=== design 1 ===
Fig. 1: design 1, signal wires on met1
Scale: 4 px per µm. Supply wires on this layer in gray.
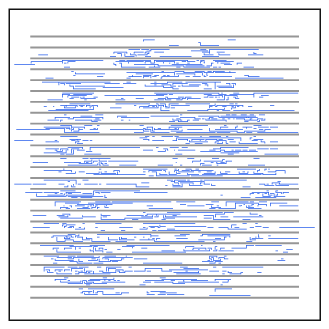
Fig. 2: design 1, met2 routing
Scale: 4 px per µm.
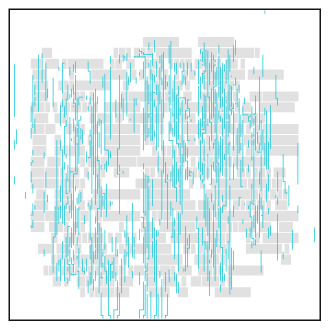
--- config.mk ---
export PLATFORM = sky130hd
export DESIGN_NAME = xfer_sched
export DESIGN_NICKNAME = d
export VERILOG_FILES = /design/src/rtl/xfer_sched.sv
export SDC_FILE = /design/constraint.sdc
export NUM_CORES = 1
export LEC_CHECK = 0
export ABC_AREA = 1
export CAP_MARGIN = 20
export CORE_MARGIN = 5
export CORE_UTILIZATION = 55
export CTS_BUF_LIST = sky130_fd_sc_hd__clkbuf_16
export CTS_CLUSTER_SIZE = 8
export DETAILED_ROUTE_END_ITERATION = 10
export PLACE_DENSITY = 0.81
export SLEW_MARGIN = 20
export SYNTH_ARGS = -nofsm -noshare
export SYNTH_HDL_FRONTEND = slang
export SYNTH_SLANG_ARGS = --single-unit
--- constraint.sdc ---
create_clock -name clk -period 3.5 [get_ports clk]
set_clock_uncertainty 0.15 [all_clocks]
set_input_delay 0.875 -clock clk [delete_from_list [all_inputs] [get_ports clk]]
set_output_delay 0.875 -clock clk [all_outputs]
set_load 0.1 [all_outputs]
--- src/rtl/xfer_sched.sv ---
// Round-robin scheduler sharing one slow-rate word path into a clock-domain crossing.
// Optional XFER_MISS_CNT_EN adds a saturating count of ticks that found no request.
module xfer_sched #(
  parameter int NREQ   = 4,
  parameter int DW     = 5,
  parameter int DIV    = 50_000_000,
  parameter int SETTLE = 2
) (
  input  logic                     clk,
  input  logic                     reset,
  input  logic [NREQ-1:0]          req,
  input  logic [NREQ*DW-1:0]       data_in,
  output logic [NREQ-1:0]          grant,
  output logic [DW-1:0]            x_data,
  output logic [$clog2(NREQ)-1:0]  x_src,
  output logic                     x_strobe,
  output logic                     busy
`ifdef XFER_MISS_CNT_EN
  ,
  output logic [7:0]               miss_cnt
`endif
);

  localparam int SW  = $clog2(NREQ);
  localparam int CW  = $clog2(DIV);
  localparam int STW = (SETTLE > 1) ? $clog2(SETTLE) : 1;

  if (DIV < SETTLE + 4 || SETTLE < 1 || NREQ < 2 || NREQ > 8) begin : g_param_check
    $error("xfer_sched: requires DIV >= SETTLE+4, SETTLE >= 1, 2 <= NREQ <= 8");
  end

  typedef enum logic [1:0] {
    S_IDLE,
    S_SETTLE,
    S_STROBE
  } state_t;

  state_t           state_reg;
  state_t           state_next;
  logic [CW-1:0]    cnt_reg;
  logic [STW-1:0]   settle_reg;
  logic [SW-1:0]    ptr_reg;
  logic [SW-1:0]    winner;
  logic [SW-1:0]    cand;
  logic             found;
  logic             tick;
  logic             load;
  logic [DW-1:0]    words [NREQ];

  for (genvar gi = 0; gi < NREQ; gi++) begin : g_words
    assign words[gi] = data_in[gi*DW +: DW];
  end

  assign tick = (cnt_reg == CW'(DIV - 1));

  // Scan from the requester after the last winner so every requester gets a turn.
  always_comb begin
    winner = ptr_reg;
    cand   = '0;
    found  = 1'b0;
    for (int k = 1; k <= NREQ; k++) begin
      cand = SW'((int'(ptr_reg) + k) % NREQ);
      if (!found && req[cand]) begin
        winner = cand;
        found  = 1'b1;
      end
    end
  end

  always_comb begin
    state_next = state_reg;
    load       = 1'b0;
    busy       = 1'b0;
    x_strobe   = 1'b0;
    grant      = '0;
    case (state_reg)
      S_IDLE: begin
        if (tick && (|req)) begin
          load       = 1'b1;
          state_next = S_SETTLE;
        end
      end
      S_SETTLE: begin
        busy = 1'b1;
        if (settle_reg == '0) state_next = S_STROBE;
      end
      S_STROBE: begin
        busy          = 1'b1;
        x_strobe      = 1'b1;
        grant[x_src]  = 1'b1;
        state_next    = S_IDLE;
      end
      default: state_next = S_IDLE;
    endcase
  end

  always_ff @(posedge clk or posedge reset) begin
    if (reset) begin
      cnt_reg    <= '0;
      state_reg  <= S_IDLE;
      settle_reg <= '0;
      ptr_reg    <= SW'(NREQ - 1);
      x_data     <= '0;
      x_src      <= '0;
    end else begin
      cnt_reg   <= tick ? '0 : cnt_reg + CW'(1);
      state_reg <= state_next;
      if (load) begin
        x_data     <= words[winner];
        x_src      <= winner;
        ptr_reg    <= winner;
        settle_reg <= STW'(SETTLE - 1);
      end else if (state_reg == S_SETTLE && settle_reg != '0) begin
        settle_reg <= settle_reg - STW'(1);
      end
    end
  end

`ifdef XFER_MISS_CNT_EN
  always_ff @(posedge clk or posedge reset) begin
    if (reset) begin
      miss_cnt <= '0;
    end else if (state_reg == S_IDLE && tick && !(|req) && miss_cnt != 8'hFF) begin
      miss_cnt <= miss_cnt + 8'd1;
    end
  end
`endif

endmodule

==> impl_metrics.env <==
# physical design summary
export IMPL_synth_avg_cell_area_um2=7.13
export IMPL_final_hold_violation_count=0
export IMPL_antenna_found_initial=0
export IMPL_fill_cells=358
export IMPL_fp_util_pct=56.9
export IMPL_top_usage_layer="met2"
export IMPL_area_dominant_class="logic gates"
export IMPL_fin_cells=446
export IMPL_endpoint="x_data[2]$_DFFE_PP0P_"
export IMPL_clkTransAtPathRegs_ns=0.06
export IMPL_setup_viol=0
export IMPL_p_leak_nw=1.57
export IMPL_synthXorXnorAreaFrac_pct=3.51
export IMPL_postLayoutSetupSlackWorst_ns=0.868
export IMPL_cp_arrival_ns=2.65
export IMPL_synth_compound_area_share_pct=4.51
export IMPL_outcome="complete, no violations"
export IMPL_finish_utilization_pct=70.0
export IMPL_track_usage_pct=20.3
export IMPL_post_route_min_period_ns=2.63
export IMPL_avgRoutedWirePerCell_um=12.8
Notes on Fig. 1 above:
wire length on this layer = 2540 µm
nets with wire on the layer = 388
main direction = horizontal

Notes on Fig. 2 above:
share of all routed wire = 48%
main direction = vertical

## critical path, stage by stage
cell and delay (ns):
clkdlybuf4s50_1 0.46, nand2_1 0.09, nand2_1 0.07, nand2_1 0.08
nand2_2 0.08, nand2_1 0.09, nand3_1 0.28, nand2_1 0.29
nand2_1 0.08, nand2_1 0.06, nand2_1 0.05, nand3_1 0.08
nand2_1 0.06
## report_power, final
group          switching (mW)  internal, mW  total [mW]
Sequential                  0         0.440       0.440
Combinational          0.0431        0.0414      0.0845
Clock                   0.170         0.333       0.503

=== design 2 ===
Fig. 3: design 2, signal wires on met1
Scale: 2 px per µm. Supply wires on this layer in gray.
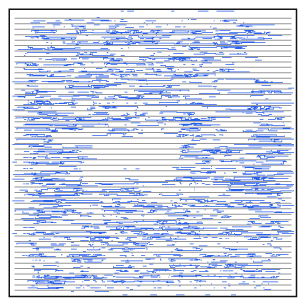
==> src/rtl/mem_port_arbiter.sv <==
// rtl/mem_port_arbiter.sv - shares one variable-latency memory between fetch (I) and load/store (D) ports
// Optional: MEMARB_ROUND_ROBIN_EN alternates contended grants instead of fixed D priority.
module mem_port_arbiter #(
    parameter int unsigned MAX_WAIT = 16
) (
    input  logic        clk,
    input  logic        reset,
    input  logic        i_req,
    input  logic [31:0] i_addr,
    output logic        i_gnt,
    output logic        i_rvalid,
    output logic [31:0] i_rdata,
    output logic        i_err,
    input  logic        d_req,
    input  logic        d_we,
    input  logic [3:0]  d_be,
    input  logic [31:0] d_addr,
    input  logic [31:0] d_wdata,
    output logic        d_gnt,
    output logic        d_rvalid,
    output logic [31:0] d_rdata,
    output logic        d_err,
    output logic        m_req,
    output logic        m_we,
    output logic [3:0]  m_be,
    output logic [31:0] m_addr,
    output logic [31:0] m_wdata,
    input  logic        m_ack,
    input  logic [31:0] m_rdata
);
    typedef enum logic [1:0] {S_IDLE, S_BUSY, S_RESP} state_t;

    localparam int unsigned   CW       = (MAX_WAIT > 1) ? $clog2(MAX_WAIT) : 1;
    localparam logic [CW-1:0] LAST_CNT = CW'((MAX_WAIT > 0) ? MAX_WAIT - 1 : 0);

    state_t        r_state, w_next;
    logic          r_owner_d;
    logic          r_m_req, r_m_we;
    logic [3:0]    r_m_be;
    logic [31:0]   r_m_addr, r_m_wdata;
    logic [CW-1:0] r_wait_cnt;
    logic [31:0]   r_i_rdata, r_d_rdata;
    logic          r_i_err, r_d_err;
    logic          w_gnt_i, w_gnt_d, w_timeout, w_done;
`ifdef MEMARB_ROUND_ROBIN_EN
    logic          r_last_d;
`endif

    always_ff @(posedge clk or posedge reset) begin
        if (reset) r_state <= S_IDLE;
        else       r_state <= w_next;
    end

    always_comb begin
        w_next    = r_state;
        w_gnt_i   = 1'b0;
        w_gnt_d   = 1'b0;
        w_timeout = (MAX_WAIT != 0) && (r_wait_cnt == LAST_CNT);
        w_done    = m_ack || w_timeout;
        case (r_state)
            S_IDLE: begin
                if (!reset) begin
`ifdef MEMARB_ROUND_ROBIN_EN
                    if (i_req && d_req) begin
                        w_gnt_i = r_last_d;
                        w_gnt_d = !r_last_d;
                    end else begin
                        w_gnt_i = i_req;
                        w_gnt_d = d_req;
                    end
`else
                    w_gnt_d = d_req;
                    w_gnt_i = i_req && !d_req;
`endif
                end
                if (w_gnt_i || w_gnt_d) w_next = S_BUSY;
            end
            S_BUSY:  if (w_done) w_next = S_RESP;
            S_RESP:  w_next = S_IDLE;
            default: w_next = S_IDLE;
        endcase
    end

    // Memory-side request is latched at grant and frozen for the whole BUSY window.
    always_ff @(posedge clk or posedge reset) begin
        if (reset) begin
            r_owner_d  <= 1'b0;
            r_m_req    <= 1'b0;
            r_m_we     <= 1'b0;
            r_m_be     <= 4'h0;
            r_m_addr   <= 32'h0;
            r_m_wdata  <= 32'h0;
            r_wait_cnt <= '0;
            r_i_rdata  <= 32'h0;
            r_d_rdata  <= 32'h0;
            r_i_err    <= 1'b0;
            r_d_err    <= 1'b0;
`ifdef MEMARB_ROUND_ROBIN_EN
            r_last_d   <= 1'b1;
`endif
        end else begin
            case (r_state)
                S_IDLE: begin
                    if (w_gnt_i || w_gnt_d) begin
                        r_owner_d  <= w_gnt_d;
                        r_m_req    <= 1'b1;
                        r_wait_cnt <= '0;
                        r_m_we     <= w_gnt_d && d_we;
                        r_m_be     <= w_gnt_d ? d_be    : 4'hF;
                        r_m_addr   <= w_gnt_d ? d_addr  : i_addr;
                        r_m_wdata  <= w_gnt_d ? d_wdata : 32'h0;
                    end
                end
                S_BUSY: begin
                    if (w_done) begin
                        r_m_req <= 1'b0;
                        if (r_owner_d) begin
                            r_d_rdata <= (m_ack && !r_m_we) ? m_rdata : 32'h0;
                            r_d_err   <= !m_ack;
                        end else begin
                            r_i_rdata <= m_ack ? m_rdata : 32'h0;
                            r_i_err   <= !m_ack;
                        end
                    end else begin
                        r_wait_cnt <= r_wait_cnt + 1'b1;
                    end
                end
                S_RESP: begin
`ifdef MEMARB_ROUND_ROBIN_EN
                    r_last_d <= r_owner_d;
`endif
                end
                default: begin
                end
            endcase
        end
    end

    assign i_gnt    = w_gnt_i;
    assign d_gnt    = w_gnt_d;
    assign i_rvalid = (r_state == S_RESP) && !r_owner_d;
    assign d_rvalid = (r_state == S_RESP) && r_owner_d;
    assign i_rdata  = r_i_rdata;
    assign d_rdata  = r_d_rdata;
    assign i_err    = r_i_err;
    assign d_err    = r_d_err;
    assign m_req    = r_m_req;
    assign m_we     = r_m_we;
    assign m_be     = r_m_be;
    assign m_addr   = r_m_addr;
    assign m_wdata  = r_m_wdata;
endmodule

==> config.mk <==
export PLATFORM = sky130hd
export DESIGN_NAME = mem_port_arbiter
export DESIGN_NICKNAME = d
export VERILOG_FILES = /design/src/rtl/mem_port_arbiter.sv
export SDC_FILE = /design/constraint.sdc
export NUM_CORES = 1
export LEC_CHECK = 0
export ABC_AREA = 1
export CAP_MARGIN = 20
export CELL_PAD_IN_SITES_DETAIL_PLACEMENT = 0
export CELL_PAD_IN_SITES_GLOBAL_PLACEMENT = 1
export CORE_MARGIN = 2
export CORE_UTILIZATION = 33
export CTS_BUF_LIST = sky130_fd_sc_hd__clkbuf_2 sky130_fd_sc_hd__clkbuf_4 sky130_fd_sc_hd__clkbuf_8
export DETAILED_ROUTE_END_ITERATION = 10
export PLACE_DENSITY_LB_ADDON = 0.2
export REMOVE_ABC_BUFFERS = 1
export SLEW_MARGIN = 20
export SYNTH_ARGS = -nofsm -noshare
export SYNTH_HDL_FRONTEND = slang
export SYNTH_SLANG_ARGS = --single-unit
export TNS_END_PERCENT = 5
==> constraint.sdc <==
create_clock -name clk -period 8.25 [get_ports clk]
set_clock_uncertainty 0.2 [all_clocks]
set_input_delay 0.825 -clock clk [delete_from_list [all_inputs] [get_ports clk]]
set_output_delay 0.825 -clock clk [all_outputs]
set_load 0.02 [all_outputs]
==> impl_metrics.env <==
# physical design summary
export IMPL_outcome="complete, no violations"
export IMPL_crit_chain="clkdlybuf4s50_1, inv_6, buf_4, nand2_1, nor2_4, clkdlybuf4s50_1"
export IMPL_slowest_stage="clkdlybuf4s50_1"
export IMPL_critical_path_class="in2out"
export IMPL_grt_pass1_vias=5565
export IMPL_fill_cells=1842
export IMPL_die_w_um=143
export IMPL_required_ns=7.22
export IMPL_via_count=5656
export IMPL_top_area_cell="dfrtp_1"
export IMPL_dp_cells=1273
export IMPL_cp_slowest_stage_delay_ns=0.61
export IMPL_fin_cells=1305
export IMPL_drc=0
export IMPL_grt_pass1_wl_um=29500
export IMPL_nWellTaps=260
## Picture notes: Fig. 3
main direction = horizontal
wire length on this layer = 7950 µm
nets with wire on the layer = 1016
share of all routed wire = 43%
longest straight run = 41.4 µm

## metal layers
layer,part of all wire (%),vias to the layer above
li1,-,2874
met1,43,2579
met2,48,171
met3,6.6,32
met4,3.2,0
met5,0,-
## registers in the layout (all words and copies together) (netlist names), 2 cells and up
name and count:
d_rdata 32, i_rdata 32, m_addr 32, m_be 4
m_wdata 32, r_state 2, r_wait_cnt 4
## logic make-up after synthesis
group | count (synthesis)
compound gates | 69
xor+xnor | 1
fa+ha+maj | 1
buf+inv | 114
flops | 143
simple gates | 442

=== design 3 ===
Fig. 4: design 3, signal wires on met1
Scale: 3 px per µm. Supply wires on this layer in gray.
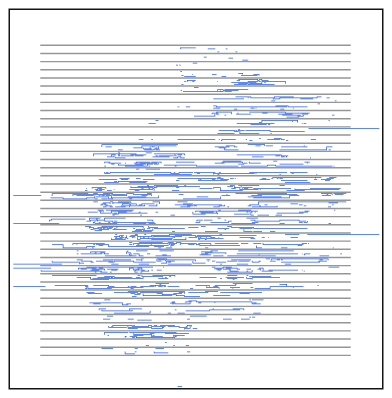
File: config.mk
export PLATFORM = sky130hd
export DESIGN_NAME = uart_reg_ctrl
export DESIGN_NICKNAME = d
export VERILOG_FILES = /design/src/rtl/uart_reg_pkg.sv /design/src/rtl/uart_reg_ctrl_fifo.sv /design/src/rtl/uart_reg_ctrl.sv
export SDC_FILE = /design/constraint.sdc
export NUM_CORES = 1
export LEC_CHECK = 0
export CAP_MARGIN = 20
export CORE_AREA = 10 10 114 116
export DETAILED_ROUTE_END_ITERATION = 7
export DIE_AREA = 0 0 124 126
export GPL_TIMING_DRIVEN = 0
export REMOVE_ABC_BUFFERS = 1
export SLEW_MARGIN = 15
export SYNTH_ARGS = -nofsm -noshare
export SYNTH_HDL_FRONTEND = slang
export SYNTH_SLANG_ARGS = --single-unit
File: constraint.sdc
create_clock -name clk -period 7.05 [get_ports clk]
set_clock_uncertainty 0.2 [all_clocks]
set_input_delay 1.41 -clock clk [delete_from_list [all_inputs] [get_ports clk]]
set_output_delay 1.41 -clock clk [all_outputs]
set_load 0.1 [all_outputs]
File: src/rtl/uart_reg_pkg.sv
// Shared definitions for the 16750 register-bus controller: register map,
// LSR bit positions and the bus sequencer state encoding.
package uart_reg_pkg;

    localparam logic [2:0] ADDR_RBR = 3'd0;
    localparam logic [2:0] ADDR_THR = 3'd0;
    localparam logic [2:0] ADDR_IER = 3'd1;
    localparam logic [2:0] ADDR_FCR = 3'd2;
    localparam logic [2:0] ADDR_LCR = 3'd3;
    localparam logic [2:0] ADDR_MCR = 3'd4;
    localparam logic [2:0] ADDR_LSR = 3'd5;
    localparam logic [2:0] ADDR_MSR = 3'd6;
    localparam logic [2:0] ADDR_SCR = 3'd7;
    localparam logic [2:0] ADDR_DLL = 3'd0;
    localparam logic [2:0] ADDR_DLM = 3'd1;

    localparam int LSR_DR   = 0;
    localparam int LSR_OE   = 1;
    localparam int LSR_PE   = 2;
    localparam int LSR_FE   = 3;
    localparam int LSR_BI   = 4;
    localparam int LSR_THRE = 5;

    localparam logic [7:0] DLAB_MASK = 8'h80;

    typedef enum logic [3:0] {
        ST_RESET,
        ST_CFG_LCR_DLAB,
        ST_CFG_DLL,
        ST_CFG_DLM,
        ST_CFG_LCR,
        ST_CFG_FCR,
        ST_CFG_IER,
        ST_IDLE,
        ST_POLL_LSR,
        ST_READ_RBR,
        ST_WRITE_THR
    } ctrl_state_t;

endpackage

File: src/rtl/uart_reg_ctrl_fifo.sv
// Small synchronous FIFO buffering received bytes; head is read straight
// from storage so rx_data is valid in the same cycle as rx_valid.
module uart_rx_fifo #(
    parameter int DEPTH = 4,
    parameter int WIDTH = 8
) (
    input  logic             clk,
    input  logic             rst,
    input  logic             push,
    input  logic [WIDTH-1:0] push_data,
    input  logic             pop,
    output logic             full,
    output logic             empty,
    output logic [WIDTH-1:0] head_data
);

    localparam int PTR_W = $clog2(DEPTH);
    localparam logic [PTR_W:0] PTR_ONE = 1;

    logic [WIDTH-1:0] mem [DEPTH];
    logic [PTR_W:0]   wr_ptr_reg;
    logic [PTR_W:0]   rd_ptr_reg;
    logic             push_ok;
    logic             pop_ok;

    assign empty = (wr_ptr_reg == rd_ptr_reg);
    assign full  = (wr_ptr_reg[PTR_W] != rd_ptr_reg[PTR_W]) &&
                   (wr_ptr_reg[PTR_W-1:0] == rd_ptr_reg[PTR_W-1:0]);

    // A pop in the same cycle frees the slot, so a push into a full FIFO still lands.
    assign pop_ok  = pop && !empty;
    assign push_ok = push && (!full || pop);

    always_ff @(posedge clk) begin
        if (rst) begin
            wr_ptr_reg <= '0;
            rd_ptr_reg <= '0;
        end else begin
            if (push_ok) wr_ptr_reg <= wr_ptr_reg + PTR_ONE;
            if (pop_ok)  rd_ptr_reg <= rd_ptr_reg + PTR_ONE;
        end
    end

    always_ff @(posedge clk) begin
        if (push_ok) mem[wr_ptr_reg[PTR_W-1:0]] <= push_data;
    end

    assign head_data = mem[rd_ptr_reg[PTR_W-1:0]];

endmodule

File: src/rtl/uart_reg_ctrl.sv
// Host-side sequencer for a 16750 register bus: configures the UART, then
// polls LSR to move RX bytes into a FIFO and TX bytes into THR.
module uart_reg_ctrl
    import uart_reg_pkg::*;
#(
    parameter logic [15:0] DIVISOR    = 16'd18,
    parameter logic [7:0]  LCR_VAL    = 8'h03,
    parameter logic [7:0]  FCR_VAL    = 8'h00,
    parameter logic [7:0]  IER_VAL    = 8'h00,
    parameter int          RD_LAT     = 1,
    parameter int          RX_DEPTH   = 4,
    parameter logic [7:0]  MATCH_BYTE = 8'h20
) (
    input  logic       clk,
    input  logic       rst,
    input  logic       cfg_restart,
    output logic       cfg_done,
    output logic       u_cs,
    output logic       u_wr,
    output logic       u_rd,
    output logic [2:0] u_a,
    output logic [7:0] u_din,
    input  logic [7:0] u_dout,
    output logic [7:0] rx_data,
    output logic       rx_valid,
    input  logic       rx_ready,
    input  logic [7:0] tx_data,
    input  logic       tx_valid,
    output logic       tx_ready,
    output logic       rx_overrun,
    output logic       line_err,
    output logic       match_hit,
    input  logic       err_clr
);

    localparam logic [2:0] WR_LAST = 3'd2;
    localparam logic [2:0] RD_LAST = 3'(RD_LAT + 2);

    ctrl_state_t state_reg, state_next;
    logic [2:0]  phase_reg, phase_next;
    logic [7:0]  rd_data_reg;
    logic        hold_valid_reg;
    logic [7:0]  hold_data_reg;
    logic        restart_pend_reg;
    logic        rx_overrun_reg;
    logic        line_err_reg;
    logic        match_hit_reg;

    logic [2:0]  acc_a;
    logic [7:0]  acc_din;
    logic        acc_read;
    logic        in_access;
    logic        acc_end;
    logic [2:0]  last_phase;
    logic        capture;
    logic        poll_end;
    logic        rx_push;
    logic        tx_done;
    logic        tx_accept;
    logic        ovr_set;
    logic        err_set;
    logic        fifo_full;
    logic        fifo_empty;

    uart_rx_fifo #(
        .DEPTH (RX_DEPTH),
        .WIDTH (8)
    ) u_rx_fifo (
        .clk       (clk),
        .rst       (rst),
        .push      (rx_push),
        .push_data (rd_data_reg),
        .pop       (rx_ready),
        .full      (fifo_full),
        .empty     (fifo_empty),
        .head_data (rx_data)
    );

    assign cfg_done   = (state_reg == ST_IDLE) || (state_reg == ST_POLL_LSR) ||
                        (state_reg == ST_READ_RBR) || (state_reg == ST_WRITE_THR);
    assign tx_ready   = cfg_done && !hold_valid_reg;
    assign tx_accept  = tx_valid && tx_ready;
    assign rx_valid   = !fifo_empty;
    assign rx_overrun = rx_overrun_reg;
    assign line_err   = line_err_reg;
    assign match_hit  = match_hit_reg;

    always_comb begin
        state_next = state_reg;
        phase_next = phase_reg;
        acc_a      = 3'd0;
        acc_din    = 8'h00;
        acc_read   = 1'b0;

        case (state_reg)
            ST_CFG_LCR_DLAB: begin acc_a = ADDR_LCR; acc_din = DLAB_MASK | LCR_VAL; end
            ST_CFG_DLL:      begin acc_a = ADDR_DLL; acc_din = DIVISOR[7:0];        end
            ST_CFG_DLM:      begin acc_a = ADDR_DLM; acc_din = DIVISOR[15:8];       end
            ST_CFG_LCR:      begin acc_a = ADDR_LCR; acc_din = LCR_VAL;             end
            ST_CFG_FCR:      begin acc_a = ADDR_FCR; acc_din = FCR_VAL;             end
            ST_CFG_IER:      begin acc_a = ADDR_IER; acc_din = IER_VAL;             end
            ST_POLL_LSR:     begin acc_a = ADDR_LSR; acc_read = 1'b1;               end
            ST_READ_RBR:     begin acc_a = ADDR_RBR; acc_read = 1'b1;               end
            ST_WRITE_THR:    begin acc_a = ADDR_THR; acc_din = hold_data_reg;       end
            default: ;
        endcase

        // Every state other than RESET and IDLE is one bus access; phase 0 is SETUP
        // and the last phase is RELEASE.
        in_access  = (state_reg != ST_RESET) && (state_reg != ST_IDLE);
        last_phase = acc_read ? RD_LAST : WR_LAST;
        acc_end    = in_access && (phase_reg == last_phase);

        u_cs  = in_access && !acc_end;
        u_wr  = in_access && !acc_read && (phase_reg == 3'd1);
        u_rd  = acc_read && (phase_reg != 3'd0) && !acc_end;
        u_a   = in_access ? acc_a : 3'd0;
        u_din = in_access ? acc_din : 8'h00;

        capture  = acc_read && (phase_reg == RD_LAST - 3'd1);
        poll_end = acc_end && (state_reg == ST_POLL_LSR);
        rx_push  = acc_end && (state_reg == ST_READ_RBR);
        tx_done  = acc_end && (state_reg == ST_WRITE_THR);
        ovr_set  = poll_end && ((rd_data_reg[LSR_DR] && fifo_full) || rd_data_reg[LSR_OE]);
        err_set  = poll_end && (rd_data_reg[LSR_PE] || rd_data_reg[LSR_FE] || rd_data_reg[LSR_BI]);

        if (in_access) phase_next = acc_end ? 3'd0 : phase_reg + 3'd1;

        case (state_reg)
            ST_RESET:        state_next = ST_CFG_LCR_DLAB;
            ST_CFG_LCR_DLAB: if (acc_end) state_next = ST_CFG_DLL;
            ST_CFG_DLL:      if (acc_end) state_next = ST_CFG_DLM;
            ST_CFG_DLM:      if (acc_end) state_next = ST_CFG_LCR;
            ST_CFG_LCR:      if (acc_end) state_next = ST_CFG_FCR;
            ST_CFG_FCR:      if (acc_end) state_next = ST_CFG_IER;
            ST_CFG_IER:      if (acc_end) state_next = ST_IDLE;
            ST_IDLE:         state_next = (restart_pend_reg || cfg_restart) ? ST_CFG_LCR_DLAB
                                                                             : ST_POLL_LSR;
            ST_POLL_LSR: begin
                // RX takes precedence; a full FIFO leaves the byte in the UART.
                if (acc_end) begin
                    if (rd_data_reg[LSR_DR])
                        state_next = fifo_full ? ST_IDLE : ST_READ_RBR;
                    else if (rd_data_reg[LSR_THRE] && hold_valid_reg)
                        state_next = ST_WRITE_THR;
                    else
                        state_next = ST_IDLE;
                end
            end
            ST_READ_RBR:     if (acc_end) state_next = ST_IDLE;
            ST_WRITE_THR:    if (acc_end) state_next = ST_IDLE;
            default:         state_next = ST_RESET;
        endcase
    end

    always_ff @(posedge clk) begin
        if (rst) begin
            state_reg        <= ST_RESET;
            phase_reg        <= 3'd0;
            rd_data_reg      <= 8'h00;
            hold_valid_reg   <= 1'b0;
            hold_data_reg    <= 8'h00;
            restart_pend_reg <= 1'b0;
            rx_overrun_reg   <= 1'b0;
            line_err_reg     <= 1'b0;
            match_hit_reg    <= 1'b0;
        end else begin
            state_reg <= state_next;
            phase_reg <= phase_next;

            if (capture) rd_data_reg <= u_dout;

            if (tx_accept) begin
                hold_valid_reg <= 1'b1;
                hold_data_reg  <= tx_data;
            end else if (tx_done) begin
                hold_valid_reg <= 1'b0;
            end

            if (state_reg == ST_IDLE)
                restart_pend_reg <= 1'b0;
            else if (cfg_restart)
                restart_pend_reg <= 1'b1;

            // A set event in the same cycle as err_clr wins.
            if (ovr_set)      rx_overrun_reg <= 1'b1;
            else if (err_clr) rx_overrun_reg <= 1'b0;

            if (err_set)      line_err_reg <= 1'b1;
            else if (err_clr) line_err_reg <= 1'b0;

            if (rx_push) match_hit_reg <= (rd_data_reg == MATCH_BYTE);
        end
    end

endmodule

==> impl_metrics.env <==
# physical design summary
export IMPL_outcome="complete, no violations"
export IMPL_worstHoldEndpoint="rx_overrun$_SDFFE_PP0P_"
export IMPL_worstSetupEndpointType="output pin"
export IMPL_synthFlopType="dfxtp_1"
export IMPL_wl_met1_um=3290
export IMPL_tritoncts="built"
export IMPL_reg2reg_to="u_rx_fifo.mem[0][6]$_DFFE_PP_"
export IMPL_die_area_um2=15600
export IMPL_worstReg2RegStart="state_reg[3]$_SDFFE_PP0P_"
export IMPL_synth_seq_share_pct=53.8
export IMPL_fill_cells=1081
export IMPL_top_power_group="combinational logic"
export IMPL_fin_total_pwr_mw=1.35
export IMPL_synthXorXnorAreaFrac_pct=3.04
export IMPL_io_buffers=49
export IMPL_layout_top_cell="clkdlybuf4s50_1"
export IMPL_top_area_cell="edfxtp_1"
export IMPL_final_nets=350
export IMPL_wl_um=7250
export IMPL_critical_path_class="reg2out"
export IMPL_grt_pass1_wl_um=11900
export IMPL_die_w_um=124
export IMPL_diodes=0
About Fig. 4:
wire length on this layer = 3290 µm
main direction = horizontal
nets with wire on the layer = 314
share of all routed wire = 45%
longest straight run = 29.2 µm

-- final cells by class --
class	instances	area, µm²	share of cell area, %
clock buffer	10	138	3.48
clock inverter	6	86.3	2.18
inverter	13	48.8	1.23
multi-input combinational	176	1330	33.6
sequential	68	1680	42.5
tap	140	175	4.42
timing repair buffer	51	500	12.6
-- worst max-delay path, stage by stage, from the launching register on --
cell and delay, ns:
dfxtp_1 0.82, nand3_1 0.19, a21oi_1 0.52, o221a_2 0.30
clkdlybuf4s50_1 1.14
-- layer usage --
layer,vias up,track usage (%)
met4,0,3.52
met5,-,0
met2,54,15.5
met1,1057,11.9
met3,11,3.04
li1,1082,-

=== design 4 ===
Fig. 5: design 4, signal wires on met1
Scale: 2 px per µm. Supply wires on this layer in gray.
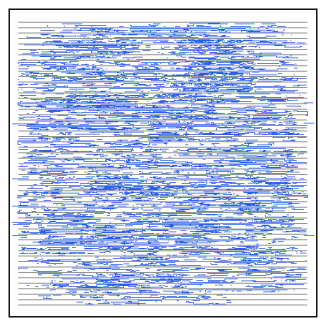
Fig. 6: design 4, met2 routing
Scale: 2 px per µm.
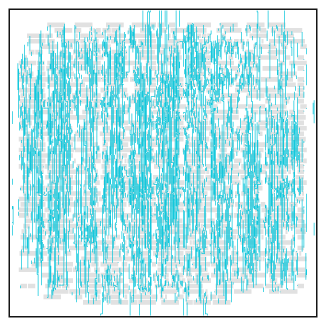
===== src/rtl/pwm_multi_channel.sv =====
// Multi-channel PWM generator: shared prescaler and period counter,
// per-channel duty compare, shadowed period/duty, center mode, period IRQ.
module pwm_multi_channel #(
   parameter int NUM_CH = 4,
   parameter int CNT_W  = 16
) (
   input  logic              clk,
   input  logic              reset,
   input  logic              chipselect,
   input  logic              write,
   input  logic              read,
   input  logic [3:0]        address,
   input  logic [31:0]       writedata,
   output logic [31:0]       readdata,
   output logic [NUM_CH-1:0] pwm_out,
   output logic              period_irq
);

   logic              wr_en, rd_en;
   logic              en_q, center_q, irq_en_q;
   logic              en_d, center_d, irq_en_d;
   logic [NUM_CH-1:0] inv_q, inv_d;
   logic [CNT_W-1:0]  per_q, psc_q;
   logic [CNT_W-1:0]  duty_q [NUM_CH];
   logic [CNT_W-1:0]  per_a_q, psc_a_q;
   logic [CNT_W-1:0]  duty_a_q [NUM_CH];
   logic              mode_q;
   logic [CNT_W-1:0]  pcnt_q, pcnt_d, cnt_q, cnt_d;
   logic              down_q, down_d;
   logic              done_q, done_d;
   logic [NUM_CH-1:0] pwm_q, pwm_d;
   logic [31:0]       rdata_q, rdata_d;
   logic              tick, bnd, load;
   logic              unused_wd;

   assign wr_en      = chipselect & write;
   assign rd_en      = chipselect & read;
   assign unused_wd  = ^writedata;
   assign readdata   = rdata_q;
   assign pwm_out    = pwm_q;
   assign period_irq = done_q & irq_en_q;

   always_comb begin
      en_d     = en_q;
      center_d = center_q;
      irq_en_d = irq_en_q;
      inv_d    = inv_q;
      if (wr_en && address == 4'd0) begin
         en_d     = writedata[0];
         center_d = writedata[1];
         irq_en_d = writedata[2];
         inv_d    = writedata[8 +: NUM_CH];
      end
   end

   // Boundary: edge wrap at top, or center turnaround back to zero.
   always_comb begin
      tick = en_q && (pcnt_q == psc_a_q);
      if (!mode_q)
         bnd = tick && (cnt_q == per_a_q);
      else if (down_q)
         bnd = tick && (cnt_q == CNT_W'(1));
      else
         bnd = tick && (cnt_q == per_a_q) && (per_a_q <= CNT_W'(1));
      load = !en_q || bnd;
   end

   always_comb begin
      pcnt_d = pcnt_q;
      cnt_d  = cnt_q;
      down_d = down_q;
      if (!en_d) begin
         pcnt_d = '0;
         cnt_d  = '0;
         down_d = 1'b0;
      end else if (en_q) begin
         pcnt_d = tick ? '0 : pcnt_q + CNT_W'(1);
         if (tick) begin
            if (bnd) begin
               cnt_d  = '0;
               down_d = 1'b0;
            end else if (mode_q && !down_q && cnt_q == per_a_q) begin
               cnt_d  = cnt_q - CNT_W'(1);
               down_d = 1'b1;
            end else if (down_q) begin
               cnt_d  = cnt_q - CNT_W'(1);
            end else begin
               cnt_d  = cnt_q + CNT_W'(1);
            end
         end
      end
   end

   always_comb begin
      done_d = done_q;
      if (wr_en && address == 4'd1 && writedata[1])
         done_d = 1'b0;
      if (bnd)
         done_d = 1'b1;
      for (int n = 0; n < NUM_CH; n++)
         pwm_d[n] = en_q ? ((cnt_q < duty_a_q[n]) ^ inv_q[n]) : inv_q[n];
   end

   always_comb begin
      rdata_d = '0;
      case (address)
         4'd0: begin
            rdata_d[0]           = en_q;
            rdata_d[1]           = center_q;
            rdata_d[2]           = irq_en_q;
            rdata_d[8 +: NUM_CH] = inv_q;
         end
         4'd1: begin
            rdata_d[0]          = en_q;
            rdata_d[1]          = done_q;
            rdata_d[16 +: CNT_W] = cnt_q;
         end
         4'd2:    rdata_d[CNT_W-1:0] = per_q;
         4'd3:    rdata_d[CNT_W-1:0] = psc_q;
         default: begin
            for (int n = 0; n < NUM_CH; n++)
               if (address == 4'(4 + n))
                  rdata_d[CNT_W-1:0] = duty_q[n];
         end
      endcase
   end

   always_ff @(posedge clk or posedge reset) begin
      if (reset) begin
         en_q     <= 1'b0;
         center_q <= 1'b0;
         irq_en_q <= 1'b0;
         inv_q    <= '0;
         per_q    <= '0;
         psc_q    <= '0;
         per_a_q  <= '0;
         psc_a_q  <= '0;
         mode_q   <= 1'b0;
         pcnt_q   <= '0;
         cnt_q    <= '0;
         down_q   <= 1'b0;
         done_q   <= 1'b0;
         pwm_q    <= '0;
         rdata_q  <= '0;
         for (int n = 0; n < NUM_CH; n++) begin
            duty_q[n]   <= '0;
            duty_a_q[n] <= '0;
         end
      end else begin
         en_q     <= en_d;
         center_q <= center_d;
         irq_en_q <= irq_en_d;
         inv_q    <= inv_d;
         pcnt_q   <= pcnt_d;
         cnt_q    <= cnt_d;
         down_q   <= down_d;
         done_q   <= done_d;
         pwm_q    <= pwm_d;
         if (rd_en)
            rdata_q <= rdata_d;
         if (wr_en && address == 4'd2)
            per_q <= writedata[CNT_W-1:0];
         if (wr_en && address == 4'd3)
            psc_q <= writedata[CNT_W-1:0];
         for (int n = 0; n < NUM_CH; n++)
            if (wr_en && address == 4'(4 + n))
               duty_q[n] <= writedata[CNT_W-1:0];
         // Mode is sampled only while stopped so it switches on next enable.
         if (!en_q)
            mode_q <= center_d;
         if (load) begin
            per_a_q <= per_q;
            psc_a_q <= psc_q;
            for (int n = 0; n < NUM_CH; n++)
               duty_a_q[n] <= duty_q[n];
         end
      end
   end

endmodule


===== config.mk =====
export PLATFORM = sky130hd
export DESIGN_NAME = pwm_multi_channel
export DESIGN_NICKNAME = d
export VERILOG_FILES = /design/src/rtl/pwm_multi_channel.sv
export SDC_FILE = /design/constraint.sdc
export NUM_CORES = 1
export LEC_CHECK = 0
export CAP_MARGIN = 0
export CORE_MARGIN = 4
export CORE_UTILIZATION = 65
export DETAILED_ROUTE_END_ITERATION = 16
export PLACE_DENSITY_LB_ADDON = 0.15
export REMOVE_ABC_BUFFERS = 1
export SYNTH_ARGS = -nofsm -noshare
export SYNTH_HDL_FRONTEND = slang
export SYNTH_SLANG_ARGS = --single-unit
export TNS_END_PERCENT = 50

===== constraint.sdc =====
create_clock -name clk -period 15.9 [get_ports clk]
set_clock_uncertainty 0.1 [all_clocks]
set_input_delay 4.77 -clock clk [delete_from_list [all_inputs] [get_ports clk]]
set_output_delay 4.77 -clock clk [all_outputs]
set_load 0.01 [all_outputs]

==> impl_metrics.env <==
# physical design summary
export IMPL_hp_class="reg2reg"
export IMPL_whs_path_depth=1
export IMPL_numCtsBuffers=28
export IMPL_required_ns=16.22
export IMPL_p_leak_nw=7.39
export IMPL_crit_buf_inv=3
export IMPL_track_usage_pct=29.4
export IMPL_outcome="complete, no violations"
export IMPL_worstSetupEndpointType="register"
export IMPL_drt_iter0_markers=837
export IMPL_p_per_area_nw_per_um2=131
export IMPL_die_area_um2=23400
export IMPL_crit_top_cell="buf_4"
export IMPL_fp_util_pct=66.9
export IMPL_area_dominant_class="flip-flops and latches"
## Picture notes: Fig. 5
nets with wire on the layer = 1205
share of all routed wire = 43%
main direction = horizontal
wire length on this layer = 14600 µm

## Picture notes: Fig. 6
longest straight run = 61.9 µm
wire length on this layer = 16600 µm
share of all routed wire = 48%
main direction = vertical
nets with wire on the layer = 1127

-- power by group through the flow --
stage | Sequential [mW] | Combinational [mW] | Clock [mW]
finish | 0.933 | 0.444 | 0.636
global route | 0.948 | 0.489 | 0.672
CTS | 0.930 | 0.444 | 0.643
detailed placement | 0.939 | 0.437 | 0
global placement | 0.933 | 0.423 | 0
floorplan | 0.904 | 0.318 | 0
-- per-stage QoR --
step	instances	instance area (µm²)
finish	1489	15300
global route	1489	15300
CTS	1489	15300
detailed placement	1442	14400
global placement	1442	14400
floorplan	1096	13300

=== design 5 ===
Fig. 7: design 5, signal wires on met1
Scale: 4 px per µm. Supply wires on this layer in gray.
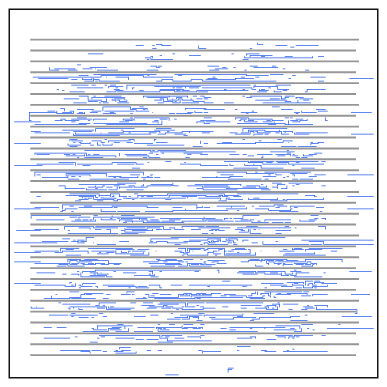
Fig. 8: design 5, met2 routing
Scale: 3 px per µm.
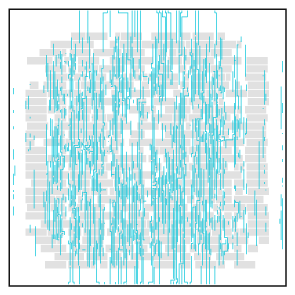
[config.mk]
export PLATFORM = sky130hd
export DESIGN_NAME = stream_demux
export DESIGN_NICKNAME = d
export VERILOG_FILES = /design/src/rtl/stream_demux.sv
export SDC_FILE = /design/constraint.sdc
export NUM_CORES = 1
export LEC_CHECK = 0
export CAP_MARGIN = 5
export CORE_MARGIN = 5
export CORE_UTILIZATION = 47
export CTS_CLUSTER_DIAMETER = 30
export DETAILED_ROUTE_END_ITERATION = 8
export PLACE_DENSITY = 0.88
export SLEW_MARGIN = 5
export SYNTH_ARGS = -nofsm -noshare
export SYNTH_HDL_FRONTEND = slang
export SYNTH_SLANG_ARGS = --single-unit
export TNS_END_PERCENT = 5
[constraint.sdc]
create_clock -name clk -period 1.55 [get_ports clk]
set_input_delay 0.31 -clock clk [delete_from_list [all_inputs] [get_ports clk]]
set_output_delay 0.31 -clock clk [all_outputs]
set_load 0.1 [all_outputs]
[src/rtl/stream_demux.sv]
// stream_demux: registered 1-to-NCH valid/ready demultiplexer with one output register per channel.
// Define STREAM_DEMUX_ERR_EN to add sticky out-of-range select reporting (sel_err, err_cnt, err_clr).
module stream_demux #(
  parameter int DW  = 8,
  parameter int NCH = 8,
  parameter int SW  = 3
) (
  input  logic              clk,
  input  logic              rst_n,
  input  logic              in_valid,
  output logic              in_ready,
  input  logic [DW-1:0]     in_data,
  input  logic [SW-1:0]     in_sel,
  output logic [NCH-1:0]    out_valid,
  input  logic [NCH-1:0]    out_ready,
  output logic [NCH*DW-1:0] out_data
`ifdef STREAM_DEMUX_ERR_EN
  ,
  output logic              sel_err,
  output logic [7:0]        err_cnt,
  input  logic              err_clr
`endif
);
  localparam logic [SW:0] LP_NCH = (SW+1)'(NCH);
  logic [NCH-1:0]         r_vld;
  logic [NCH-1:0][DW-1:0] r_dat;
  logic [NCH-1:0]         w_hit;
  logic [NCH-1:0]         w_ld;
  logic                   w_in_range;
  always_comb begin
    w_hit = '0;
    for (int k = 0; k < NCH; k++) w_hit[k] = in_sel == SW'(k);
  end
  // An out-of-range select hits no channel, so it is always ready and loads nothing.
  assign w_in_range = {1'b0, in_sel} < LP_NCH;
  assign in_ready   = !w_in_range || |(w_hit & (~r_vld | out_ready));
  assign w_ld       = {NCH{in_valid}} & w_hit & (~r_vld | out_ready);
  assign out_valid  = r_vld;
  assign out_data   = r_dat;
  always_ff @(posedge clk) begin
    if (!rst_n) begin
      r_vld <= '0;
      r_dat <= '0;
    end else begin
      for (int k = 0; k < NCH; k++) begin
        if (w_ld[k]) begin
          r_vld[k] <= 1'b1;
          r_dat[k] <= in_data;
        end else if (out_ready[k]) begin
          r_vld[k] <= 1'b0;
        end
      end
    end
  end
`ifdef STREAM_DEMUX_ERR_EN
  logic       r_sel_err;
  logic [7:0] r_err_cnt;
  always_ff @(posedge clk) begin
    if (!rst_n || err_clr) begin
      r_sel_err <= 1'b0;
      r_err_cnt <= '0;
    end else if (in_valid && !w_in_range) begin
      r_sel_err <= 1'b1;
      r_err_cnt <= (r_err_cnt == 8'hFF) ? r_err_cnt : r_err_cnt + 8'd1;
    end
  end
  assign sel_err = r_sel_err;
  assign err_cnt = r_err_cnt;
`endif
endmodule

==> impl_metrics.env <==
# physical design summary
export IMPL_outcome="complete, but fails checks"
export IMPL_failed_checks="setup timing"
export IMPL_numCtsBuffers=9
export IMPL_cts_max_level=3
export IMPL_postLayoutSetupSlackWorst_ns=-0.482
export IMPL_critical_path_class="reg2out"
export IMPL_min_period_over_period_pct=131
export IMPL_top_area_cell="dfxtp_1"
export IMPL_setup_viol=1
export IMPL_ir_drop_mv=0.561
export IMPL_fin_total_pwr_mw=4.16
export IMPL_warnings=29
export IMPL_synth_seq_share_pct=45.9
export IMPL_antenna_found_initial=0
export IMPL_final_cell_mix="buf_12 (74), nand3_1 (64), dfxtp_1 (64), a21boi_0 (54), o21ai_0 (53)"
export IMPL_avgRoutedWirePerCell_um=19.0
export IMPL_cp_slowest_stage_delay_ns=0.51
About Fig. 7:
wire length on this layer = 3900 µm
longest straight run = 33.6 µm

About Fig. 8:
nets with wire on the layer = 432
share of all routed wire = 50%
longest straight run = 38.8 µm

## report_power, final
part	switching, mW	total (mW)	internal, mW	leakage [nW]
Sequential	0.0399	1.92	1.88	0.589
Combinational	0.491	0.799	0.307	1.22
Clock	0.679	1.44	0.763	0.102
## repair_timing
| item | 4_1_cts | 5_1_grt |
|---|---|---|
| setup endpoints to repair | 20 | 21 |
| buffers inserted | 0 | 0 |
| resized | 13 | 2 |
| hold buffers | 0 | 0 |
| pin swaps | 1 | 2 |
## state kept, by name (all words and copies together) (netlist names)
| register | count |
|---|---|
| out_data | 64 |
| out_valid | 8 |

=== design 6 ===
Fig. 9: design 6, signal wires on met1
Scale: 4 px per µm. Supply wires on this layer in gray.
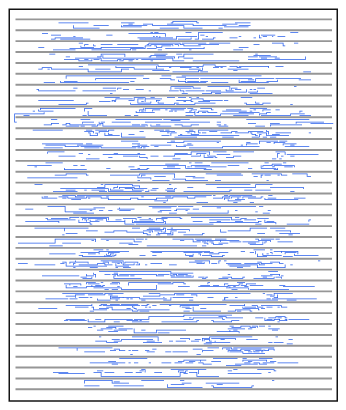
Fig. 10: design 6, met2 routing
Scale: 3 px per µm.
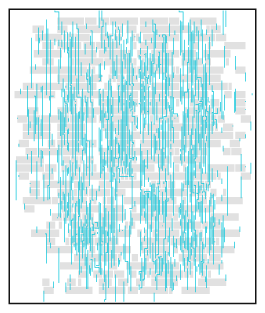
Fig. 11: design 6, the metal 3 layer
Scale: 4 px per µm.
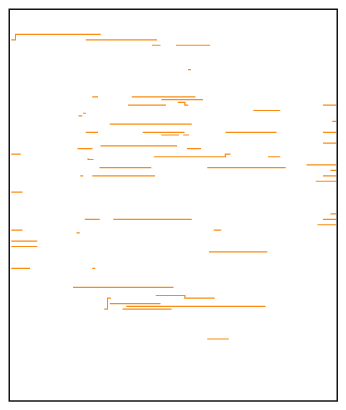
[config.mk]
export PLATFORM = sky130hd
export DESIGN_NAME = atm_pager_rdbk
export DESIGN_NICKNAME = d
export VERILOG_FILES = /design/src/rtl/atm_pager_rdbk.sv
export SDC_FILE = /design/constraint.sdc
export NUM_CORES = 1
export LEC_CHECK = 0
export CAP_MARGIN = 20
export CORE_ASPECT_RATIO = 1.2
export CORE_UTILIZATION = 57
export DETAILED_ROUTE_END_ITERATION = 8
export HOLD_SLACK_MARGIN = 0.08
export PLACE_DENSITY = 0.8
export SYNTH_ARGS = -nofsm -noshare
export SYNTH_HDL_FRONTEND = slang
export SYNTH_SLANG_ARGS = --single-unit
[constraint.sdc]
create_clock -name fclk -period 2.2 [get_ports fclk]
set_input_delay 0.44 -clock fclk [delete_from_list [all_inputs] [get_ports fclk]]
set_output_delay 0.44 -clock fclk [all_outputs]
set_load 0.02 [all_outputs]
[src/rtl/atm_pager_rdbk.sv]
// rtl/atm_pager_rdbk.sv - shadow and index/data readback of the four ATM pager windows
//
// Keeps a copy of each window's page, ram/rom and 7ffd-mode bits for both maps by
// snooping the xxF7 write strobe, and returns that state one byte at a time.
//
// Ports:
//   fclk        system clock, all state on its rising edge
//   rst_n       asynchronous active-low reset
//   za[15:0]    Z80 address; [15:14] window, [11] port flavour (1 = xFF7, 0 = x7F7)
//   zd[7:0]     Z80 data
//   pent1m_ROM  map select, same as the pagers see
//   atmF7_wr    xxF7 write strobe, one fclk wide
//   idx_wr      index-port write strobe, one fclk wide
//   rd_stb      data-port read strobe, one fclk wide
//   rd_data     registered readback byte, held until the next rd_stb
//   idx         current readback index

module atm_pager_rdbk (
   input  logic        fclk,
   input  logic        rst_n,
   input  logic [15:0] za,
   input  logic [7:0]  zd,
   input  logic        pent1m_ROM,
   input  logic        atmF7_wr,
   input  logic        idx_wr,
   input  logic        rd_stb,
   output logic [7:0]  rd_data,
   output logic [3:0]  idx
);

   localparam logic [0:0] ST_IDLE = 1'b0;
   localparam logic [0:0] ST_HOLD = 1'b1;

   // Entry layout: {d7, rn, pg[7:0]}, addressed as {window, map}.
   logic [9:0] r_shadow [8];
   logic [3:0] r_idx;
   logic [7:0] r_rd_data;
   logic [0:0] r_state;

   logic [2:0] w_wsel;
   logic [9:0] w_wentry;
   logic [9:0] w_rentry;
   logic [7:0] w_rbyte;
   logic       w_unused;

   // Reset image mirrors the pagers' pent1m-mode defaults.
   function automatic logic [9:0] reset_entry(input int e);
      logic [9:0] v;
      case (e)
         0:       v = {1'b1, 1'b0, 8'h01};
         1:       v = {1'b1, 1'b0, 8'h03};
         2, 3:    v = {1'b0, 1'b1, 8'hFA};
         4, 5:    v = {1'b0, 1'b1, 8'hFD};
         default: v = {1'b1, 1'b1, 8'hFF};
      endcase
      return v;
   endfunction

   assign w_wsel = {za[15:14], pent1m_ROM};

   // xFF7 carries a 6-bit page plus both flags; x7F7 carries a full page,
   // forces RAM and leaves the 7ffd-mode bit as it was.
   always_comb begin
      w_wentry = '0;
      if (za[11]) begin
         w_wentry = {zd[7], zd[6], 2'b00, zd[5:0]};
      end else begin
         w_wentry = {r_shadow[w_wsel][9], 1'b1, zd};
      end
   end

   assign w_rentry = r_shadow[r_idx[3:1]];
   assign w_rbyte  = r_idx[0] ? {w_rentry[9], w_rentry[8], 6'b000000} : w_rentry[7:0];

   assign w_unused = ^{za[13:12], za[10:0]};

   always_ff @(posedge fclk or negedge rst_n) begin
      if (!rst_n) begin
         for (int e = 0; e < 8; e++) begin
            r_shadow[e] <= reset_entry(e);
         end
      end else if (atmF7_wr) begin
         r_shadow[w_wsel] <= w_wentry;
      end
   end

   // A read samples the pre-write shadow, so a same-cycle atmF7_wr is not seen.
   // A same-cycle idx_wr overrides the post-read increment.
   always_ff @(posedge fclk or negedge rst_n) begin
      if (!rst_n) begin
         r_idx     <= 4'd0;
         r_rd_data <= 8'h00;
      end else begin
         if (rd_stb) begin
            r_rd_data <= w_rbyte;
         end
         if (idx_wr) begin
            r_idx <= zd[3:0];
         end else if (rd_stb) begin
            r_idx <= r_idx + 4'd1;
         end
      end
   end

   // HOLD marks that rd_data has been latched and is frozen until the next
   // strobe; it is a debug indicator only and never gates data.
   always_ff @(posedge fclk or negedge rst_n) begin
      if (!rst_n) begin
         r_state <= ST_IDLE;
      end else begin
         case (r_state)
            ST_IDLE: if (rd_stb) r_state <= ST_HOLD;
            ST_HOLD: if (idx_wr) r_state <= ST_IDLE;
            default: r_state <= ST_IDLE;
         endcase
      end
   end

   assign rd_data = r_rd_data;
   assign idx     = r_idx;

endmodule

==> impl_metrics.env <==
# physical design summary
export IMPL_top_area_cell="dfstp_2"
export IMPL_seq_share_pct=47.4
export IMPL_buffers_excl_clock=52
export IMPL_area_delta_synth_final_pct=15.3
export IMPL_outcome="complete, no violations"
export IMPL_inverters_excl_clock=8
export IMPL_cp_slowest_stage_delay_ns=0.64
export IMPL_synth_seq_share_pct=54.7
export IMPL_startpoint="idx[1]$_DFFE_PN0P_"
export IMPL_comb_area_um2=1790
export IMPL_die_area_um2=7960
export IMPL_slew_headroom_pct=62.8
export IMPL_fin_total_pwr_mw=4.50
export IMPL_synthDistinctLibCells=31
export IMPL_clkTransAtPathRegs_ns=0.10
export IMPL_nWellTaps=90
export IMPL_wl_met3_um=450
export IMPL_use_met2_pct=41.1
export IMPL_worst_pin_slew_ns=0.558
export IMPL_worstReg2RegStart="idx[1]$_DFFE_PN0P_"
export IMPL_fin_cells=509
export IMPL_hp_class="reg2reg"
export IMPL_skew_ns=0.0120
export IMPL_drive_gt1_share_pct=37.0
export IMPL_floorplan_nets=409
export IMPL_p_sw_share_pct=29.2
export IMPL_drt_iter0_markers=276
About Fig. 9:
main direction = horizontal
longest straight run = 33.6 µm
wire length on this layer = 3830 µm
share of all routed wire = 42%

About Fig. 10:
main direction = vertical
wire length on this layer = 4680 µm
longest straight run = 38.2 µm

About Fig. 11:
nets with wire on the layer = 46
main direction = horizontal

==> state kept, by name, indices dropped and copies added (netlist names) <==
name / cells
rd_data: 8
r_shadow: 80
idx: 4
==> worst paths after layout <==
check                      cells past startpoint  slack, ns                  endpoint
max in group asynchronous                      3       0.89  r_shadow[25]$_DFFE_PN1P_
max reg2reg                                    5       0.49    rd_data[7]$_DFFE_PN0P_
min                                            2       0.46  r_shadow[70]$_DFFE_PN1P_
min reg2reg                                    2       0.46  r_shadow[70]$_DFFE_PN1P_
min in group asynchronous                      2       0.60  r_shadow[39]$_DFFE_PN0P_
max                                            2       0.13                    idx[1]

=== design 7 ===
File: src/rtl/pipe_pkg.sv
// Shared pipeline-stage definitions: default bundle widths, per-stage kill masks
// and the skid-buffer state encoding.
package pipe_pkg;

    localparam int PIPE_CTRL_W = 16;
    localparam int PIPE_DATA_W = 64;

    // Bit positions of the side-effecting enables inside the control bundle.
    localparam int REG_WRITE = 0;
    localparam int MEM_READ  = 1;
    localparam int MEM_WRITE = 2;
    localparam int HALT      = 3;

    localparam logic [PIPE_CTRL_W-1:0] ID_EX_KILL_MASK  = {PIPE_CTRL_W{1'b1}};
    localparam logic [PIPE_CTRL_W-1:0] EX_MEM_KILL_MASK =
        PIPE_CTRL_W'((1 << REG_WRITE) | (1 << MEM_READ) | (1 << MEM_WRITE) | (1 << HALT));

    typedef enum logic [1:0] {
        EMPTY = 2'd0,
        HALF  = 2'd1,
        FULL  = 2'd2
    } pipe_skid_state_t;

endpackage

File: src/rtl/pipe_entry_reg.sv
// One valid+ctrl+data storage entry. Load wins over clear; ctrl/data change only on load.
module pipe_entry_reg #(
    parameter int CTRL_W = 16,
    parameter int DATA_W = 64
) (
    input  logic              clk,
    input  logic              rst,
    input  logic              load_i,
    input  logic              clear_i,
    input  logic [CTRL_W-1:0] ctrl_i,
    input  logic [DATA_W-1:0] data_i,
    output logic              valid_o,
    output logic [CTRL_W-1:0] ctrl_o,
    output logic [DATA_W-1:0] data_o
);

    logic              valid_q;
    logic [CTRL_W-1:0] ctrl_q;
    logic [DATA_W-1:0] data_q;

    // NOTE: non-blocking assignments keep every flop sampling pre-edge values.
    // NOTE: payload flops are reset too, so out_ctrl/out_data read 0 during reset.
    always_ff @(posedge clk or negedge rst) begin
        if (!rst) begin
            valid_q <= 1'b0;
            ctrl_q  <= '0;
            data_q  <= '0;
        end else if (load_i) begin
            valid_q <= 1'b1;
            ctrl_q  <= ctrl_i;
            data_q  <= data_i;
        end else if (clear_i) begin
            valid_q <= 1'b0;
        end
    end

    assign valid_o = valid_q;
    assign ctrl_o  = ctrl_q;
    assign data_o  = data_q;

endmodule

File: src/rtl/pipe_stage_skid.sv
// Valid/ready pipeline stage with a two-entry skid buffer, flush and bubble kill mask.
// Optional performance counters are enabled with `define PIPE_STAGE_PERF_EN.
module pipe_stage_skid
    import pipe_pkg::*;
#(
    parameter int                CTRL_W    = PIPE_CTRL_W,
    parameter int                DATA_W    = PIPE_DATA_W,
    parameter logic [CTRL_W-1:0] KILL_MASK = {CTRL_W{1'b1}}
) (
    input  logic              clk,
    input  logic              rst,
    input  logic              in_valid,
    output logic              in_ready,
    input  logic [CTRL_W-1:0] in_ctrl,
    input  logic [DATA_W-1:0] in_data,
    input  logic              flush,
    output logic              out_valid,
    input  logic              out_ready,
    output logic [CTRL_W-1:0] out_ctrl,
    output logic [DATA_W-1:0] out_data
`ifdef PIPE_STAGE_PERF_EN
    ,
    output logic [31:0]       stall_cnt,
    output logic [31:0]       flush_cnt
`endif
);

    logic              m_valid, s_valid;
    logic [CTRL_W-1:0] m_ctrl, s_ctrl, m_ctrl_d;
    logic [DATA_W-1:0] m_data, s_data, m_data_d;
    logic              m_load, m_clr, m_from_skid, s_load, s_clr;
    logic              in_ready_q, in_ready_d;
    logic              accept, drain;
    pipe_skid_state_t  state, state_d;

    assign accept = in_valid & in_ready_q;
    assign drain  = m_valid & out_ready;

    // The entry valid bits are the state register; decode them into the named state.
    always_comb begin
        case ({s_valid, m_valid})
            2'b01:   state = HALF;
            2'b11:   state = FULL;
            default: state = EMPTY;
        endcase
    end

    // NOTE: every always_comb output gets a default first, so no latches are inferred.
    always_comb begin
        m_load      = 1'b0;
        m_clr       = 1'b0;
        m_from_skid = 1'b0;
        s_load      = 1'b0;
        s_clr       = 1'b0;
        state_d     = state;
        if (flush) begin
            m_clr   = 1'b1;
            s_clr   = 1'b1;
            state_d = EMPTY;
        end else begin
            case (state)
                EMPTY: if (accept) begin
                    m_load  = 1'b1;
                    state_d = HALF;
                end
                HALF: if (accept && drain) begin
                    m_load = 1'b1;
                end else if (accept) begin
                    s_load  = 1'b1;
                    state_d = FULL;
                end else if (drain) begin
                    m_clr   = 1'b1;
                    state_d = EMPTY;
                end
                FULL: if (drain) begin
                    m_load      = 1'b1;
                    m_from_skid = 1'b1;
                    s_clr       = 1'b1;
                    state_d     = HALF;
                end
                default: state_d = EMPTY;
            endcase
        end
    end

    assign m_ctrl_d   = m_from_skid ? s_ctrl : in_ctrl;
    assign m_data_d   = m_from_skid ? s_data : in_data;
    assign in_ready_d = (state_d != FULL);

    pipe_entry_reg #(.CTRL_W(CTRL_W), .DATA_W(DATA_W)) u_main (
        .clk     (clk),
        .rst     (rst),
        .load_i  (m_load),
        .clear_i (m_clr),
        .ctrl_i  (m_ctrl_d),
        .data_i  (m_data_d),
        .valid_o (m_valid),
        .ctrl_o  (m_ctrl),
        .data_o  (m_data)
    );

    pipe_entry_reg #(.CTRL_W(CTRL_W), .DATA_W(DATA_W)) u_skid (
        .clk     (clk),
        .rst     (rst),
        .load_i  (s_load),
        .clear_i (s_clr),
        .ctrl_i  (in_ctrl),
        .data_i  (in_data),
        .valid_o (s_valid),
        .ctrl_o  (s_ctrl),
        .data_o  (s_data)
    );

    // Held at 0 in reset so upstream cannot hand over a beat until the first edge after release.
    always_ff @(posedge clk or negedge rst) begin
        if (!rst) in_ready_q <= 1'b0;
        else      in_ready_q <= in_ready_d;
    end

    assign in_ready  = in_ready_q;
    assign out_valid = m_valid;
    assign out_ctrl  = m_ctrl & ~(KILL_MASK & {CTRL_W{!m_valid}});
    assign out_data  = m_data;

`ifdef PIPE_STAGE_PERF_EN
    logic [31:0] stall_cnt_q, flush_cnt_q;

    always_ff @(posedge clk or negedge rst) begin
        if (!rst) begin
            stall_cnt_q <= '0;
            flush_cnt_q <= '0;
        end else begin
            if (m_valid && !out_ready && stall_cnt_q != '1)
                stall_cnt_q <= stall_cnt_q + 32'd1;
            if (flush && (m_valid || s_valid) && flush_cnt_q != '1)
                flush_cnt_q <= flush_cnt_q + 32'd1;
        end
    end

    assign stall_cnt = stall_cnt_q;
    assign flush_cnt = flush_cnt_q;
`endif

`ifndef SYNTHESIS
    a_no_orphan_skid: assert property (@(posedge clk) disable iff (!rst) !(s_valid && !m_valid))
        else $error("skid entry valid while main entry empty");
`endif

endmodule

File: config.mk
export PLATFORM = sky130hd
export DESIGN_NAME = pipe_stage_skid
export DESIGN_NICKNAME = d
export VERILOG_FILES = /design/src/rtl/pipe_pkg.sv /design/src/rtl/pipe_entry_reg.sv /design/src/rtl/pipe_stage_skid.sv
export SDC_FILE = /design/constraint.sdc
export NUM_CORES = 1
export LEC_CHECK = 0
export CORE_ASPECT_RATIO = 1.5
export CORE_MARGIN = 2
export CORE_UTILIZATION = 54
export DETAILED_ROUTE_END_ITERATION = 10
export PLACE_DENSITY = 0.86
export RECOVER_POWER = 100
export REMOVE_ABC_BUFFERS = 1
export SYNTH_ARGS = -nofsm -noshare
export SYNTH_HDL_FRONTEND = slang
export SYNTH_SLANG_ARGS = --single-unit
File: constraint.sdc
create_clock -name clk -period 3.35 [get_ports clk]
set_input_delay 0.67 -clock clk [delete_from_list [all_inputs] [get_ports clk]]
set_output_delay 0.67 -clock clk [all_outputs]
set_load 0.05 [all_outputs]
==> impl_metrics.env <==
# physical design summary
export IMPL_outcome="complete, but fails checks"
export IMPL_failed_checks="capacitance limit, slew limit"
export IMPL_final_nets=711
export IMPL_finish_utilization_pct=72.8
export IMPL_first_pass_iters=4
export IMPL_cts_max_level=4
export IMPL_cts_sinks=163
export IMPL_p_leak_nw=4.01
export IMPL_area_leaders="dfrtp_1 (56%), mux2_2 (36%), buf_6 (2.3%)"
export IMPL_async_reset_ff_share_pct=100
export IMPL_inverters_excl_clock=2
export IMPL_worst_path_stages=2
export IMPL_hold_buffers=0
export IMPL_cap_violations=1
export IMPL_hp_class="reg2reg"
export IMPL_slew_violations=72
export IMPL_grt_pass1_wl_um=24600
export IMPL_ir_drop_mv=0.393
export IMPL_clock_power_share_pct=29.2
export IMPL_sh_comb_area_pct=30.8
export IMPL_drive_gt1_share_pct=42.6
export IMPL_grt_pass1_vias=4859
export IMPL_synthSimpleGateAreaFrac_pct=2.22
export IMPL_track_usage_pct=21.6
export IMPL_top_usage_layer="met2"
export IMPL_synthTopCellsByCount="mux2_2 (230), dfrtp_1 (163), and2_1 (16)"
export IMPL_edf_count=0
export IMPL_start_kind="register"
export IMPL_numCtsBuffers=17
export IMPL_synth_most_common_cell="mux2_2"
## power by group through the flow
stage | clock network, mW | registers (mW) | logic, mW
floorplan | 0 | 3.14 | 0.556
global placement | 0 | 2.65 | 1.62
detailed placement | 0 | 2.68 | 1.66
CTS | 1.79 | 2.65 | 1.67
global route | 1.88 | 2.70 | 1.67
finish | 1.75 | 2.64 | 1.59
## registers in the layout, indices dropped and copies added (netlist names)
register and count:
in_ready 1, u_main.ctrl_o 16, u_main.data_o 64, u_main.valid_o 1, u_skid.ctrl_o 16, u_skid.data_o 64, u_skid.valid_o 1
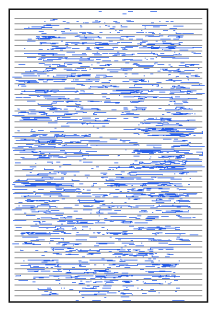
Fig. 12. Signal wires on met1 (design 7).
Scale: 2 px per µm. Supply wires on this layer in gray.
nets with wire on the layer = 631
longest straight run = 33.1 µm
main direction = horizontal
share of all routed wire = 38%

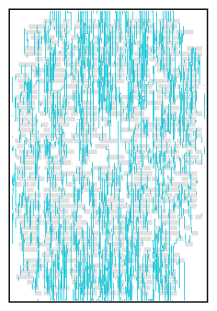
Fig. 13. Met2 routing (design 7).
Scale: 2 px per µm.
share of all routed wire = 56%
main direction = vertical
wire length on this layer = 8220 µm
longest straight run = 55.6 µm
nets with wire on the layer = 678


=== design 8 ===
File: config.mk
export PLATFORM = sky130hd
export DESIGN_NAME = vedic_24_seq
export DESIGN_NICKNAME = d
export VERILOG_FILES = /design/src/rtl/vedic_pkg.sv /design/src/rtl/vedic_12.sv /design/src/rtl/vedic_24_seq.sv
export SDC_FILE = /design/constraint.sdc
export NUM_CORES = 1
export LEC_CHECK = 0
export CAP_MARGIN = 20
export CORE_ASPECT_RATIO = 1.5
export CORE_MARGIN = 3
export CORE_UTILIZATION = 35
export CTS_CLUSTER_SIZE = 16
export DETAILED_ROUTE_END_ITERATION = 6
export PLACE_DENSITY_LB_ADDON = 0.25
export SKIP_CTS_REPAIR_TIMING = 1
export SLEW_MARGIN = 20
export SYNTH_ARGS = -nofsm -noshare
export SYNTH_HDL_FRONTEND = slang
export SYNTH_SLANG_ARGS = --single-unit
File: constraint.sdc
create_clock -name clk -period 11 [get_ports clk]
set_clock_uncertainty 0.15 [all_clocks]
set_input_delay 2.75 -clock clk [delete_from_list [all_inputs] [get_ports clk]]
set_output_delay 2.75 -clock clk [all_outputs]
set_load 0.02 [all_outputs]
File: src/rtl/vedic_pkg.sv
// Shared definitions for the vedic_24 datapath: widths, sequencer state
// encoding and the per-step partial-product shift amounts.
// Read by vedic_12 (combinational 12x12 core) and vedic_24_seq (sequencer).
package vedic_pkg;

  // Operand width of the vedic_12 core and default half width of the sequencer
  localparam int unsigned VEDIC12_W      = 12;
  localparam int unsigned HALF_W_DEFAULT = VEDIC12_W;

  // Four partial products: aL*bL, aL*bH, aH*bL, aH*bH
  localparam int unsigned NUM_STEPS = 4;
  localparam int unsigned STEP_W    = 2;

  localparam int unsigned SHIFT_S0 = 0;
  localparam int unsigned SHIFT_S1 = VEDIC12_W;
  localparam int unsigned SHIFT_S2 = VEDIC12_W;
  localparam int unsigned SHIFT_S3 = 2 * VEDIC12_W;

  localparam int unsigned SHIFT_BITS = 6;

  typedef enum logic [1:0] {
    IDLE = 2'd0,
    MUL  = 2'd1,
    DONE = 2'd2
  } state_e;

  // Left-shift applied to the partial product issued at a given step
  function automatic logic [SHIFT_BITS-1:0] step_shift(input logic [STEP_W-1:0] step);
    logic [SHIFT_BITS-1:0] sh;
    sh = '0;
    case (step)
      2'd0:    sh = SHIFT_BITS'(SHIFT_S0);
      2'd1:    sh = SHIFT_BITS'(SHIFT_S1);
      2'd2:    sh = SHIFT_BITS'(SHIFT_S2);
      default: sh = SHIFT_BITS'(SHIFT_S3);
    endcase
    return sh;
  endfunction

endpackage

File: src/rtl/vedic_12.sv
// Combinational 12x12 unsigned multiplier, Urdhva-Tiryakbhyam form:
// each product column k sums every a[i]&b[j] with i+j==k, then the
// column counts are weighted by 2^k and added.
// Ports: a, b (12-bit operands), p (24-bit product).
module vedic_12
  import vedic_pkg::*;
(
  input  logic [VEDIC12_W-1:0]   a,
  input  logic [VEDIC12_W-1:0]   b,
  output logic [2*VEDIC12_W-1:0] p
);

  localparam int unsigned W     = VEDIC12_W;
  localparam int unsigned PW    = 2 * VEDIC12_W;
  localparam int unsigned COLS  = 2 * VEDIC12_W - 1;
  localparam int unsigned CNT_W = 4;

  // Vertical-and-crosswise column sums, then weighted accumulation
  always_comb begin
    logic [CNT_W-1:0] col [COLS];
    for (int unsigned k = 0; k < COLS; k++) begin
      col[k] = '0;
    end
    for (int unsigned i = 0; i < W; i++) begin
      for (int unsigned j = 0; j < W; j++) begin
        col[i+j] = col[i+j] + CNT_W'(a[i] & b[j]);
      end
    end
    p = '0;
    for (int unsigned k = 0; k < COLS; k++) begin
      p = p + (PW'(col[k]) << k);
    end
  end

endmodule

File: src/rtl/vedic_24_seq.sv
// Multi-cycle 24x24 unsigned multiplier sequencer. One vedic_12 core is
// time-shared over four steps; partial products are shifted and summed
// into a 48-bit accumulator. Valid/ready handshakes on both sides.
// Ports:
//   clk, rst_n           clock, async active-low reset
//   in_valid / in_ready  operand handshake (a, b)
//   out_valid/ out_ready result handshake (p)
//   busy                 sequencer is not idle
// Optional build macro VEDIC_24_SEQ_ZERO_SKIP_EN: a zero operand finishes
// one cycle after acceptance with p=0 instead of running all four steps.
module vedic_24_seq
  import vedic_pkg::*;
#(
  parameter int unsigned HALF_W = HALF_W_DEFAULT
) (
  input  logic                clk,
  input  logic                rst_n,
  input  logic                in_valid,
  output logic                in_ready,
  input  logic [2*HALF_W-1:0] a,
  input  logic [2*HALF_W-1:0] b,
  output logic                out_valid,
  input  logic                out_ready,
  output logic [4*HALF_W-1:0] p,
  output logic                busy
);

  localparam int unsigned OP_W   = 2 * HALF_W;
  localparam int unsigned PP_W   = 2 * HALF_W;
  localparam int unsigned PROD_W = 4 * HALF_W;

  // The shared core has a fixed operand width
  if (HALF_W != VEDIC12_W) begin : g_bad_half_w
    $error("vedic_24_seq: HALF_W must equal the vedic_12 operand width");
  end

  state_e              r_state, w_state_nxt;
  logic [STEP_W-1:0]   r_step,  w_step_nxt;
  logic [PROD_W-1:0]   r_acc,   w_acc_nxt;
  logic [PROD_W-1:0]   r_p,     w_p_nxt;
  logic                r_out_valid, w_out_valid_nxt;
  logic                r_in_ready,  w_in_ready_nxt;
  logic                r_busy,      w_busy_nxt;
  logic [OP_W-1:0]     r_a, w_a_nxt;
  logic [OP_W-1:0]     r_b, w_b_nxt;
`ifdef VEDIC_24_SEQ_ZERO_SKIP_EN
  logic                r_zero, w_zero_nxt;
`endif

  logic [HALF_W-1:0]   w_a_half;
  logic [HALF_W-1:0]   w_b_half;
  logic [PP_W-1:0]     w_pp;
  logic [PROD_W-1:0]   w_term;
  logic [PROD_W-1:0]   w_sum;

  // Step bit 1 picks the a half, bit 0 the b half: LL, LH, HL, HH
  assign w_a_half = r_step[1] ? r_a[OP_W-1:HALF_W] : r_a[HALF_W-1:0];
  assign w_b_half = r_step[0] ? r_b[OP_W-1:HALF_W] : r_b[HALF_W-1:0];

  vedic_12 u_vedic_12 (
    .a (w_a_half),
    .b (w_b_half),
    .p (w_pp)
  );

  assign w_term = PROD_W'(w_pp) << step_shift(r_step);
  assign w_sum  = r_acc + w_term;

  // Next-state and next-datapath values
  always_comb begin
    w_state_nxt     = r_state;
    w_step_nxt      = r_step;
    w_acc_nxt       = r_acc;
    w_p_nxt         = r_p;
    w_out_valid_nxt = r_out_valid;
    w_a_nxt         = r_a;
    w_b_nxt         = r_b;
`ifdef VEDIC_24_SEQ_ZERO_SKIP_EN
    w_zero_nxt      = r_zero;
`endif

    case (r_state)
      IDLE: begin
        if (in_valid) begin
          w_a_nxt     = a;
          w_b_nxt     = b;
          w_acc_nxt   = '0;
          w_step_nxt  = '0;
          w_state_nxt = MUL;
`ifdef VEDIC_24_SEQ_ZERO_SKIP_EN
          w_zero_nxt  = (a == '0) || (b == '0);
`endif
        end
      end

      MUL: begin
        w_acc_nxt = w_sum;
        if (r_step == STEP_W'(NUM_STEPS - 1)) begin
          w_p_nxt         = w_sum;
          w_out_valid_nxt = 1'b1;
          w_state_nxt     = DONE;
        end else begin
          w_step_nxt = r_step + STEP_W'(1);
        end
`ifdef VEDIC_24_SEQ_ZERO_SKIP_EN
        // Known-zero product: skip the remaining steps
        if (r_zero && (r_step == '0)) begin
          w_p_nxt         = '0;
          w_out_valid_nxt = 1'b1;
          w_state_nxt     = DONE;
        end
`endif
      end

      DONE: begin
        if (out_ready) begin
          w_out_valid_nxt = 1'b0;
          w_state_nxt     = IDLE;
        end
      end

      default: begin
        w_state_nxt     = IDLE;
        w_out_valid_nxt = 1'b0;
      end
    endcase

    w_in_ready_nxt = (w_state_nxt == IDLE);
    w_busy_nxt     = (w_state_nxt != IDLE);
  end

  // State and datapath registers
  always_ff @(posedge clk or negedge rst_n) begin
    if (!rst_n) begin
      r_state     <= IDLE;
      r_step      <= '0;
      r_acc       <= '0;
      r_p         <= '0;
      r_out_valid <= 1'b0;
      r_in_ready  <= 1'b1;
      r_busy      <= 1'b0;
      r_a         <= '0;
      r_b         <= '0;
`ifdef VEDIC_24_SEQ_ZERO_SKIP_EN
      r_zero      <= 1'b0;
`endif
    end else begin
      r_state     <= w_state_nxt;
      r_step      <= w_step_nxt;
      r_acc       <= w_acc_nxt;
      r_p         <= w_p_nxt;
      r_out_valid <= w_out_valid_nxt;
      r_in_ready  <= w_in_ready_nxt;
      r_busy      <= w_busy_nxt;
      r_a         <= w_a_nxt;
      r_b         <= w_b_nxt;
`ifdef VEDIC_24_SEQ_ZERO_SKIP_EN
      r_zero      <= w_zero_nxt;
`endif
    end
  end

  assign in_ready  = r_in_ready;
  assign out_valid = r_out_valid;
  assign p         = r_p;
  assign busy      = r_busy;

endmodule

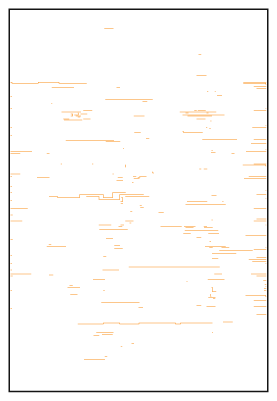
Fig. 14. The metal 3 layer (design 8).
Scale: 1.5 px per µm.
nets with wire on the layer = 139
share of all routed wire = 3.2%
wire length on this layer = 1420 µm

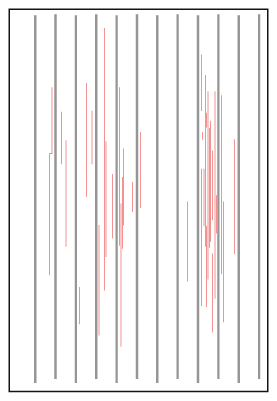
Fig. 15. M4 wires (design 8).
Scale: 1.5 px per µm. Supply wires on this layer in gray.
share of all routed wire = 5.2%
wire length on this layer = 2330 µm

==> impl_metrics.env <==
# physical design summary
export IMPL_avgRoutedWirePerCell_um=20.2
export IMPL_mux_share_pct=9.62
export IMPL_syn_inst=1582
export IMPL_sh_comb_area_pct=58.2
export IMPL_area_leaders="dfrtp_1 (26%), fa_1 (14%), ha_1 (9.7%)"
export IMPL_synthSimpleGateAreaFrac_pct=14.9
export IMPL_hp_start="p[13]$_DFFE_PN0P_"
export IMPL_ant_nets=0
export IMPL_synth_seq_share_pct=26.4
export IMPL_cp_slowest_stage_delay_ns=0.56
export IMPL_seq_cells=151
export IMPL_ys_chip_area_um2=14300
export IMPL_top_logic_kind="adder cells"
export IMPL_fin_cells=2219
export IMPL_fill_cells=4024
export IMPL_comb_area_um2=9840
export IMPL_drt_iter0_markers=581
export IMPL_synthDistinctLibCells=69
export IMPL_final_cell_area_um2=16900
export IMPL_post_route_min_period_ns=10.46
export IMPL_postLayoutSetupSlackWorst_ns=0.539
export IMPL_worstReg2RegStart="r_step[0]$_DFFE_PN0P_"
export IMPL_track_usage_pct=21.1
export IMPL_outcome="complete, no violations"
export IMPL_grt_pass1_vias=12400
export IMPL_worstHoldEndpoint="p[13]$_DFFE_PN0P_"
export IMPL_synth_top_cell_area_share_pct=26.2
export IMPL_crit_buf_inv=6
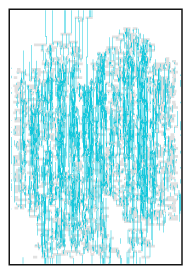
Fig. 16. Met2 routing (design 8).
Scale: 1 px per µm.
wire length on this layer = 24.3 mm
longest straight run = 87.0 µm
nets with wire on the layer = 1682

## layout by cell type (no fill, tap or decap), types with 28 or more instances in the layout
master and count:
ha_1 111, nor2_1 156, o21ai_0 63, xor2_1 32, a21o_1 48, xnor2_1 36, mux2_2 90, buf_4 64
inv_1 138, fa_1 102, a22o_1 35, clkdlybuf4s50_1 101, a21oi_1 86, mux2i_1 28, dfrtp_1 149, nand3_1 34
nand2_1 194

=== design 9 ===
<file path="src/rtl/locked_intc_pkg.sv">
// -----------------------------------------------------------------------------
// locked_intc_pkg
// Shared types and constants for the key-locked priority interrupt controller:
//   - state_t      : controller state (LOAD, CHECK, RUN)
//   - DEF_KEY_W    : default key length in bits
//   - id_width()   : channel-ID width for a given channel count
// -----------------------------------------------------------------------------
package locked_intc_pkg;

    typedef enum logic [1:0] {
        LOAD  = 2'd0,
        CHECK = 2'd1,
        RUN   = 2'd2
    } state_t;

    localparam int DEF_KEY_W = 64;

    // Width needed to encode channel indices 0..n-1 (never below one bit).
    function automatic int id_width(input int n);
        return (n <= 2) ? 1 : $clog2(n);
    endfunction

endpackage

</file>
<file path="src/rtl/prio_arbiter.sv">
// -----------------------------------------------------------------------------
// prio_arbiter
// Combinational find-first-set: reports the lowest-index asserted request.
// Ports:
//   req  in  NCH   request vector
//   any  out 1     at least one request asserted
//   id   out ID_W  index of the lowest asserted request (0 when none)
// -----------------------------------------------------------------------------
module prio_arbiter #(
    parameter int NCH  = 27,
    parameter int ID_W = 5
) (
    input  logic [NCH-1:0]  req,
    output logic            any,
    output logic [ID_W-1:0] id
);

    // Scan from the top down so the lowest set index is the last one written.
    always_comb begin
        any = 1'b0;
        id  = '0;
        for (int i = NCH - 1; i >= 0; i--) begin
            any = any | req[i];
            id  = req[i] ? ID_W'(i) : id;
        end
    end

endmodule

</file>
<file path="src/rtl/locked_prio_intc.sv">
// -----------------------------------------------------------------------------
// locked_prio_intc
// Sequential key-locked priority interrupt controller. A key is shifted in
// LSB first, checked once, and then the controller arbitrates latched
// interrupt requests (lowest unmasked index wins) and presents one grant at
// a time over a valid/ack handshake. With a wrong key it keeps running, but
// the presented ID is XOR-corrupted by the low key bits that differ.
// Ports:
//   clk, rst      clock (rising edge), asynchronous active-high reset
//   irq_i         level interrupt requests, latched into the pending register
//   mask_i        1 = channel excluded from arbitration
//   key_bit_i     serial key bit (LSB first), qualified by key_valid_i
//   key_valid_i   key bit qualifier
//   key_last_i    final key bit marker (with key_valid_i)
//   key_clear_i   discard key and return to LOAD
//   key_ready_o   high while loading the key
//   unlocked_o    loaded key matched KEY_VAL
//   int_valid_o   a granted interrupt is presented
//   int_id_o      presented channel ID (corrupted when locked)
//   int_ack_i     consumer acknowledge
// -----------------------------------------------------------------------------
module locked_prio_intc
    import locked_intc_pkg::*;
#(
    parameter int               NCH     = 27,
    parameter int               ID_W    = id_width(NCH),
    parameter int               KEY_W   = DEF_KEY_W,
    parameter logic [KEY_W-1:0] KEY_VAL = '0
) (
    input  logic            clk,
    input  logic            rst,
    input  logic [NCH-1:0]  irq_i,
    input  logic [NCH-1:0]  mask_i,
    input  logic            key_bit_i,
    input  logic            key_valid_i,
    input  logic            key_last_i,
    input  logic            key_clear_i,
    output logic            key_ready_o,
    output logic            unlocked_o,
    output logic            int_valid_o,
    output logic [ID_W-1:0] int_id_o,
    input  logic            int_ack_i
);

    localparam int              CNT_W   = $clog2(KEY_W + 1);
    localparam logic [ID_W-1:0] KEY_LOW = KEY_VAL[ID_W-1:0];

    state_t           r_state;
    logic [KEY_W-1:0] r_key;
    logic [CNT_W-1:0] r_bit_cnt;
    logic             r_unlocked;
    logic             r_key_ready;
    logic             r_int_valid;
    logic [ID_W-1:0]  r_int_id;
    logic [ID_W-1:0]  r_true_id;
    logic [NCH-1:0]   r_pend;

    logic [NCH-1:0]   w_req;
    logic             w_any;
    logic [ID_W-1:0]  w_id;
    logic             w_hs;
    logic             w_key_done;
    logic [NCH-1:0]   w_clr_vec;

    assign w_req      = r_pend & ~mask_i;
    assign w_hs       = r_int_valid & int_ack_i;
    // Leave LOAD on an explicit last bit or when the final key position fills.
    assign w_key_done = key_valid_i & (key_last_i | (r_bit_cnt == CNT_W'(KEY_W - 1)));

    prio_arbiter #(
        .NCH  (NCH),
        .ID_W (ID_W)
    ) u_arb (
        .req (w_req),
        .any (w_any),
        .id  (w_id)
    );

    // One-hot clear of the true (uncorrupted) granted channel on handshake.
    always_comb begin
        w_clr_vec = '0;
        for (int i = 0; i < NCH; i++) begin
            w_clr_vec[i] = w_hs & (r_true_id == ID_W'(i));
        end
    end

    // Pending register: set wins over the handshake clear in the same cycle.
    always_ff @(posedge clk or posedge rst) begin
        if (rst) begin
            r_pend <= '0;
        end else begin
            r_pend <= (r_pend & ~w_clr_vec) | irq_i;
        end
    end

    // Controller FSM: key shifter, key check, grant presentation.
    always_ff @(posedge clk or posedge rst) begin
        if (rst) begin
            r_state     <= LOAD;
            r_key       <= '0;
            r_bit_cnt   <= '0;
            r_unlocked  <= 1'b0;
            r_key_ready <= 1'b1;
            r_int_valid <= 1'b0;
            r_int_id    <= '0;
            r_true_id   <= '0;
        end else if (key_clear_i) begin
            // Pending requests are kept; only the key context is discarded.
            r_state     <= LOAD;
            r_key       <= '0;
            r_bit_cnt   <= '0;
            r_unlocked  <= 1'b0;
            r_key_ready <= 1'b1;
            r_int_valid <= 1'b0;
        end else begin
            case (r_state)
                LOAD: begin
                    if (key_valid_i) begin
                        for (int i = 0; i < KEY_W; i++) begin
                            if (r_bit_cnt == CNT_W'(i)) begin
                                r_key[i] <= key_bit_i;
                            end
                        end
                        r_bit_cnt <= r_bit_cnt + CNT_W'(1);
                        if (w_key_done) begin
                            r_state     <= CHECK;
                            r_key_ready <= 1'b0;
                        end
                    end
                end
                CHECK: begin
                    r_unlocked <= (r_key == KEY_VAL);
                    r_state    <= RUN;
                end
                RUN: begin
                    if (r_int_valid) begin
                        if (int_ack_i) begin
                            r_int_valid <= 1'b0;
                        end
                    end else if (w_any) begin
                        // The key is frozen in RUN, so corruption is fixed at grant time.
                        r_int_valid <= 1'b1;
                        r_true_id   <= w_id;
                        r_int_id    <= w_id ^ (r_key[ID_W-1:0] ^ KEY_LOW);
                    end
                end
                default: begin
                    r_state     <= LOAD;
                    r_key_ready <= 1'b1;
                end
            endcase
        end
    end

    assign key_ready_o = r_key_ready;
    assign unlocked_o  = r_unlocked;
    assign int_valid_o = r_int_valid;
    assign int_id_o    = r_int_id;

endmodule
</file>
<file path="config.mk">
export PLATFORM = sky130hd
export DESIGN_NAME = locked_prio_intc
export DESIGN_NICKNAME = d
export VERILOG_FILES = /design/src/rtl/locked_intc_pkg.sv /design/src/rtl/prio_arbiter.sv /design/src/rtl/locked_prio_intc.sv
export SDC_FILE = /design/constraint.sdc
export NUM_CORES = 1
export LEC_CHECK = 0
export ABC_AREA = 1
export CORE_MARGIN = 2
export CORE_UTILIZATION = 61
export CTS_CLUSTER_DIAMETER = 30
export CTS_CLUSTER_SIZE = 25
export DETAILED_ROUTE_END_ITERATION = 10
export HOLD_SLACK_MARGIN = 0.08
export MAX_ROUTING_LAYER = met4
export PLACE_DENSITY = 0.95
export SLEW_MARGIN = 20
export SYNTH_ARGS = -nofsm -noshare
export SYNTH_HDL_FRONTEND = slang
export SYNTH_SLANG_ARGS = --single-unit
</file>
<file path="constraint.sdc">
create_clock -name clk -period 7.67 [get_ports clk]
set_clock_uncertainty 0.05 [all_clocks]
set_input_delay 1.534 -clock clk [delete_from_list [all_inputs] [get_ports clk]]
set_output_delay 1.534 -clock clk [all_outputs]
set_load 0.01 [all_outputs]
</file>
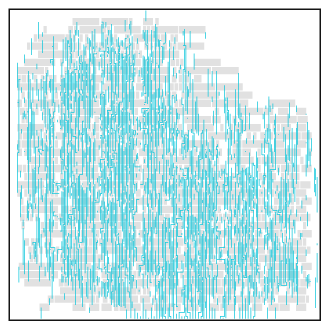
Fig. 17. Met2 routing (design 9).
Scale: 3 px per µm.
share of all routed wire = 49%
main direction = vertical
longest straight run = 40.8 µm
wire length on this layer = 8170 µm
nets with wire on the layer = 786

==> impl_metrics.env <==
# physical design summary
export IMPL_diodes=0
export IMPL_place_gp_congestion=0.907
export IMPL_warnings=32
export IMPL_cap_violations=0
export IMPL_cts_max_level=4
export IMPL_slew_headroom_pct=28.6
export IMPL_worstSetupEndpointType="register"
export IMPL_setup_viol=0
export IMPL_cts_sinks=113
export IMPL_antenna_found_initial=0
export IMPL_flop_area_um2=2830
export IMPL_p_leak_nw=4.13
export IMPL_synth_seq_share_pct=47.2
export IMPL_synthFlopType="dfrtp_1"
export IMPL_met3_usage_pct=7.66
export IMPL_hp_class="reg2reg"
export IMPL_max_freq_ghz=0.299
export IMPL_ys_cells=838
export IMPL_synthDistinctLibCells=27
export IMPL_start_kind="input pin"
export IMPL_outcome="complete, no violations"
export IMPL_grt_max_degree=64
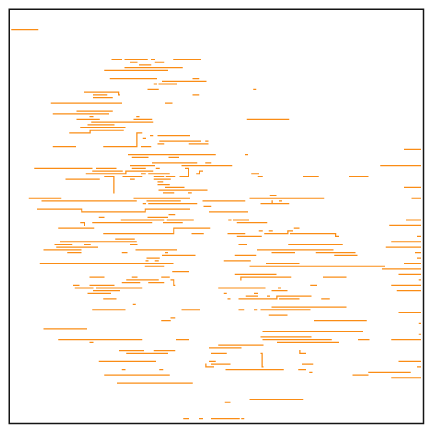
Fig. 18. The metal 3 layer (design 9).
Scale: 4 px per µm.
share of all routed wire = 9.2%
longest straight run = 33.6 µm
wire length on this layer = 1530 µm
nets with wire on the layer = 158

metrics by stage:
stage	power (mW)	utilization, %
2_1_floorplan	0.843	-
4_1_cts	1.72	76.7
6_report	1.73	76.7
5_1_grt	1.80	76.7
3_5_place_dp	0.968	70.7
3_3_place_gp	0.959	70.7
kinds of logic (layout without fill, tap and decap cells):
kind of cell	count (synthesis)	count (layout)	synth area share (%)
buf+inv	179	263	11.3
compound gates	137	137	12.0
fa+ha+maj	8	8	1.67
xor+xnor	4	4	0.584
flops	113	113	47.2
simple gates	397	397	27.3

=== design 10 ===
Fig. 19: design 10, signal wires on met1
Scale: 3 px per µm. Supply wires on this layer in gray.
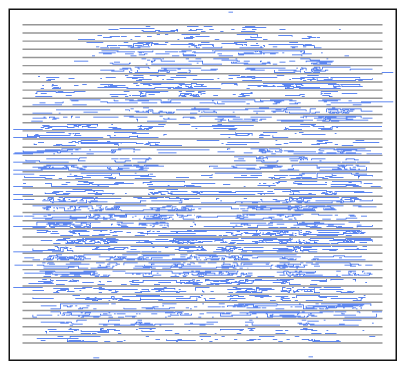
Fig. 20: design 10, met2 routing
Scale: 2 px per µm.
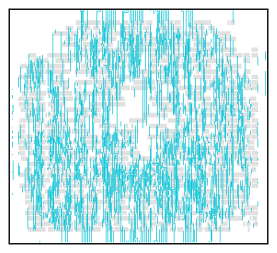
<file path="config.mk">
export PLATFORM = sky130hd
export DESIGN_NAME = fetch_stage
export DESIGN_NICKNAME = d
export VERILOG_FILES = /design/src/rtl/fetch_stage.sv
export SDC_FILE = /design/constraint.sdc
export NUM_CORES = 1
export LEC_CHECK = 0
export CORE_ASPECT_RATIO = 0.9
export CORE_MARGIN = 4
export CORE_UTILIZATION = 54
export CTS_CLUSTER_SIZE = 16
export DETAILED_ROUTE_END_ITERATION = 10
export GPL_TIMING_DRIVEN = 0
export PLACE_DENSITY = 0.9
export SLEW_MARGIN = 20
export SYNTH_ARGS = -nofsm -noshare
export SYNTH_HDL_FRONTEND = slang
export SYNTH_SLANG_ARGS = --single-unit
</file>
<file path="constraint.sdc">
create_clock -name clk -period 17.15 [get_ports clk]
set_clock_uncertainty 0.05 [all_clocks]
set_input_delay 3.43 -clock clk [delete_from_list [all_inputs] [get_ports clk]]
set_output_delay 3.43 -clock clk [all_outputs]
set_load 0.005 [all_outputs]
</file>
<file path="src/rtl/fetch_stage.sv">
// Instruction fetch stage: single-outstanding memory requester with a one-entry skid buffer.
// Optional macro FETCH_MISALIGN_CHECK_EN halts fetch on a misaligned redirect target.
module fetch_stage #(
  parameter logic [31:0] RESET_PC = 32'h0000_0000
) (
  input  logic        clk,
  input  logic        rst,
  input  logic        stall,
  input  logic        redirect,
  input  logic [31:0] redirect_target,
  output logic        imem_req_valid,
  input  logic        imem_req_ready,
  output logic [31:0] imem_addr,
  input  logic        imem_rsp_valid,
  input  logic [31:0] imem_rsp_data,
  output logic [31:0] instruction,
  output logic [31:0] pc_address,
  output logic        valid,
  output logic        misalign_err
);

  localparam logic [31:0] NOP = 32'h0000_0013;

  typedef enum logic [1:0] {S_IDLE, S_REQ, S_WAIT, S_DROP} state_e;

  state_e      state_q, state_d;
  logic [31:0] pc_q, pc_d;
  logic [31:0] instr_q, instr_d;
  logic [31:0] pc_addr_q, pc_addr_d;
  logic        valid_q, valid_d;
  logic        buf_valid_q, buf_valid_d;
  logic [31:0] buf_instr_q, buf_instr_d;
  logic [31:0] buf_pc_q, buf_pc_d;
  logic        halt_q, halt_d;

  logic [31:0] redirect_pc;
  logic        misalign_hit;
  logic        handshake;
  logic        capture;

`ifdef FETCH_MISALIGN_CHECK_EN
  assign redirect_pc  = redirect_target;
  assign misalign_hit = |redirect_target[1:0];
  assign misalign_err = halt_q;
`else
  assign redirect_pc  = redirect_target & 32'hFFFF_FFFC;
  assign misalign_hit = 1'b0;
  assign misalign_err = 1'b0;
`endif

  // Requests pause while the skid buffer holds a word so at most two words are ever in the stage.
  assign imem_req_valid = (state_q == S_REQ) && !buf_valid_q;
  assign imem_addr      = pc_q;
  assign instruction    = instr_q;
  assign pc_address     = pc_addr_q;
  assign valid          = valid_q;

  assign handshake = imem_req_valid && imem_req_ready;
  assign capture   = (state_q == S_WAIT) && imem_rsp_valid && !redirect;

  always_comb begin
    state_d     = state_q;
    pc_d        = pc_q;
    instr_d     = instr_q;
    pc_addr_d   = pc_addr_q;
    valid_d     = valid_q;
    buf_valid_d = buf_valid_q;
    buf_instr_d = buf_instr_q;
    buf_pc_d    = buf_pc_q;
    halt_d      = halt_q;

    if (!halt_q) begin
      if (redirect) begin
        valid_d     = 1'b0;
        buf_valid_d = 1'b0;
        pc_d        = redirect_pc;
        unique case (state_q)
          S_IDLE:  state_d = S_REQ;
          S_REQ:   state_d = handshake ? S_DROP : S_REQ;
          S_WAIT:  state_d = imem_rsp_valid ? S_REQ : S_DROP;
          S_DROP:  state_d = imem_rsp_valid ? S_REQ : S_DROP;
          default: state_d = S_IDLE;
        endcase
        if (misalign_hit) begin
          halt_d  = 1'b1;
          state_d = S_IDLE;
        end
      end else begin
        if (capture) begin
          pc_d = pc_q + 32'd4;
          if (!valid_q || !stall) begin
            instr_d   = imem_rsp_data;
            pc_addr_d = pc_q;
            valid_d   = 1'b1;
          end else begin
            buf_valid_d = 1'b1;
            buf_instr_d = imem_rsp_data;
            buf_pc_d    = pc_q;
          end
        end else if (valid_q && !stall) begin
          if (buf_valid_q) begin
            instr_d     = buf_instr_q;
            pc_addr_d   = buf_pc_q;
            buf_valid_d = 1'b0;
          end else begin
            valid_d = 1'b0;
          end
        end
        unique case (state_q)
          S_IDLE:  state_d = S_REQ;
          S_REQ:   state_d = handshake ? S_WAIT : S_REQ;
          S_WAIT:  state_d = imem_rsp_valid ? S_REQ : S_WAIT;
          S_DROP:  state_d = imem_rsp_valid ? S_REQ : S_DROP;
          default: state_d = S_IDLE;
        endcase
      end
    end
  end

  always_ff @(posedge clk or posedge rst) begin
    if (rst) begin
      state_q     <= S_IDLE;
      pc_q        <= RESET_PC;
      instr_q     <= NOP;
      pc_addr_q   <= 32'h0000_0000;
      valid_q     <= 1'b0;
      buf_valid_q <= 1'b0;
      buf_instr_q <= NOP;
      buf_pc_q    <= 32'h0000_0000;
      halt_q      <= 1'b0;
    end else begin
      state_q     <= state_d;
      pc_q        <= pc_d;
      instr_q     <= instr_d;
      pc_addr_q   <= pc_addr_d;
      valid_q     <= valid_d;
      buf_valid_q <= buf_valid_d;
      buf_instr_q <= buf_instr_d;
      buf_pc_q    <= buf_pc_d;
      halt_q      <= halt_d;
    end
  end

endmodule

</file>
==> impl_metrics.env <==
# physical design summary
export IMPL_comb_power_uw=307
export IMPL_inverters_excl_clock=9
export IMPL_p_leak_nw=3.95
export IMPL_synthFlopType="dfrtp_1"
export IMPL_outcome="complete, no violations"
export IMPL_place_gp_congestion=0.886
export IMPL_synth_flops=158
export IMPL_synthTopCellsByCount="dfrtp_1 (152), nor2_1 (80), a21oi_1 (65)"
export IMPL_num_multi_input_gates=417
export IMPL_drt_iter0_markers=586
export IMPL_finish_utilization_pct=74.9
export IMPL_min_period_over_period_pct=34.7
export IMPL_final_hold_violation_count=0
export IMPL_synthXorXnorAreaFrac_pct=1.37
export IMPL_ir_drop_mv=0.105
## Picture notes: Fig. 19
wire length on this layer = 7600 µm
nets with wire on the layer = 788
longest straight run = 35.4 µm
share of all routed wire = 40%

## Picture notes: Fig. 20
longest straight run = 38.1 µm
nets with wire on the layer = 788

-- registers in the layout, summed over array words and instances, names as in the netlist --
signal       flops
buf_instr_q     32
instruction     32
buf_pc_q        30
imem_addr       30
pc_address      30
state_q          2
buf_valid_q      1
valid            1
-- stage by stage --
stage               total power [mW]  area (µm²)
finish                          1.22        9550
global route                    1.28        9550
CTS                             1.23        9540
detailed placement             0.833        8920
global placement               0.815        8890
floorplan                      0.610        7070
-- critical path: cells and delay by family --
family,cells,cell delay [ns]
and+or+nand+nor,1,0.09
AOI/OAI and AO/OA,2,0.65
buffers and inverters,5,2.00

=== design 11 ===
Fig. 21: design 11, M4 wires
Scale: 3 px per µm. Supply wires on this layer in gray.
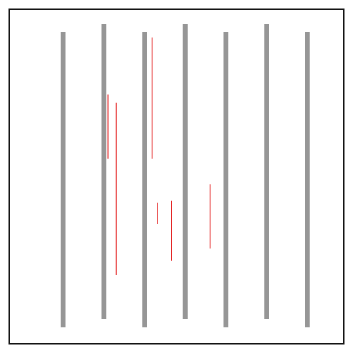
### src/rtl/pulse_pkg.sv
// Shared state encodings, display metric codes and default timing
// constants for the pulse session controller.
package pulse_pkg;

   typedef enum logic [1:0] {
      ST_IDLE    = 2'd0,
      ST_RESTART = 2'd1,
      ST_RUN     = 2'd2
   } state_t;

   localparam logic [1:0] SEL_STEPS   = 2'd0;
   localparam logic [1:0] SEL_HIGH    = 2'd1;
   localparam logic [1:0] SEL_MAXRATE = 2'd2;
   localparam logic [1:0] SEL_ELAPSED = 2'd3;

   localparam int CYCLES_PER_SEC_DEF = 100000000;
   localparam int STEP_MAX_DEF       = 9999;
   localparam int HIGH_RATE_DEF      = 32;

   function automatic logic [7:0] sat_inc8(input logic [7:0] v);
      return (v == 8'hFF) ? v : v + 8'd1;
   endfunction

endpackage

### src/rtl/second_ticker.sv
// One-second tick generator: counts enabled CLK cycles and emits a
// single-cycle tick on the last cycle of each second.
module second_ticker
   import pulse_pkg::*;
#(
   parameter int CYCLES_PER_SEC = CYCLES_PER_SEC_DEF
) (
   input  logic CLK,
   input  logic RESET,
   input  logic clr,
   input  logic en,
   output logic tick
);

   localparam int CW =
      (CYCLES_PER_SEC > 1) ? $clog2(CYCLES_PER_SEC) : 1;
   localparam logic [CW-1:0] LAST = CW'(CYCLES_PER_SEC - 1);

   logic [CW-1:0] cnt;

   assign tick = en && (cnt == LAST);

   always_ff @(posedge CLK or posedge RESET) begin
      if (RESET) begin
         cnt <= '0;
      end else if (clr) begin
         cnt <= '0;
      end else if (en) begin
         cnt <= tick ? '0 : cnt + CW'(1);
      end
   end

endmodule

### src/rtl/pulse_session_ctrl.sv
// Step-counting session controller: runs the pulse generator, gathers
// per-second activity metrics and rotates them onto a display.
module pulse_session_ctrl
   import pulse_pkg::*;
#(
   parameter int CYCLES_PER_SEC = CYCLES_PER_SEC_DEF,
   parameter int STEP_MAX       = STEP_MAX_DEF,
   parameter int HIGH_RATE      = HIGH_RATE_DEF
) (
   input  logic        CLK,
   input  logic        RESET,
   input  logic        START_SW,
   input  logic        MODE_BTN,
   input  logic        PULSE_IN,
   output logic        GEN_START,
   output logic [1:0]  GEN_MODE,
   output logic [1:0]  DISP_SEL,
   output logic [15:0] DISP_VALUE,
   output logic        SAT
);

   localparam int SW = $clog2(STEP_MAX + 1);
   localparam logic [SW-1:0] STEP_TOP = SW'(STEP_MAX);
   localparam logic [8:0]    HR       = 9'(HIGH_RATE);

   state_t state, nxt;

   logic          mode_q, pulse_q;
   logic          press, step_edge;
   logic          run_act, clr_m, tick;
   logic [1:0]    gen_mode;
   logic [1:0]    disp_sel;
   logic [SW-1:0] step_cnt;
   logic [7:0]    sec_cnt, sec_eff;
   logic [7:0]    elapsed, high_secs, max_rate;
   logic [15:0]   disp_mux;

   assign press     = MODE_BTN & ~mode_q;
   assign step_edge = PULSE_IN & ~pulse_q;
   assign run_act   = (state == ST_RUN);

   always_ff @(posedge CLK or posedge RESET) begin
      if (RESET) begin
         state <= ST_IDLE;
      end else begin
         state <= nxt;
      end
   end

   always_comb begin
      nxt = state;
      unique case (state)
         ST_IDLE:    if (START_SW && !press) nxt = ST_RUN;
         ST_RUN:     if (press) nxt = ST_RESTART;
         ST_RESTART: nxt = ST_RUN;
         default:    nxt = ST_IDLE;
      endcase
      if (!START_SW) nxt = ST_IDLE;
   end

   // Metrics are zero both on a fresh session and throughout RESTART.
   assign clr_m = (state == ST_IDLE && nxt == ST_RUN)
               || (nxt == ST_RESTART)
               || (state == ST_RESTART);

   always_ff @(posedge CLK or posedge RESET) begin
      if (RESET) begin
         mode_q   <= 1'b0;
         pulse_q  <= 1'b0;
         gen_mode <= 2'd0;
      end else begin
         mode_q  <= MODE_BTN;
         pulse_q <= PULSE_IN;
         if (press) gen_mode <= gen_mode + 2'd1;
      end
   end

   second_ticker #(
      .CYCLES_PER_SEC(CYCLES_PER_SEC)
   ) u_tick (
      .CLK  (CLK),
      .RESET(RESET),
      .clr  (!run_act),
      .en   (run_act),
      .tick (tick)
   );

   // A step landing on the tick belongs to the second that is ending.
   always_comb begin
      sec_eff = sec_cnt;
      if (step_edge) sec_eff = sat_inc8(sec_cnt);
   end

   always_ff @(posedge CLK or posedge RESET) begin
      if (RESET) begin
         step_cnt  <= '0;
         sec_cnt   <= 8'd0;
         elapsed   <= 8'd0;
         high_secs <= 8'd0;
         max_rate  <= 8'd0;
         disp_sel  <= 2'd0;
      end else if (clr_m) begin
         step_cnt  <= '0;
         sec_cnt   <= 8'd0;
         elapsed   <= 8'd0;
         high_secs <= 8'd0;
         max_rate  <= 8'd0;
         disp_sel  <= 2'd0;
      end else if (run_act) begin
         if (step_edge && step_cnt != STEP_TOP) begin
            step_cnt <= step_cnt + SW'(1);
         end
         if (tick) begin
            sec_cnt <= 8'd0;
            elapsed <= sat_inc8(elapsed);
            if ({1'b0, sec_eff} > HR) begin
               high_secs <= sat_inc8(high_secs);
            end
            if (sec_eff > max_rate) max_rate <= sec_eff;
            if (elapsed[0]) disp_sel <= disp_sel + 2'd1;
         end else begin
            sec_cnt <= sec_eff;
         end
      end
   end

   always_comb begin
      disp_mux = 16'd0;
      unique case (disp_sel)
         SEL_STEPS:   disp_mux = 16'(step_cnt);
         SEL_HIGH:    disp_mux = {8'd0, high_secs};
         SEL_MAXRATE: disp_mux = {8'd0, max_rate};
         SEL_ELAPSED: disp_mux = {8'd0, elapsed};
         default:     disp_mux = 16'd0;
      endcase
   end

   always_ff @(posedge CLK or posedge RESET) begin
      if (RESET) begin
         DISP_VALUE <= 16'd0;
         SAT        <= 1'b0;
      end else begin
         DISP_VALUE <= disp_mux;
         SAT        <= (step_cnt == STEP_TOP);
      end
   end

   assign GEN_START = run_act;
   assign GEN_MODE  = gen_mode;
   assign DISP_SEL  = disp_sel;

endmodule

### config.mk
export PLATFORM = sky130hd
export DESIGN_NAME = pulse_session_ctrl
export DESIGN_NICKNAME = d
export VERILOG_FILES = /design/src/rtl/pulse_pkg.sv /design/src/rtl/second_ticker.sv /design/src/rtl/pulse_session_ctrl.sv
export SDC_FILE = /design/constraint.sdc
export NUM_CORES = 1
export LEC_CHECK = 0
export CAP_MARGIN = 20
export CORE_MARGIN = 4
export CORE_UTILIZATION = 48
export DETAILED_ROUTE_END_ITERATION = 10
export PLACE_DENSITY_LB_ADDON = 0.25
export SLEW_MARGIN = 25
export SYNTH_ARGS = -nofsm -noshare
export SYNTH_HDL_FRONTEND = slang
export SYNTH_SLANG_ARGS = --single-unit
export TNS_END_PERCENT = 30
### constraint.sdc
create_clock -name CLK -period 4.6 [get_ports CLK]
set_clock_uncertainty 0.05 [all_clocks]
set_input_delay 0.92 -clock CLK [delete_from_list [all_inputs] [get_ports CLK]]
set_output_delay 0.92 -clock CLK [all_outputs]
set_load 0.1 [all_outputs]
==> impl_metrics.env <==
# physical design summary
export IMPL_max_freq_ghz=0.280
export IMPL_synth_seq_share_pct=47.2
export IMPL_pg_seq_uw=933
export IMPL_synthDistinctLibCells=61
export IMPL_synth_flops=96
export IMPL_clockBufferDepth=2
export IMPL_final_nets=558
export IMPL_mux_share_pct=4.65
export IMPL_worstSetupEndpointType="register"
export IMPL_diodes=0
export IMPL_routed_via_density=5.75
export IMPL_async_reset_ff_share_pct=100
export IMPL_ant_nets=0
export IMPL_use_met1_pct=25.6
export IMPL_first_pass_iters=8
export IMPL_reg2reg_to="max_rate[1]$_DFFE_PP0P_"
export IMPL_outcome="complete, no violations"
export IMPL_post_route_min_period_ns=3.57
export IMPL_synthXorXnorAreaFrac_pct=7.40
export IMPL_start_kind="input pin"
export IMPL_largest_reg_flops=27
export IMPL_max_flop_register="u_tick.cnt"
## Picture notes: Fig. 21
longest straight run = 57.1 µm
nets with wire on the layer = 5

## through the flow
step           power (mW)  utilization [%]  area [µm²]  std cells  hold slack [ns]
6_report             1.93             55.3        5700        677            0.428
5_1_grt              2.02             55.3        5700        677            0.462
4_1_cts              1.96             55.3        5700        677            0.432
3_5_place_dp         1.31             53.0        5470        661            0.418
3_3_place_gp         1.30             53.0        5470        661            0.413
2_1_floorplan        1.22                -        5090        513            0.398
## cell type report
class                   instances  area share, %
clock buffers                   9           2.17
clock inverters                 7           1.93
inverters                      27           1.82
multi-input cells             374           44.2
flip-flops and latches         96           42.1
well taps                     136           2.98
repair buffers                 28           4.74

=== design 12 ===
`src/rtl/seg_scan_capture.sv`:
```
// Receive side of a multiplexed seven-segment bus: rebuilds CNT1..CNT4 from SEL_IN/CNT_IN.
// Optional macro SEG_BCD_CHECK_EN rejects captured values above 9 with an ERR pulse.
module seg_scan_capture #(
    parameter int unsigned SETTLE  = 4,
    parameter int unsigned CONFIRM = 2,
    parameter int unsigned TIMEOUT = 200000
) (
    input  logic       CLK,
    input  logic       RST_N,
    input  logic [3:0] SEL_IN,
    input  logic [3:0] CNT_IN,
    output logic [3:0] CNT1,
    output logic [3:0] CNT2,
    output logic [3:0] CNT3,
    output logic [3:0] CNT4,
    output logic       FRAME_DONE,
    output logic       ERR,
    output logic       STALL
);
    localparam int unsigned SW = $clog2(SETTLE + 1);
    localparam int unsigned CW = $clog2(CONFIRM + 1);
    localparam int unsigned TW = $clog2(TIMEOUT + 1);

    typedef enum logic [1:0] {WAIT_SYNC, SETTLING, CAPTURE, HOLD} state_t;

    state_t          state, state_nxt;
    logic [3:0]      sel_s1, sel, sel_q, cnt_s1, cnt_v;
    logic [1:0]      idx, idx_nxt;
    logic [SW-1:0]   settle_cnt, settle_nxt;
    logic            blank_seen, blank_nxt;
    logic [3:0]      mask, mask_nxt, mask_cap;
    logic [3:0]      cand [4];
    logic [CW-1:0]   conf [4];
    logic [CW-1:0]   conf_cur, conf_new;
    logic            upd_pend;
    logic [1:0]      upd_idx;
    logic [3:0]      cnt_q [4];
    logic [TW-1:0]   stall_cnt, stall_nxt;
    logic            legal_c, cap_c, err_c, done_c, start_c;
    logic            multi_c, sel_chg_c, bcd_bad_c;
    logic [3:0]      cur_c, nxt_c;

    assign cur_c     = 4'b0001 << idx;
    assign nxt_c     = 4'b0001 << (idx + 2'd1);
    assign multi_c   = (sel & (sel - 4'd1)) != 4'b0000;
    assign sel_chg_c = sel != sel_q;
    assign conf_cur  = conf[idx];
    assign conf_new  = (cnt_v == cand[idx])
                     ? ((conf_cur >= CW'(CONFIRM)) ? CW'(CONFIRM) : conf_cur + CW'(1))
                     : CW'(1);

`ifdef SEG_BCD_CHECK_EN
    assign bcd_bad_c = cnt_v > 4'd9;
`else
    assign bcd_bad_c = 1'b0;
`endif

    assign CNT1 = cnt_q[0];
    assign CNT2 = cnt_q[1];
    assign CNT3 = cnt_q[2];
    assign CNT4 = cnt_q[3];

    // Scan-order tracking, capture decisions and frame bookkeeping.
    always_comb begin
        state_nxt  = state;
        idx_nxt    = idx;
        settle_nxt = settle_cnt;
        blank_nxt  = blank_seen | (sel == 4'b0000);
        mask_nxt   = mask;
        mask_cap   = mask | (bcd_bad_c ? 4'b0000 : cur_c);
        legal_c    = 1'b0;
        cap_c      = 1'b0;
        err_c      = 1'b0;
        done_c     = 1'b0;
        start_c    = 1'b0;
        if (multi_c) begin
            err_c     = sel_chg_c;
            mask_nxt  = 4'b0000;
            state_nxt = WAIT_SYNC;
        end else begin
            case (state)
                WAIT_SYNC: begin
                    if (sel == 4'b0001 && sel_q != 4'b0001) begin
                        idx_nxt = 2'd0;
                        start_c = 1'b1;
                    end
                end
                SETTLING: begin
                    if (sel == cur_c) begin
                        if (settle_cnt + SW'(1) >= SW'(SETTLE)) state_nxt = CAPTURE;
                        else settle_nxt = settle_cnt + SW'(1);
                    end else if (sel == nxt_c) begin
                        idx_nxt = idx + 2'd1;
                        start_c = 1'b1;
                    end else if (sel != 4'b0000) begin
                        err_c     = 1'b1;
                        mask_nxt  = 4'b0000;
                        state_nxt = WAIT_SYNC;
                    end
                end
                CAPTURE: begin
                    cap_c     = 1'b1;
                    err_c     = bcd_bad_c;
                    blank_nxt = sel == 4'b0000;
                    state_nxt = HOLD;
                    // Digit 4 closes the frame; the wrap to digit 1 always starts a fresh mask.
                    if (idx == 2'd3) begin
                        done_c   = (mask_cap == 4'b1111) && !bcd_bad_c;
                        mask_nxt = 4'b0000;
                    end else begin
                        mask_nxt = mask_cap;
                    end
                end
                HOLD: begin
                    if (sel != 4'b0000 && (sel != cur_c || blank_seen)) begin
                        if (sel == nxt_c) begin
                            idx_nxt = idx + 2'd1;
                            start_c = 1'b1;
                        end else if (sel == cur_c) begin
                            start_c = 1'b1;
                        end else begin
                            err_c     = 1'b1;
                            mask_nxt  = 4'b0000;
                            state_nxt = WAIT_SYNC;
                        end
                    end
                end
                default: state_nxt = WAIT_SYNC;
            endcase
        end
        // The cycle that accepts a new digit already counts as the first stable cycle.
        if (start_c) begin
            legal_c    = 1'b1;
            blank_nxt  = 1'b0;
            settle_nxt = SW'(1);
            state_nxt  = (SETTLE <= 1) ? CAPTURE : SETTLING;
        end
        stall_nxt = legal_c ? '0
                  : (stall_cnt == TW'(TIMEOUT)) ? stall_cnt : stall_cnt + TW'(1);
    end

    // Synchronisers and control state.
    always_ff @(posedge CLK or negedge RST_N) begin
        if (!RST_N) begin
            sel_s1     <= 4'b0000;
            sel        <= 4'b0000;
            sel_q      <= 4'b0000;
            cnt_s1     <= 4'b0000;
            cnt_v      <= 4'b0000;
            state      <= WAIT_SYNC;
            idx        <= 2'd0;
            settle_cnt <= '0;
            blank_seen <= 1'b0;
            mask       <= 4'b0000;
            stall_cnt  <= '0;
            FRAME_DONE <= 1'b0;
            ERR        <= 1'b0;
            STALL      <= 1'b0;
        end else begin
            sel_s1     <= SEL_IN;
            sel        <= sel_s1;
            sel_q      <= sel;
            cnt_s1     <= CNT_IN;
            cnt_v      <= cnt_s1;
            state      <= state_nxt;
            idx        <= idx_nxt;
            settle_cnt <= settle_nxt;
            blank_seen <= blank_nxt;
            mask       <= mask_nxt;
            stall_cnt  <= stall_nxt;
            FRAME_DONE <= done_c && !err_c;
            ERR        <= err_c;
            STALL      <= stall_nxt == TW'(TIMEOUT);
        end
    end

    // Candidate/confirm storage and the registered digit outputs.
    always_ff @(posedge CLK or negedge RST_N) begin
        if (!RST_N) begin
            for (int i = 0; i < 4; i++) begin
                cand[i]  <= 4'b0000;
                conf[i]  <= '0;
                cnt_q[i] <= 4'b0000;
            end
            upd_pend <= 1'b0;
            upd_idx  <= 2'd0;
        end else begin
            upd_pend <= cap_c && !bcd_bad_c && (conf_new == CW'(CONFIRM));
            upd_idx  <= idx;
            if (cap_c && !bcd_bad_c) begin
                cand[idx] <= cnt_v;
                conf[idx] <= conf_new;
            end
            if (upd_pend) cnt_q[upd_idx] <= cand[upd_idx];
        end
    end
endmodule

```
`config.mk`:
```
export PLATFORM = sky130hd
export DESIGN_NAME = seg_scan_capture
export DESIGN_NICKNAME = d
export VERILOG_FILES = /design/src/rtl/seg_scan_capture.sv
export SDC_FILE = /design/constraint.sdc
export NUM_CORES = 1
export LEC_CHECK = 0
export ABC_AREA = 0
export ABC_CLOCK_PERIOD_IN_PS = 5800
export CAP_MARGIN = 5
export CORE_ASPECT_RATIO = 0.7
export CORE_MARGIN = 10
export CORE_UTILIZATION = 54
export DETAILED_ROUTE_END_ITERATION = 8
export MAX_ROUTING_LAYER = met4
export PLACE_DENSITY = 0.81
export SYNTH_ARGS = -nofsm -noshare
export SYNTH_HDL_FRONTEND = slang
export SYNTH_SLANG_ARGS = --single-unit
```
`constraint.sdc`:
```
create_clock -name CLK -period 5.8 [get_ports CLK]
set_input_delay 1.16 -clock CLK [delete_from_list [all_inputs] [get_ports CLK]]
set_output_delay 1.16 -clock CLK [all_outputs]
set_load 0.005 [all_outputs]
```
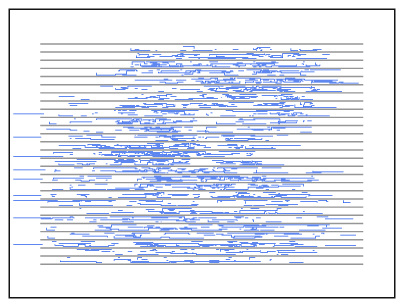
Fig. 22. Signal wires on met1 (design 12).
Scale: 3 px per µm. Supply wires on this layer in gray.
wire length on this layer = 4230 µm
share of all routed wire = 49%
main direction = horizontal

==> impl_metrics.env <==
# physical design summary
export IMPL_outcome="complete, no violations"
export IMPL_hpwl_um=6330
export IMPL_inverters_excl_clock=9
export IMPL_syn_area_um2=4410
export IMPL_finish_utilization_pct=63.6
export IMPL_die_w_um=128
export IMPL_synthXorXnorAreaFrac_pct=6.75
export IMPL_pg_clk_uw=551
export IMPL_worst_path_stages=9
export IMPL_min_period_over_period_pct=58.1
export IMPL_clock_power_share_pct=38.1
export IMPL_startpoint="idx[0]$_DFFE_PN0P_"
export IMPL_clock_buffers=9
export IMPL_drive_gt1_share_pct=15.6
export IMPL_top_power_group="registers"
==> metal layers <==
layer | global-route usage [%] | wire [µm]
met1 | 21.0 | 4230
met5 | - | 0
met4 | 4.67 | 82
met3 | 4.77 | 607
met2 | 21.6 | 3780
==> per-stage QoR <==
stage	std cells	power (mW)	hold slack (ns)
2_1_floorplan	377	0.859	0.331
3_3_place_gp	490	0.900	0.332
3_5_place_dp	490	0.907	0.336
4_1_cts	506	1.45	0.351
5_1_grt	506	1.51	0.367
6_report	506	1.45	0.349

=== design 13 ===
Fig. 23: design 13, signal wires on met1
Scale: 6 px per µm. Supply wires on this layer in gray.
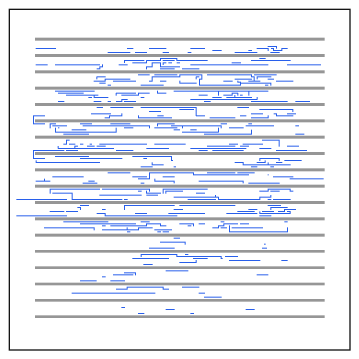
Fig. 24: design 13, met2 routing
Scale: 4 px per µm.
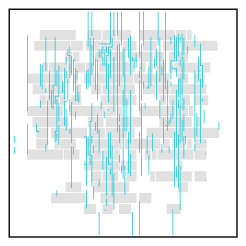
[config.mk]
export PLATFORM = sky130hd
export DESIGN_NAME = serial_sub_unit_flat
export DESIGN_NICKNAME = d
export VERILOG_FILES = /design/src/rtl/sub_pkg.sv /design/src/rtl/serial_sub_unit_if.sv /design/src/rtl/fs_cell.sv /design/src/rtl/serial_sub_unit.sv /design/src/flat_wrapper.sv
export SDC_FILE = /design/constraint.sdc
export NUM_CORES = 1
export LEC_CHECK = 0
export CORE_MARGIN = 4
export CORE_UTILIZATION = 50
export CTS_CLUSTER_DIAMETER = 150
export DETAILED_ROUTE_END_ITERATION = 10
export PLACE_DENSITY = 0.85
export SETUP_SLACK_MARGIN = 0.4
export SLEW_MARGIN = 5
export SYNTH_ARGS = -nofsm -noshare
export SYNTH_HDL_FRONTEND = slang
export SYNTH_SLANG_ARGS = --single-unit
[constraint.sdc]
create_clock -name clk -period 2.15 [get_ports clk]
set_input_delay 0.43 -clock clk [delete_from_list [all_inputs] [get_ports clk]]
set_output_delay 0.43 -clock clk [all_outputs]
set_load 0.03 [all_outputs]
[src/rtl/sub_pkg.sv]
// Shared types and helpers for the bit-serial subtractor datapath.
package sub_pkg;

  localparam logic [1:0] ST_IDLE  = 2'd0;
  localparam logic [1:0] ST_SHIFT = 2'd1;
  localparam logic [1:0] ST_DONE  = 2'd2;

  typedef enum logic [1:0] {
    IDLE  = ST_IDLE,
    SHIFT = ST_SHIFT,
    DONE  = ST_DONE
  } state_t;

  // Full-subtractor borrow; kept here so an adder/subtractor mode can reuse it.
  function automatic logic fs_borrow(input logic x, input logic y, input logic bi);
    return (~x & y) | (~(x ^ y) & bi);
  endfunction

endpackage

[src/rtl/serial_sub_unit_if.sv]
// Start/busy/done handshake plus operand and result bus for serial_sub_unit.
interface serial_sub_unit_if #(
  parameter int unsigned WIDTH = 4
);
  logic             start;
  logic [WIDTH-1:0] a;
  logic [WIDTH-1:0] b;
  logic             bin;
  logic             busy;
  logic             done;
  logic [WIDTH-1:0] diff;
  logic             bout;
  logic             zero;
  logic             ovf;

  modport master (
    output start, a, b, bin,
    input  busy, done, diff, bout, zero, ovf
  );

  modport slave (
    input  start, a, b, bin,
    output busy, done, diff, bout, zero, ovf
  );
endinterface

[src/rtl/fs_cell.sv]
// Combinational 1-bit full subtractor: d = x - y - bi, bo = borrow out.
module fs_cell
  import sub_pkg::*;
(
  input  logic x,
  input  logic y,
  input  logic bi,
  output logic d,
  output logic bo
);

  assign d  = x ^ y ^ bi;
  assign bo = fs_borrow(x, y, bi);

endmodule

[src/rtl/serial_sub_unit.sv]
// Bit-serial ripple subtractor: one full-subtractor step per clock, LSB first,
// with registered diff/bout/zero/ovf published when the operation completes.
module serial_sub_unit
  import sub_pkg::*;
#(
  parameter  int unsigned WIDTH = 4,
  localparam int unsigned CNT_W = $clog2(WIDTH) + 1
) (
  input  logic               clk,
  input  logic               rst,
  serial_sub_unit_if.slave   bus
);

  state_t             state;
  logic [CNT_W-1:0]   cnt;
  logic [WIDTH-1:0]   a_sr;
  logic [WIDTH-1:0]   b_sr;
  logic [WIDTH-1:0]   res_sr;
  logic               br;
  logic               a_msb;
  logic               b_msb;

  logic               d_bit;
  logic               bo_bit;
  logic [WIDTH-1:0]   res_nxt;
  logic               last_bit;

  fs_cell u_fs (
    .x  (a_sr[0]),
    .y  (b_sr[0]),
    .bi (br),
    .d  (d_bit),
    .bo (bo_bit)
  );

  // Result fills from the MSB end so the final bit lands in place.
  assign res_nxt  = {d_bit, res_sr[WIDTH-1:1]};
  assign last_bit = (cnt == CNT_W'(WIDTH - 1));

  always_ff @(posedge clk or posedge rst) begin
    if (rst) begin
      state    <= IDLE;
      cnt      <= '0;
      a_sr     <= '0;
      b_sr     <= '0;
      res_sr   <= '0;
      br       <= 1'b0;
      a_msb    <= 1'b0;
      b_msb    <= 1'b0;
      bus.busy <= 1'b0;
      bus.done <= 1'b0;
      bus.diff <= '0;
      bus.bout <= 1'b0;
      bus.zero <= 1'b0;
      bus.ovf  <= 1'b0;
    end else begin
      bus.done <= 1'b0;
      case (state)
        IDLE: begin
          if (bus.start) begin
            a_sr     <= bus.a;
            b_sr     <= bus.b;
            br       <= bus.bin;
            a_msb    <= bus.a[WIDTH-1];
            b_msb    <= bus.b[WIDTH-1];
            cnt      <= '0;
            bus.busy <= 1'b1;
            state    <= SHIFT;
          end
        end
        SHIFT: begin
          a_sr   <= a_sr >> 1;
          b_sr   <= b_sr >> 1;
          res_sr <= res_nxt;
          br     <= bo_bit;
          cnt    <= cnt + CNT_W'(1);
          // Flags use the operand signs captured at start, not the shifted copies.
          if (last_bit) begin
            state    <= DONE;
            bus.busy <= 1'b0;
            bus.done <= 1'b1;
            bus.diff <= res_nxt;
            bus.bout <= bo_bit;
            bus.zero <= (res_nxt == '0);
            bus.ovf  <= (a_msb ^ b_msb) & (a_msb ^ res_nxt[WIDTH-1]);
          end
        end
        DONE: begin
          state <= IDLE;
        end
        default: begin
          state <= IDLE;
        end
      endcase
    end
  end

endmodule

[src/flat_wrapper.sv]
// flat-port wrapper written by rule: the top's interface ports become plain ports
module serial_sub_unit_flat import sub_pkg::*;
#(
  parameter  int unsigned WIDTH = 4,
  localparam int unsigned CNT_W = $clog2(WIDTH) + 1
)
  (clk, rst, bus_start, bus_a, bus_b, bus_bin, bus_busy, bus_done, bus_diff, bus_bout, bus_zero, bus_ovf);
  serial_sub_unit_if #(.WIDTH(WIDTH)) bus_i ();
  input  logic clk;
  input  logic rst;
  input wire logic [$bits(bus_i.start)-1:0] bus_start;
  input wire logic [$bits(bus_i.a)-1:0] bus_a;
  input wire logic [$bits(bus_i.b)-1:0] bus_b;
  input wire logic [$bits(bus_i.bin)-1:0] bus_bin;
  output wire logic [$bits(bus_i.busy)-1:0] bus_busy;
  output wire logic [$bits(bus_i.done)-1:0] bus_done;
  output wire logic [$bits(bus_i.diff)-1:0] bus_diff;
  output wire logic [$bits(bus_i.bout)-1:0] bus_bout;
  output wire logic [$bits(bus_i.zero)-1:0] bus_zero;
  output wire logic [$bits(bus_i.ovf)-1:0] bus_ovf;
  assign bus_i.start = bus_start;
  assign bus_i.a = bus_a;
  assign bus_i.b = bus_b;
  assign bus_i.bin = bus_bin;
  assign bus_busy = bus_i.busy;
  assign bus_done = bus_i.done;
  assign bus_diff = bus_i.diff;
  assign bus_bout = bus_i.bout;
  assign bus_zero = bus_i.zero;
  assign bus_ovf = bus_i.ovf;
  serial_sub_unit #(.WIDTH(WIDTH)) u_core (.clk(clk), .rst(rst), .bus(bus_i));
endmodule
==> impl_metrics.env <==
# physical design summary
export IMPL_outcome="complete, no violations"
export IMPL_clkTransAtPathRegs_ns=0.14
export IMPL_ys_chip_area_um2=1180
export IMPL_floorplan_nets=116
export IMPL_seq_cells=28
export IMPL_startpoint="u_core.b_sr[0]$_DFFE_PP0P_"
export IMPL_cts_sinks=28
export IMPL_tritoncts="built"
export IMPL_place_gp_congestion=0.734
export IMPL_synthTopCellsByCount="dfrtp_1 (28), o21ai_0 (14), nand2_1 (13)"
export IMPL_synthSimpleGateAreaFrac_pct=8.39
export IMPL_async_reset_ff_share_pct=100
export IMPL_internal_power_mw=1.29
export IMPL_fin_total_pwr_mw=2.10
export IMPL_routed_via_density=5.35
export IMPL_clk_latency_ns=0.32
export IMPL_critical_path_class="reg2reg"
export IMPL_drt_iter0_markers=21
## Picture notes: Fig. 23
share of all routed wire = 44%
nets with wire on the layer = 126
longest straight run = 15.6 µm

## Picture notes: Fig. 24
longest straight run = 22.1 µm
nets with wire on the layer = 121
main direction = vertical
wire length on this layer = 1120 µm
share of all routed wire = 51%

## worst max-delay path, cell delays in order, from the launching register on
cell     delay [ns]
dfrtp_1        0.41
inv_1          0.08
fa_2           0.47
or4_1          0.53
o21ai_1        0.14
## per-layer routing
metal	wire length [µm]	vias up	share of wire [%]	global-route usage, %
met5	0	-	0	0
met4	36	0	1.6	8.14
met3	70	4	3.2	2.30
met2	1120	12	51	24.9
met1	974	408	44	18.1
li1	-	395	-	-


## Gallery

M4 wires.
image #1
Scale: 3 px per µm. Supply wires on this layer in gray.
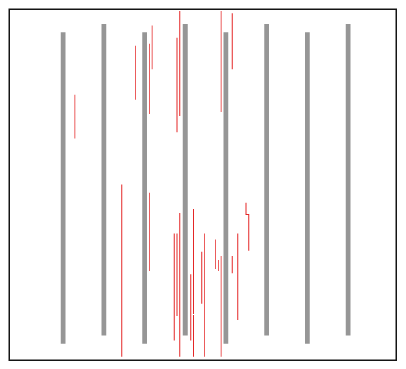
image #2
Scale: 2 px per µm. Supply wires on this layer in gray.
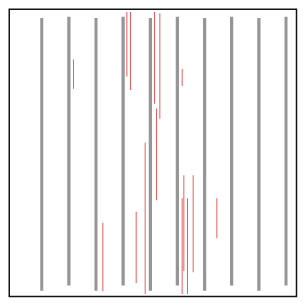
image #3
Scale: 4 px per µm. Supply wires on this layer in gray.
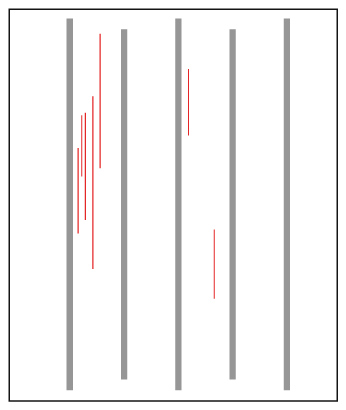
image #4
Scale: 2 px per µm. Supply wires on this layer in gray.
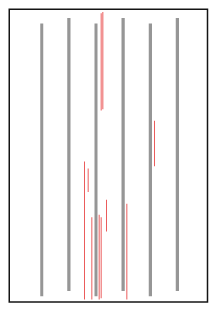
image #5
Scale: 3 px per µm. Supply wires on this layer in gray.
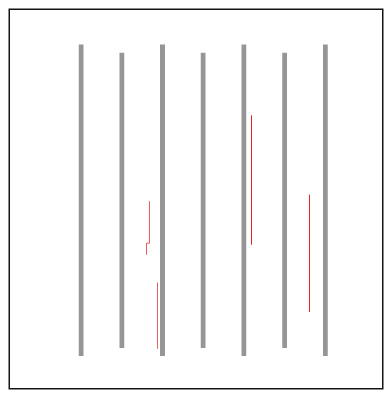
image #6
Scale: 4 px per µm. Supply wires on this layer in gray.
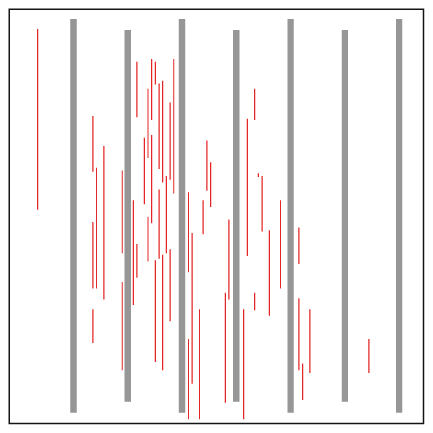
The one with the smallest die is image #3.
design 3: image #5
design 10: image #1
design 6: image #3
design 7: image #4
design 9: image #6
design 2: image #2


==> screenshots <==
Met2 routing.
Scale: 2 px per µm.
shot_01.png
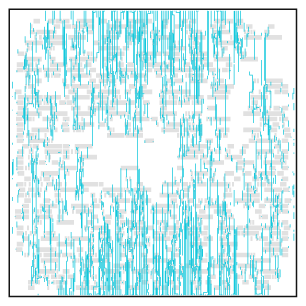
shot_02.png
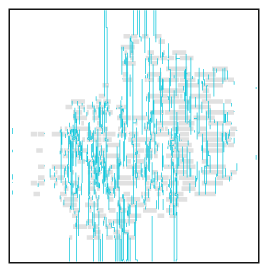
shot_03.png
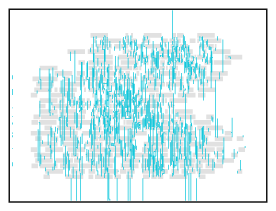
shot_04.png
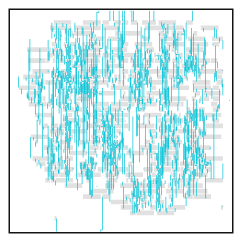
- design 2 = shot_01.png
- design 12 = shot_03.png
- design 3 = shot_02.png
- design 11 = shot_04.png
- largest die: shot_01.png

Key to shot_01.png:
share of all routed wire = 48%
nets with wire on the layer = 867

No activity file was given, so power comes from the tool's default toggle rates.
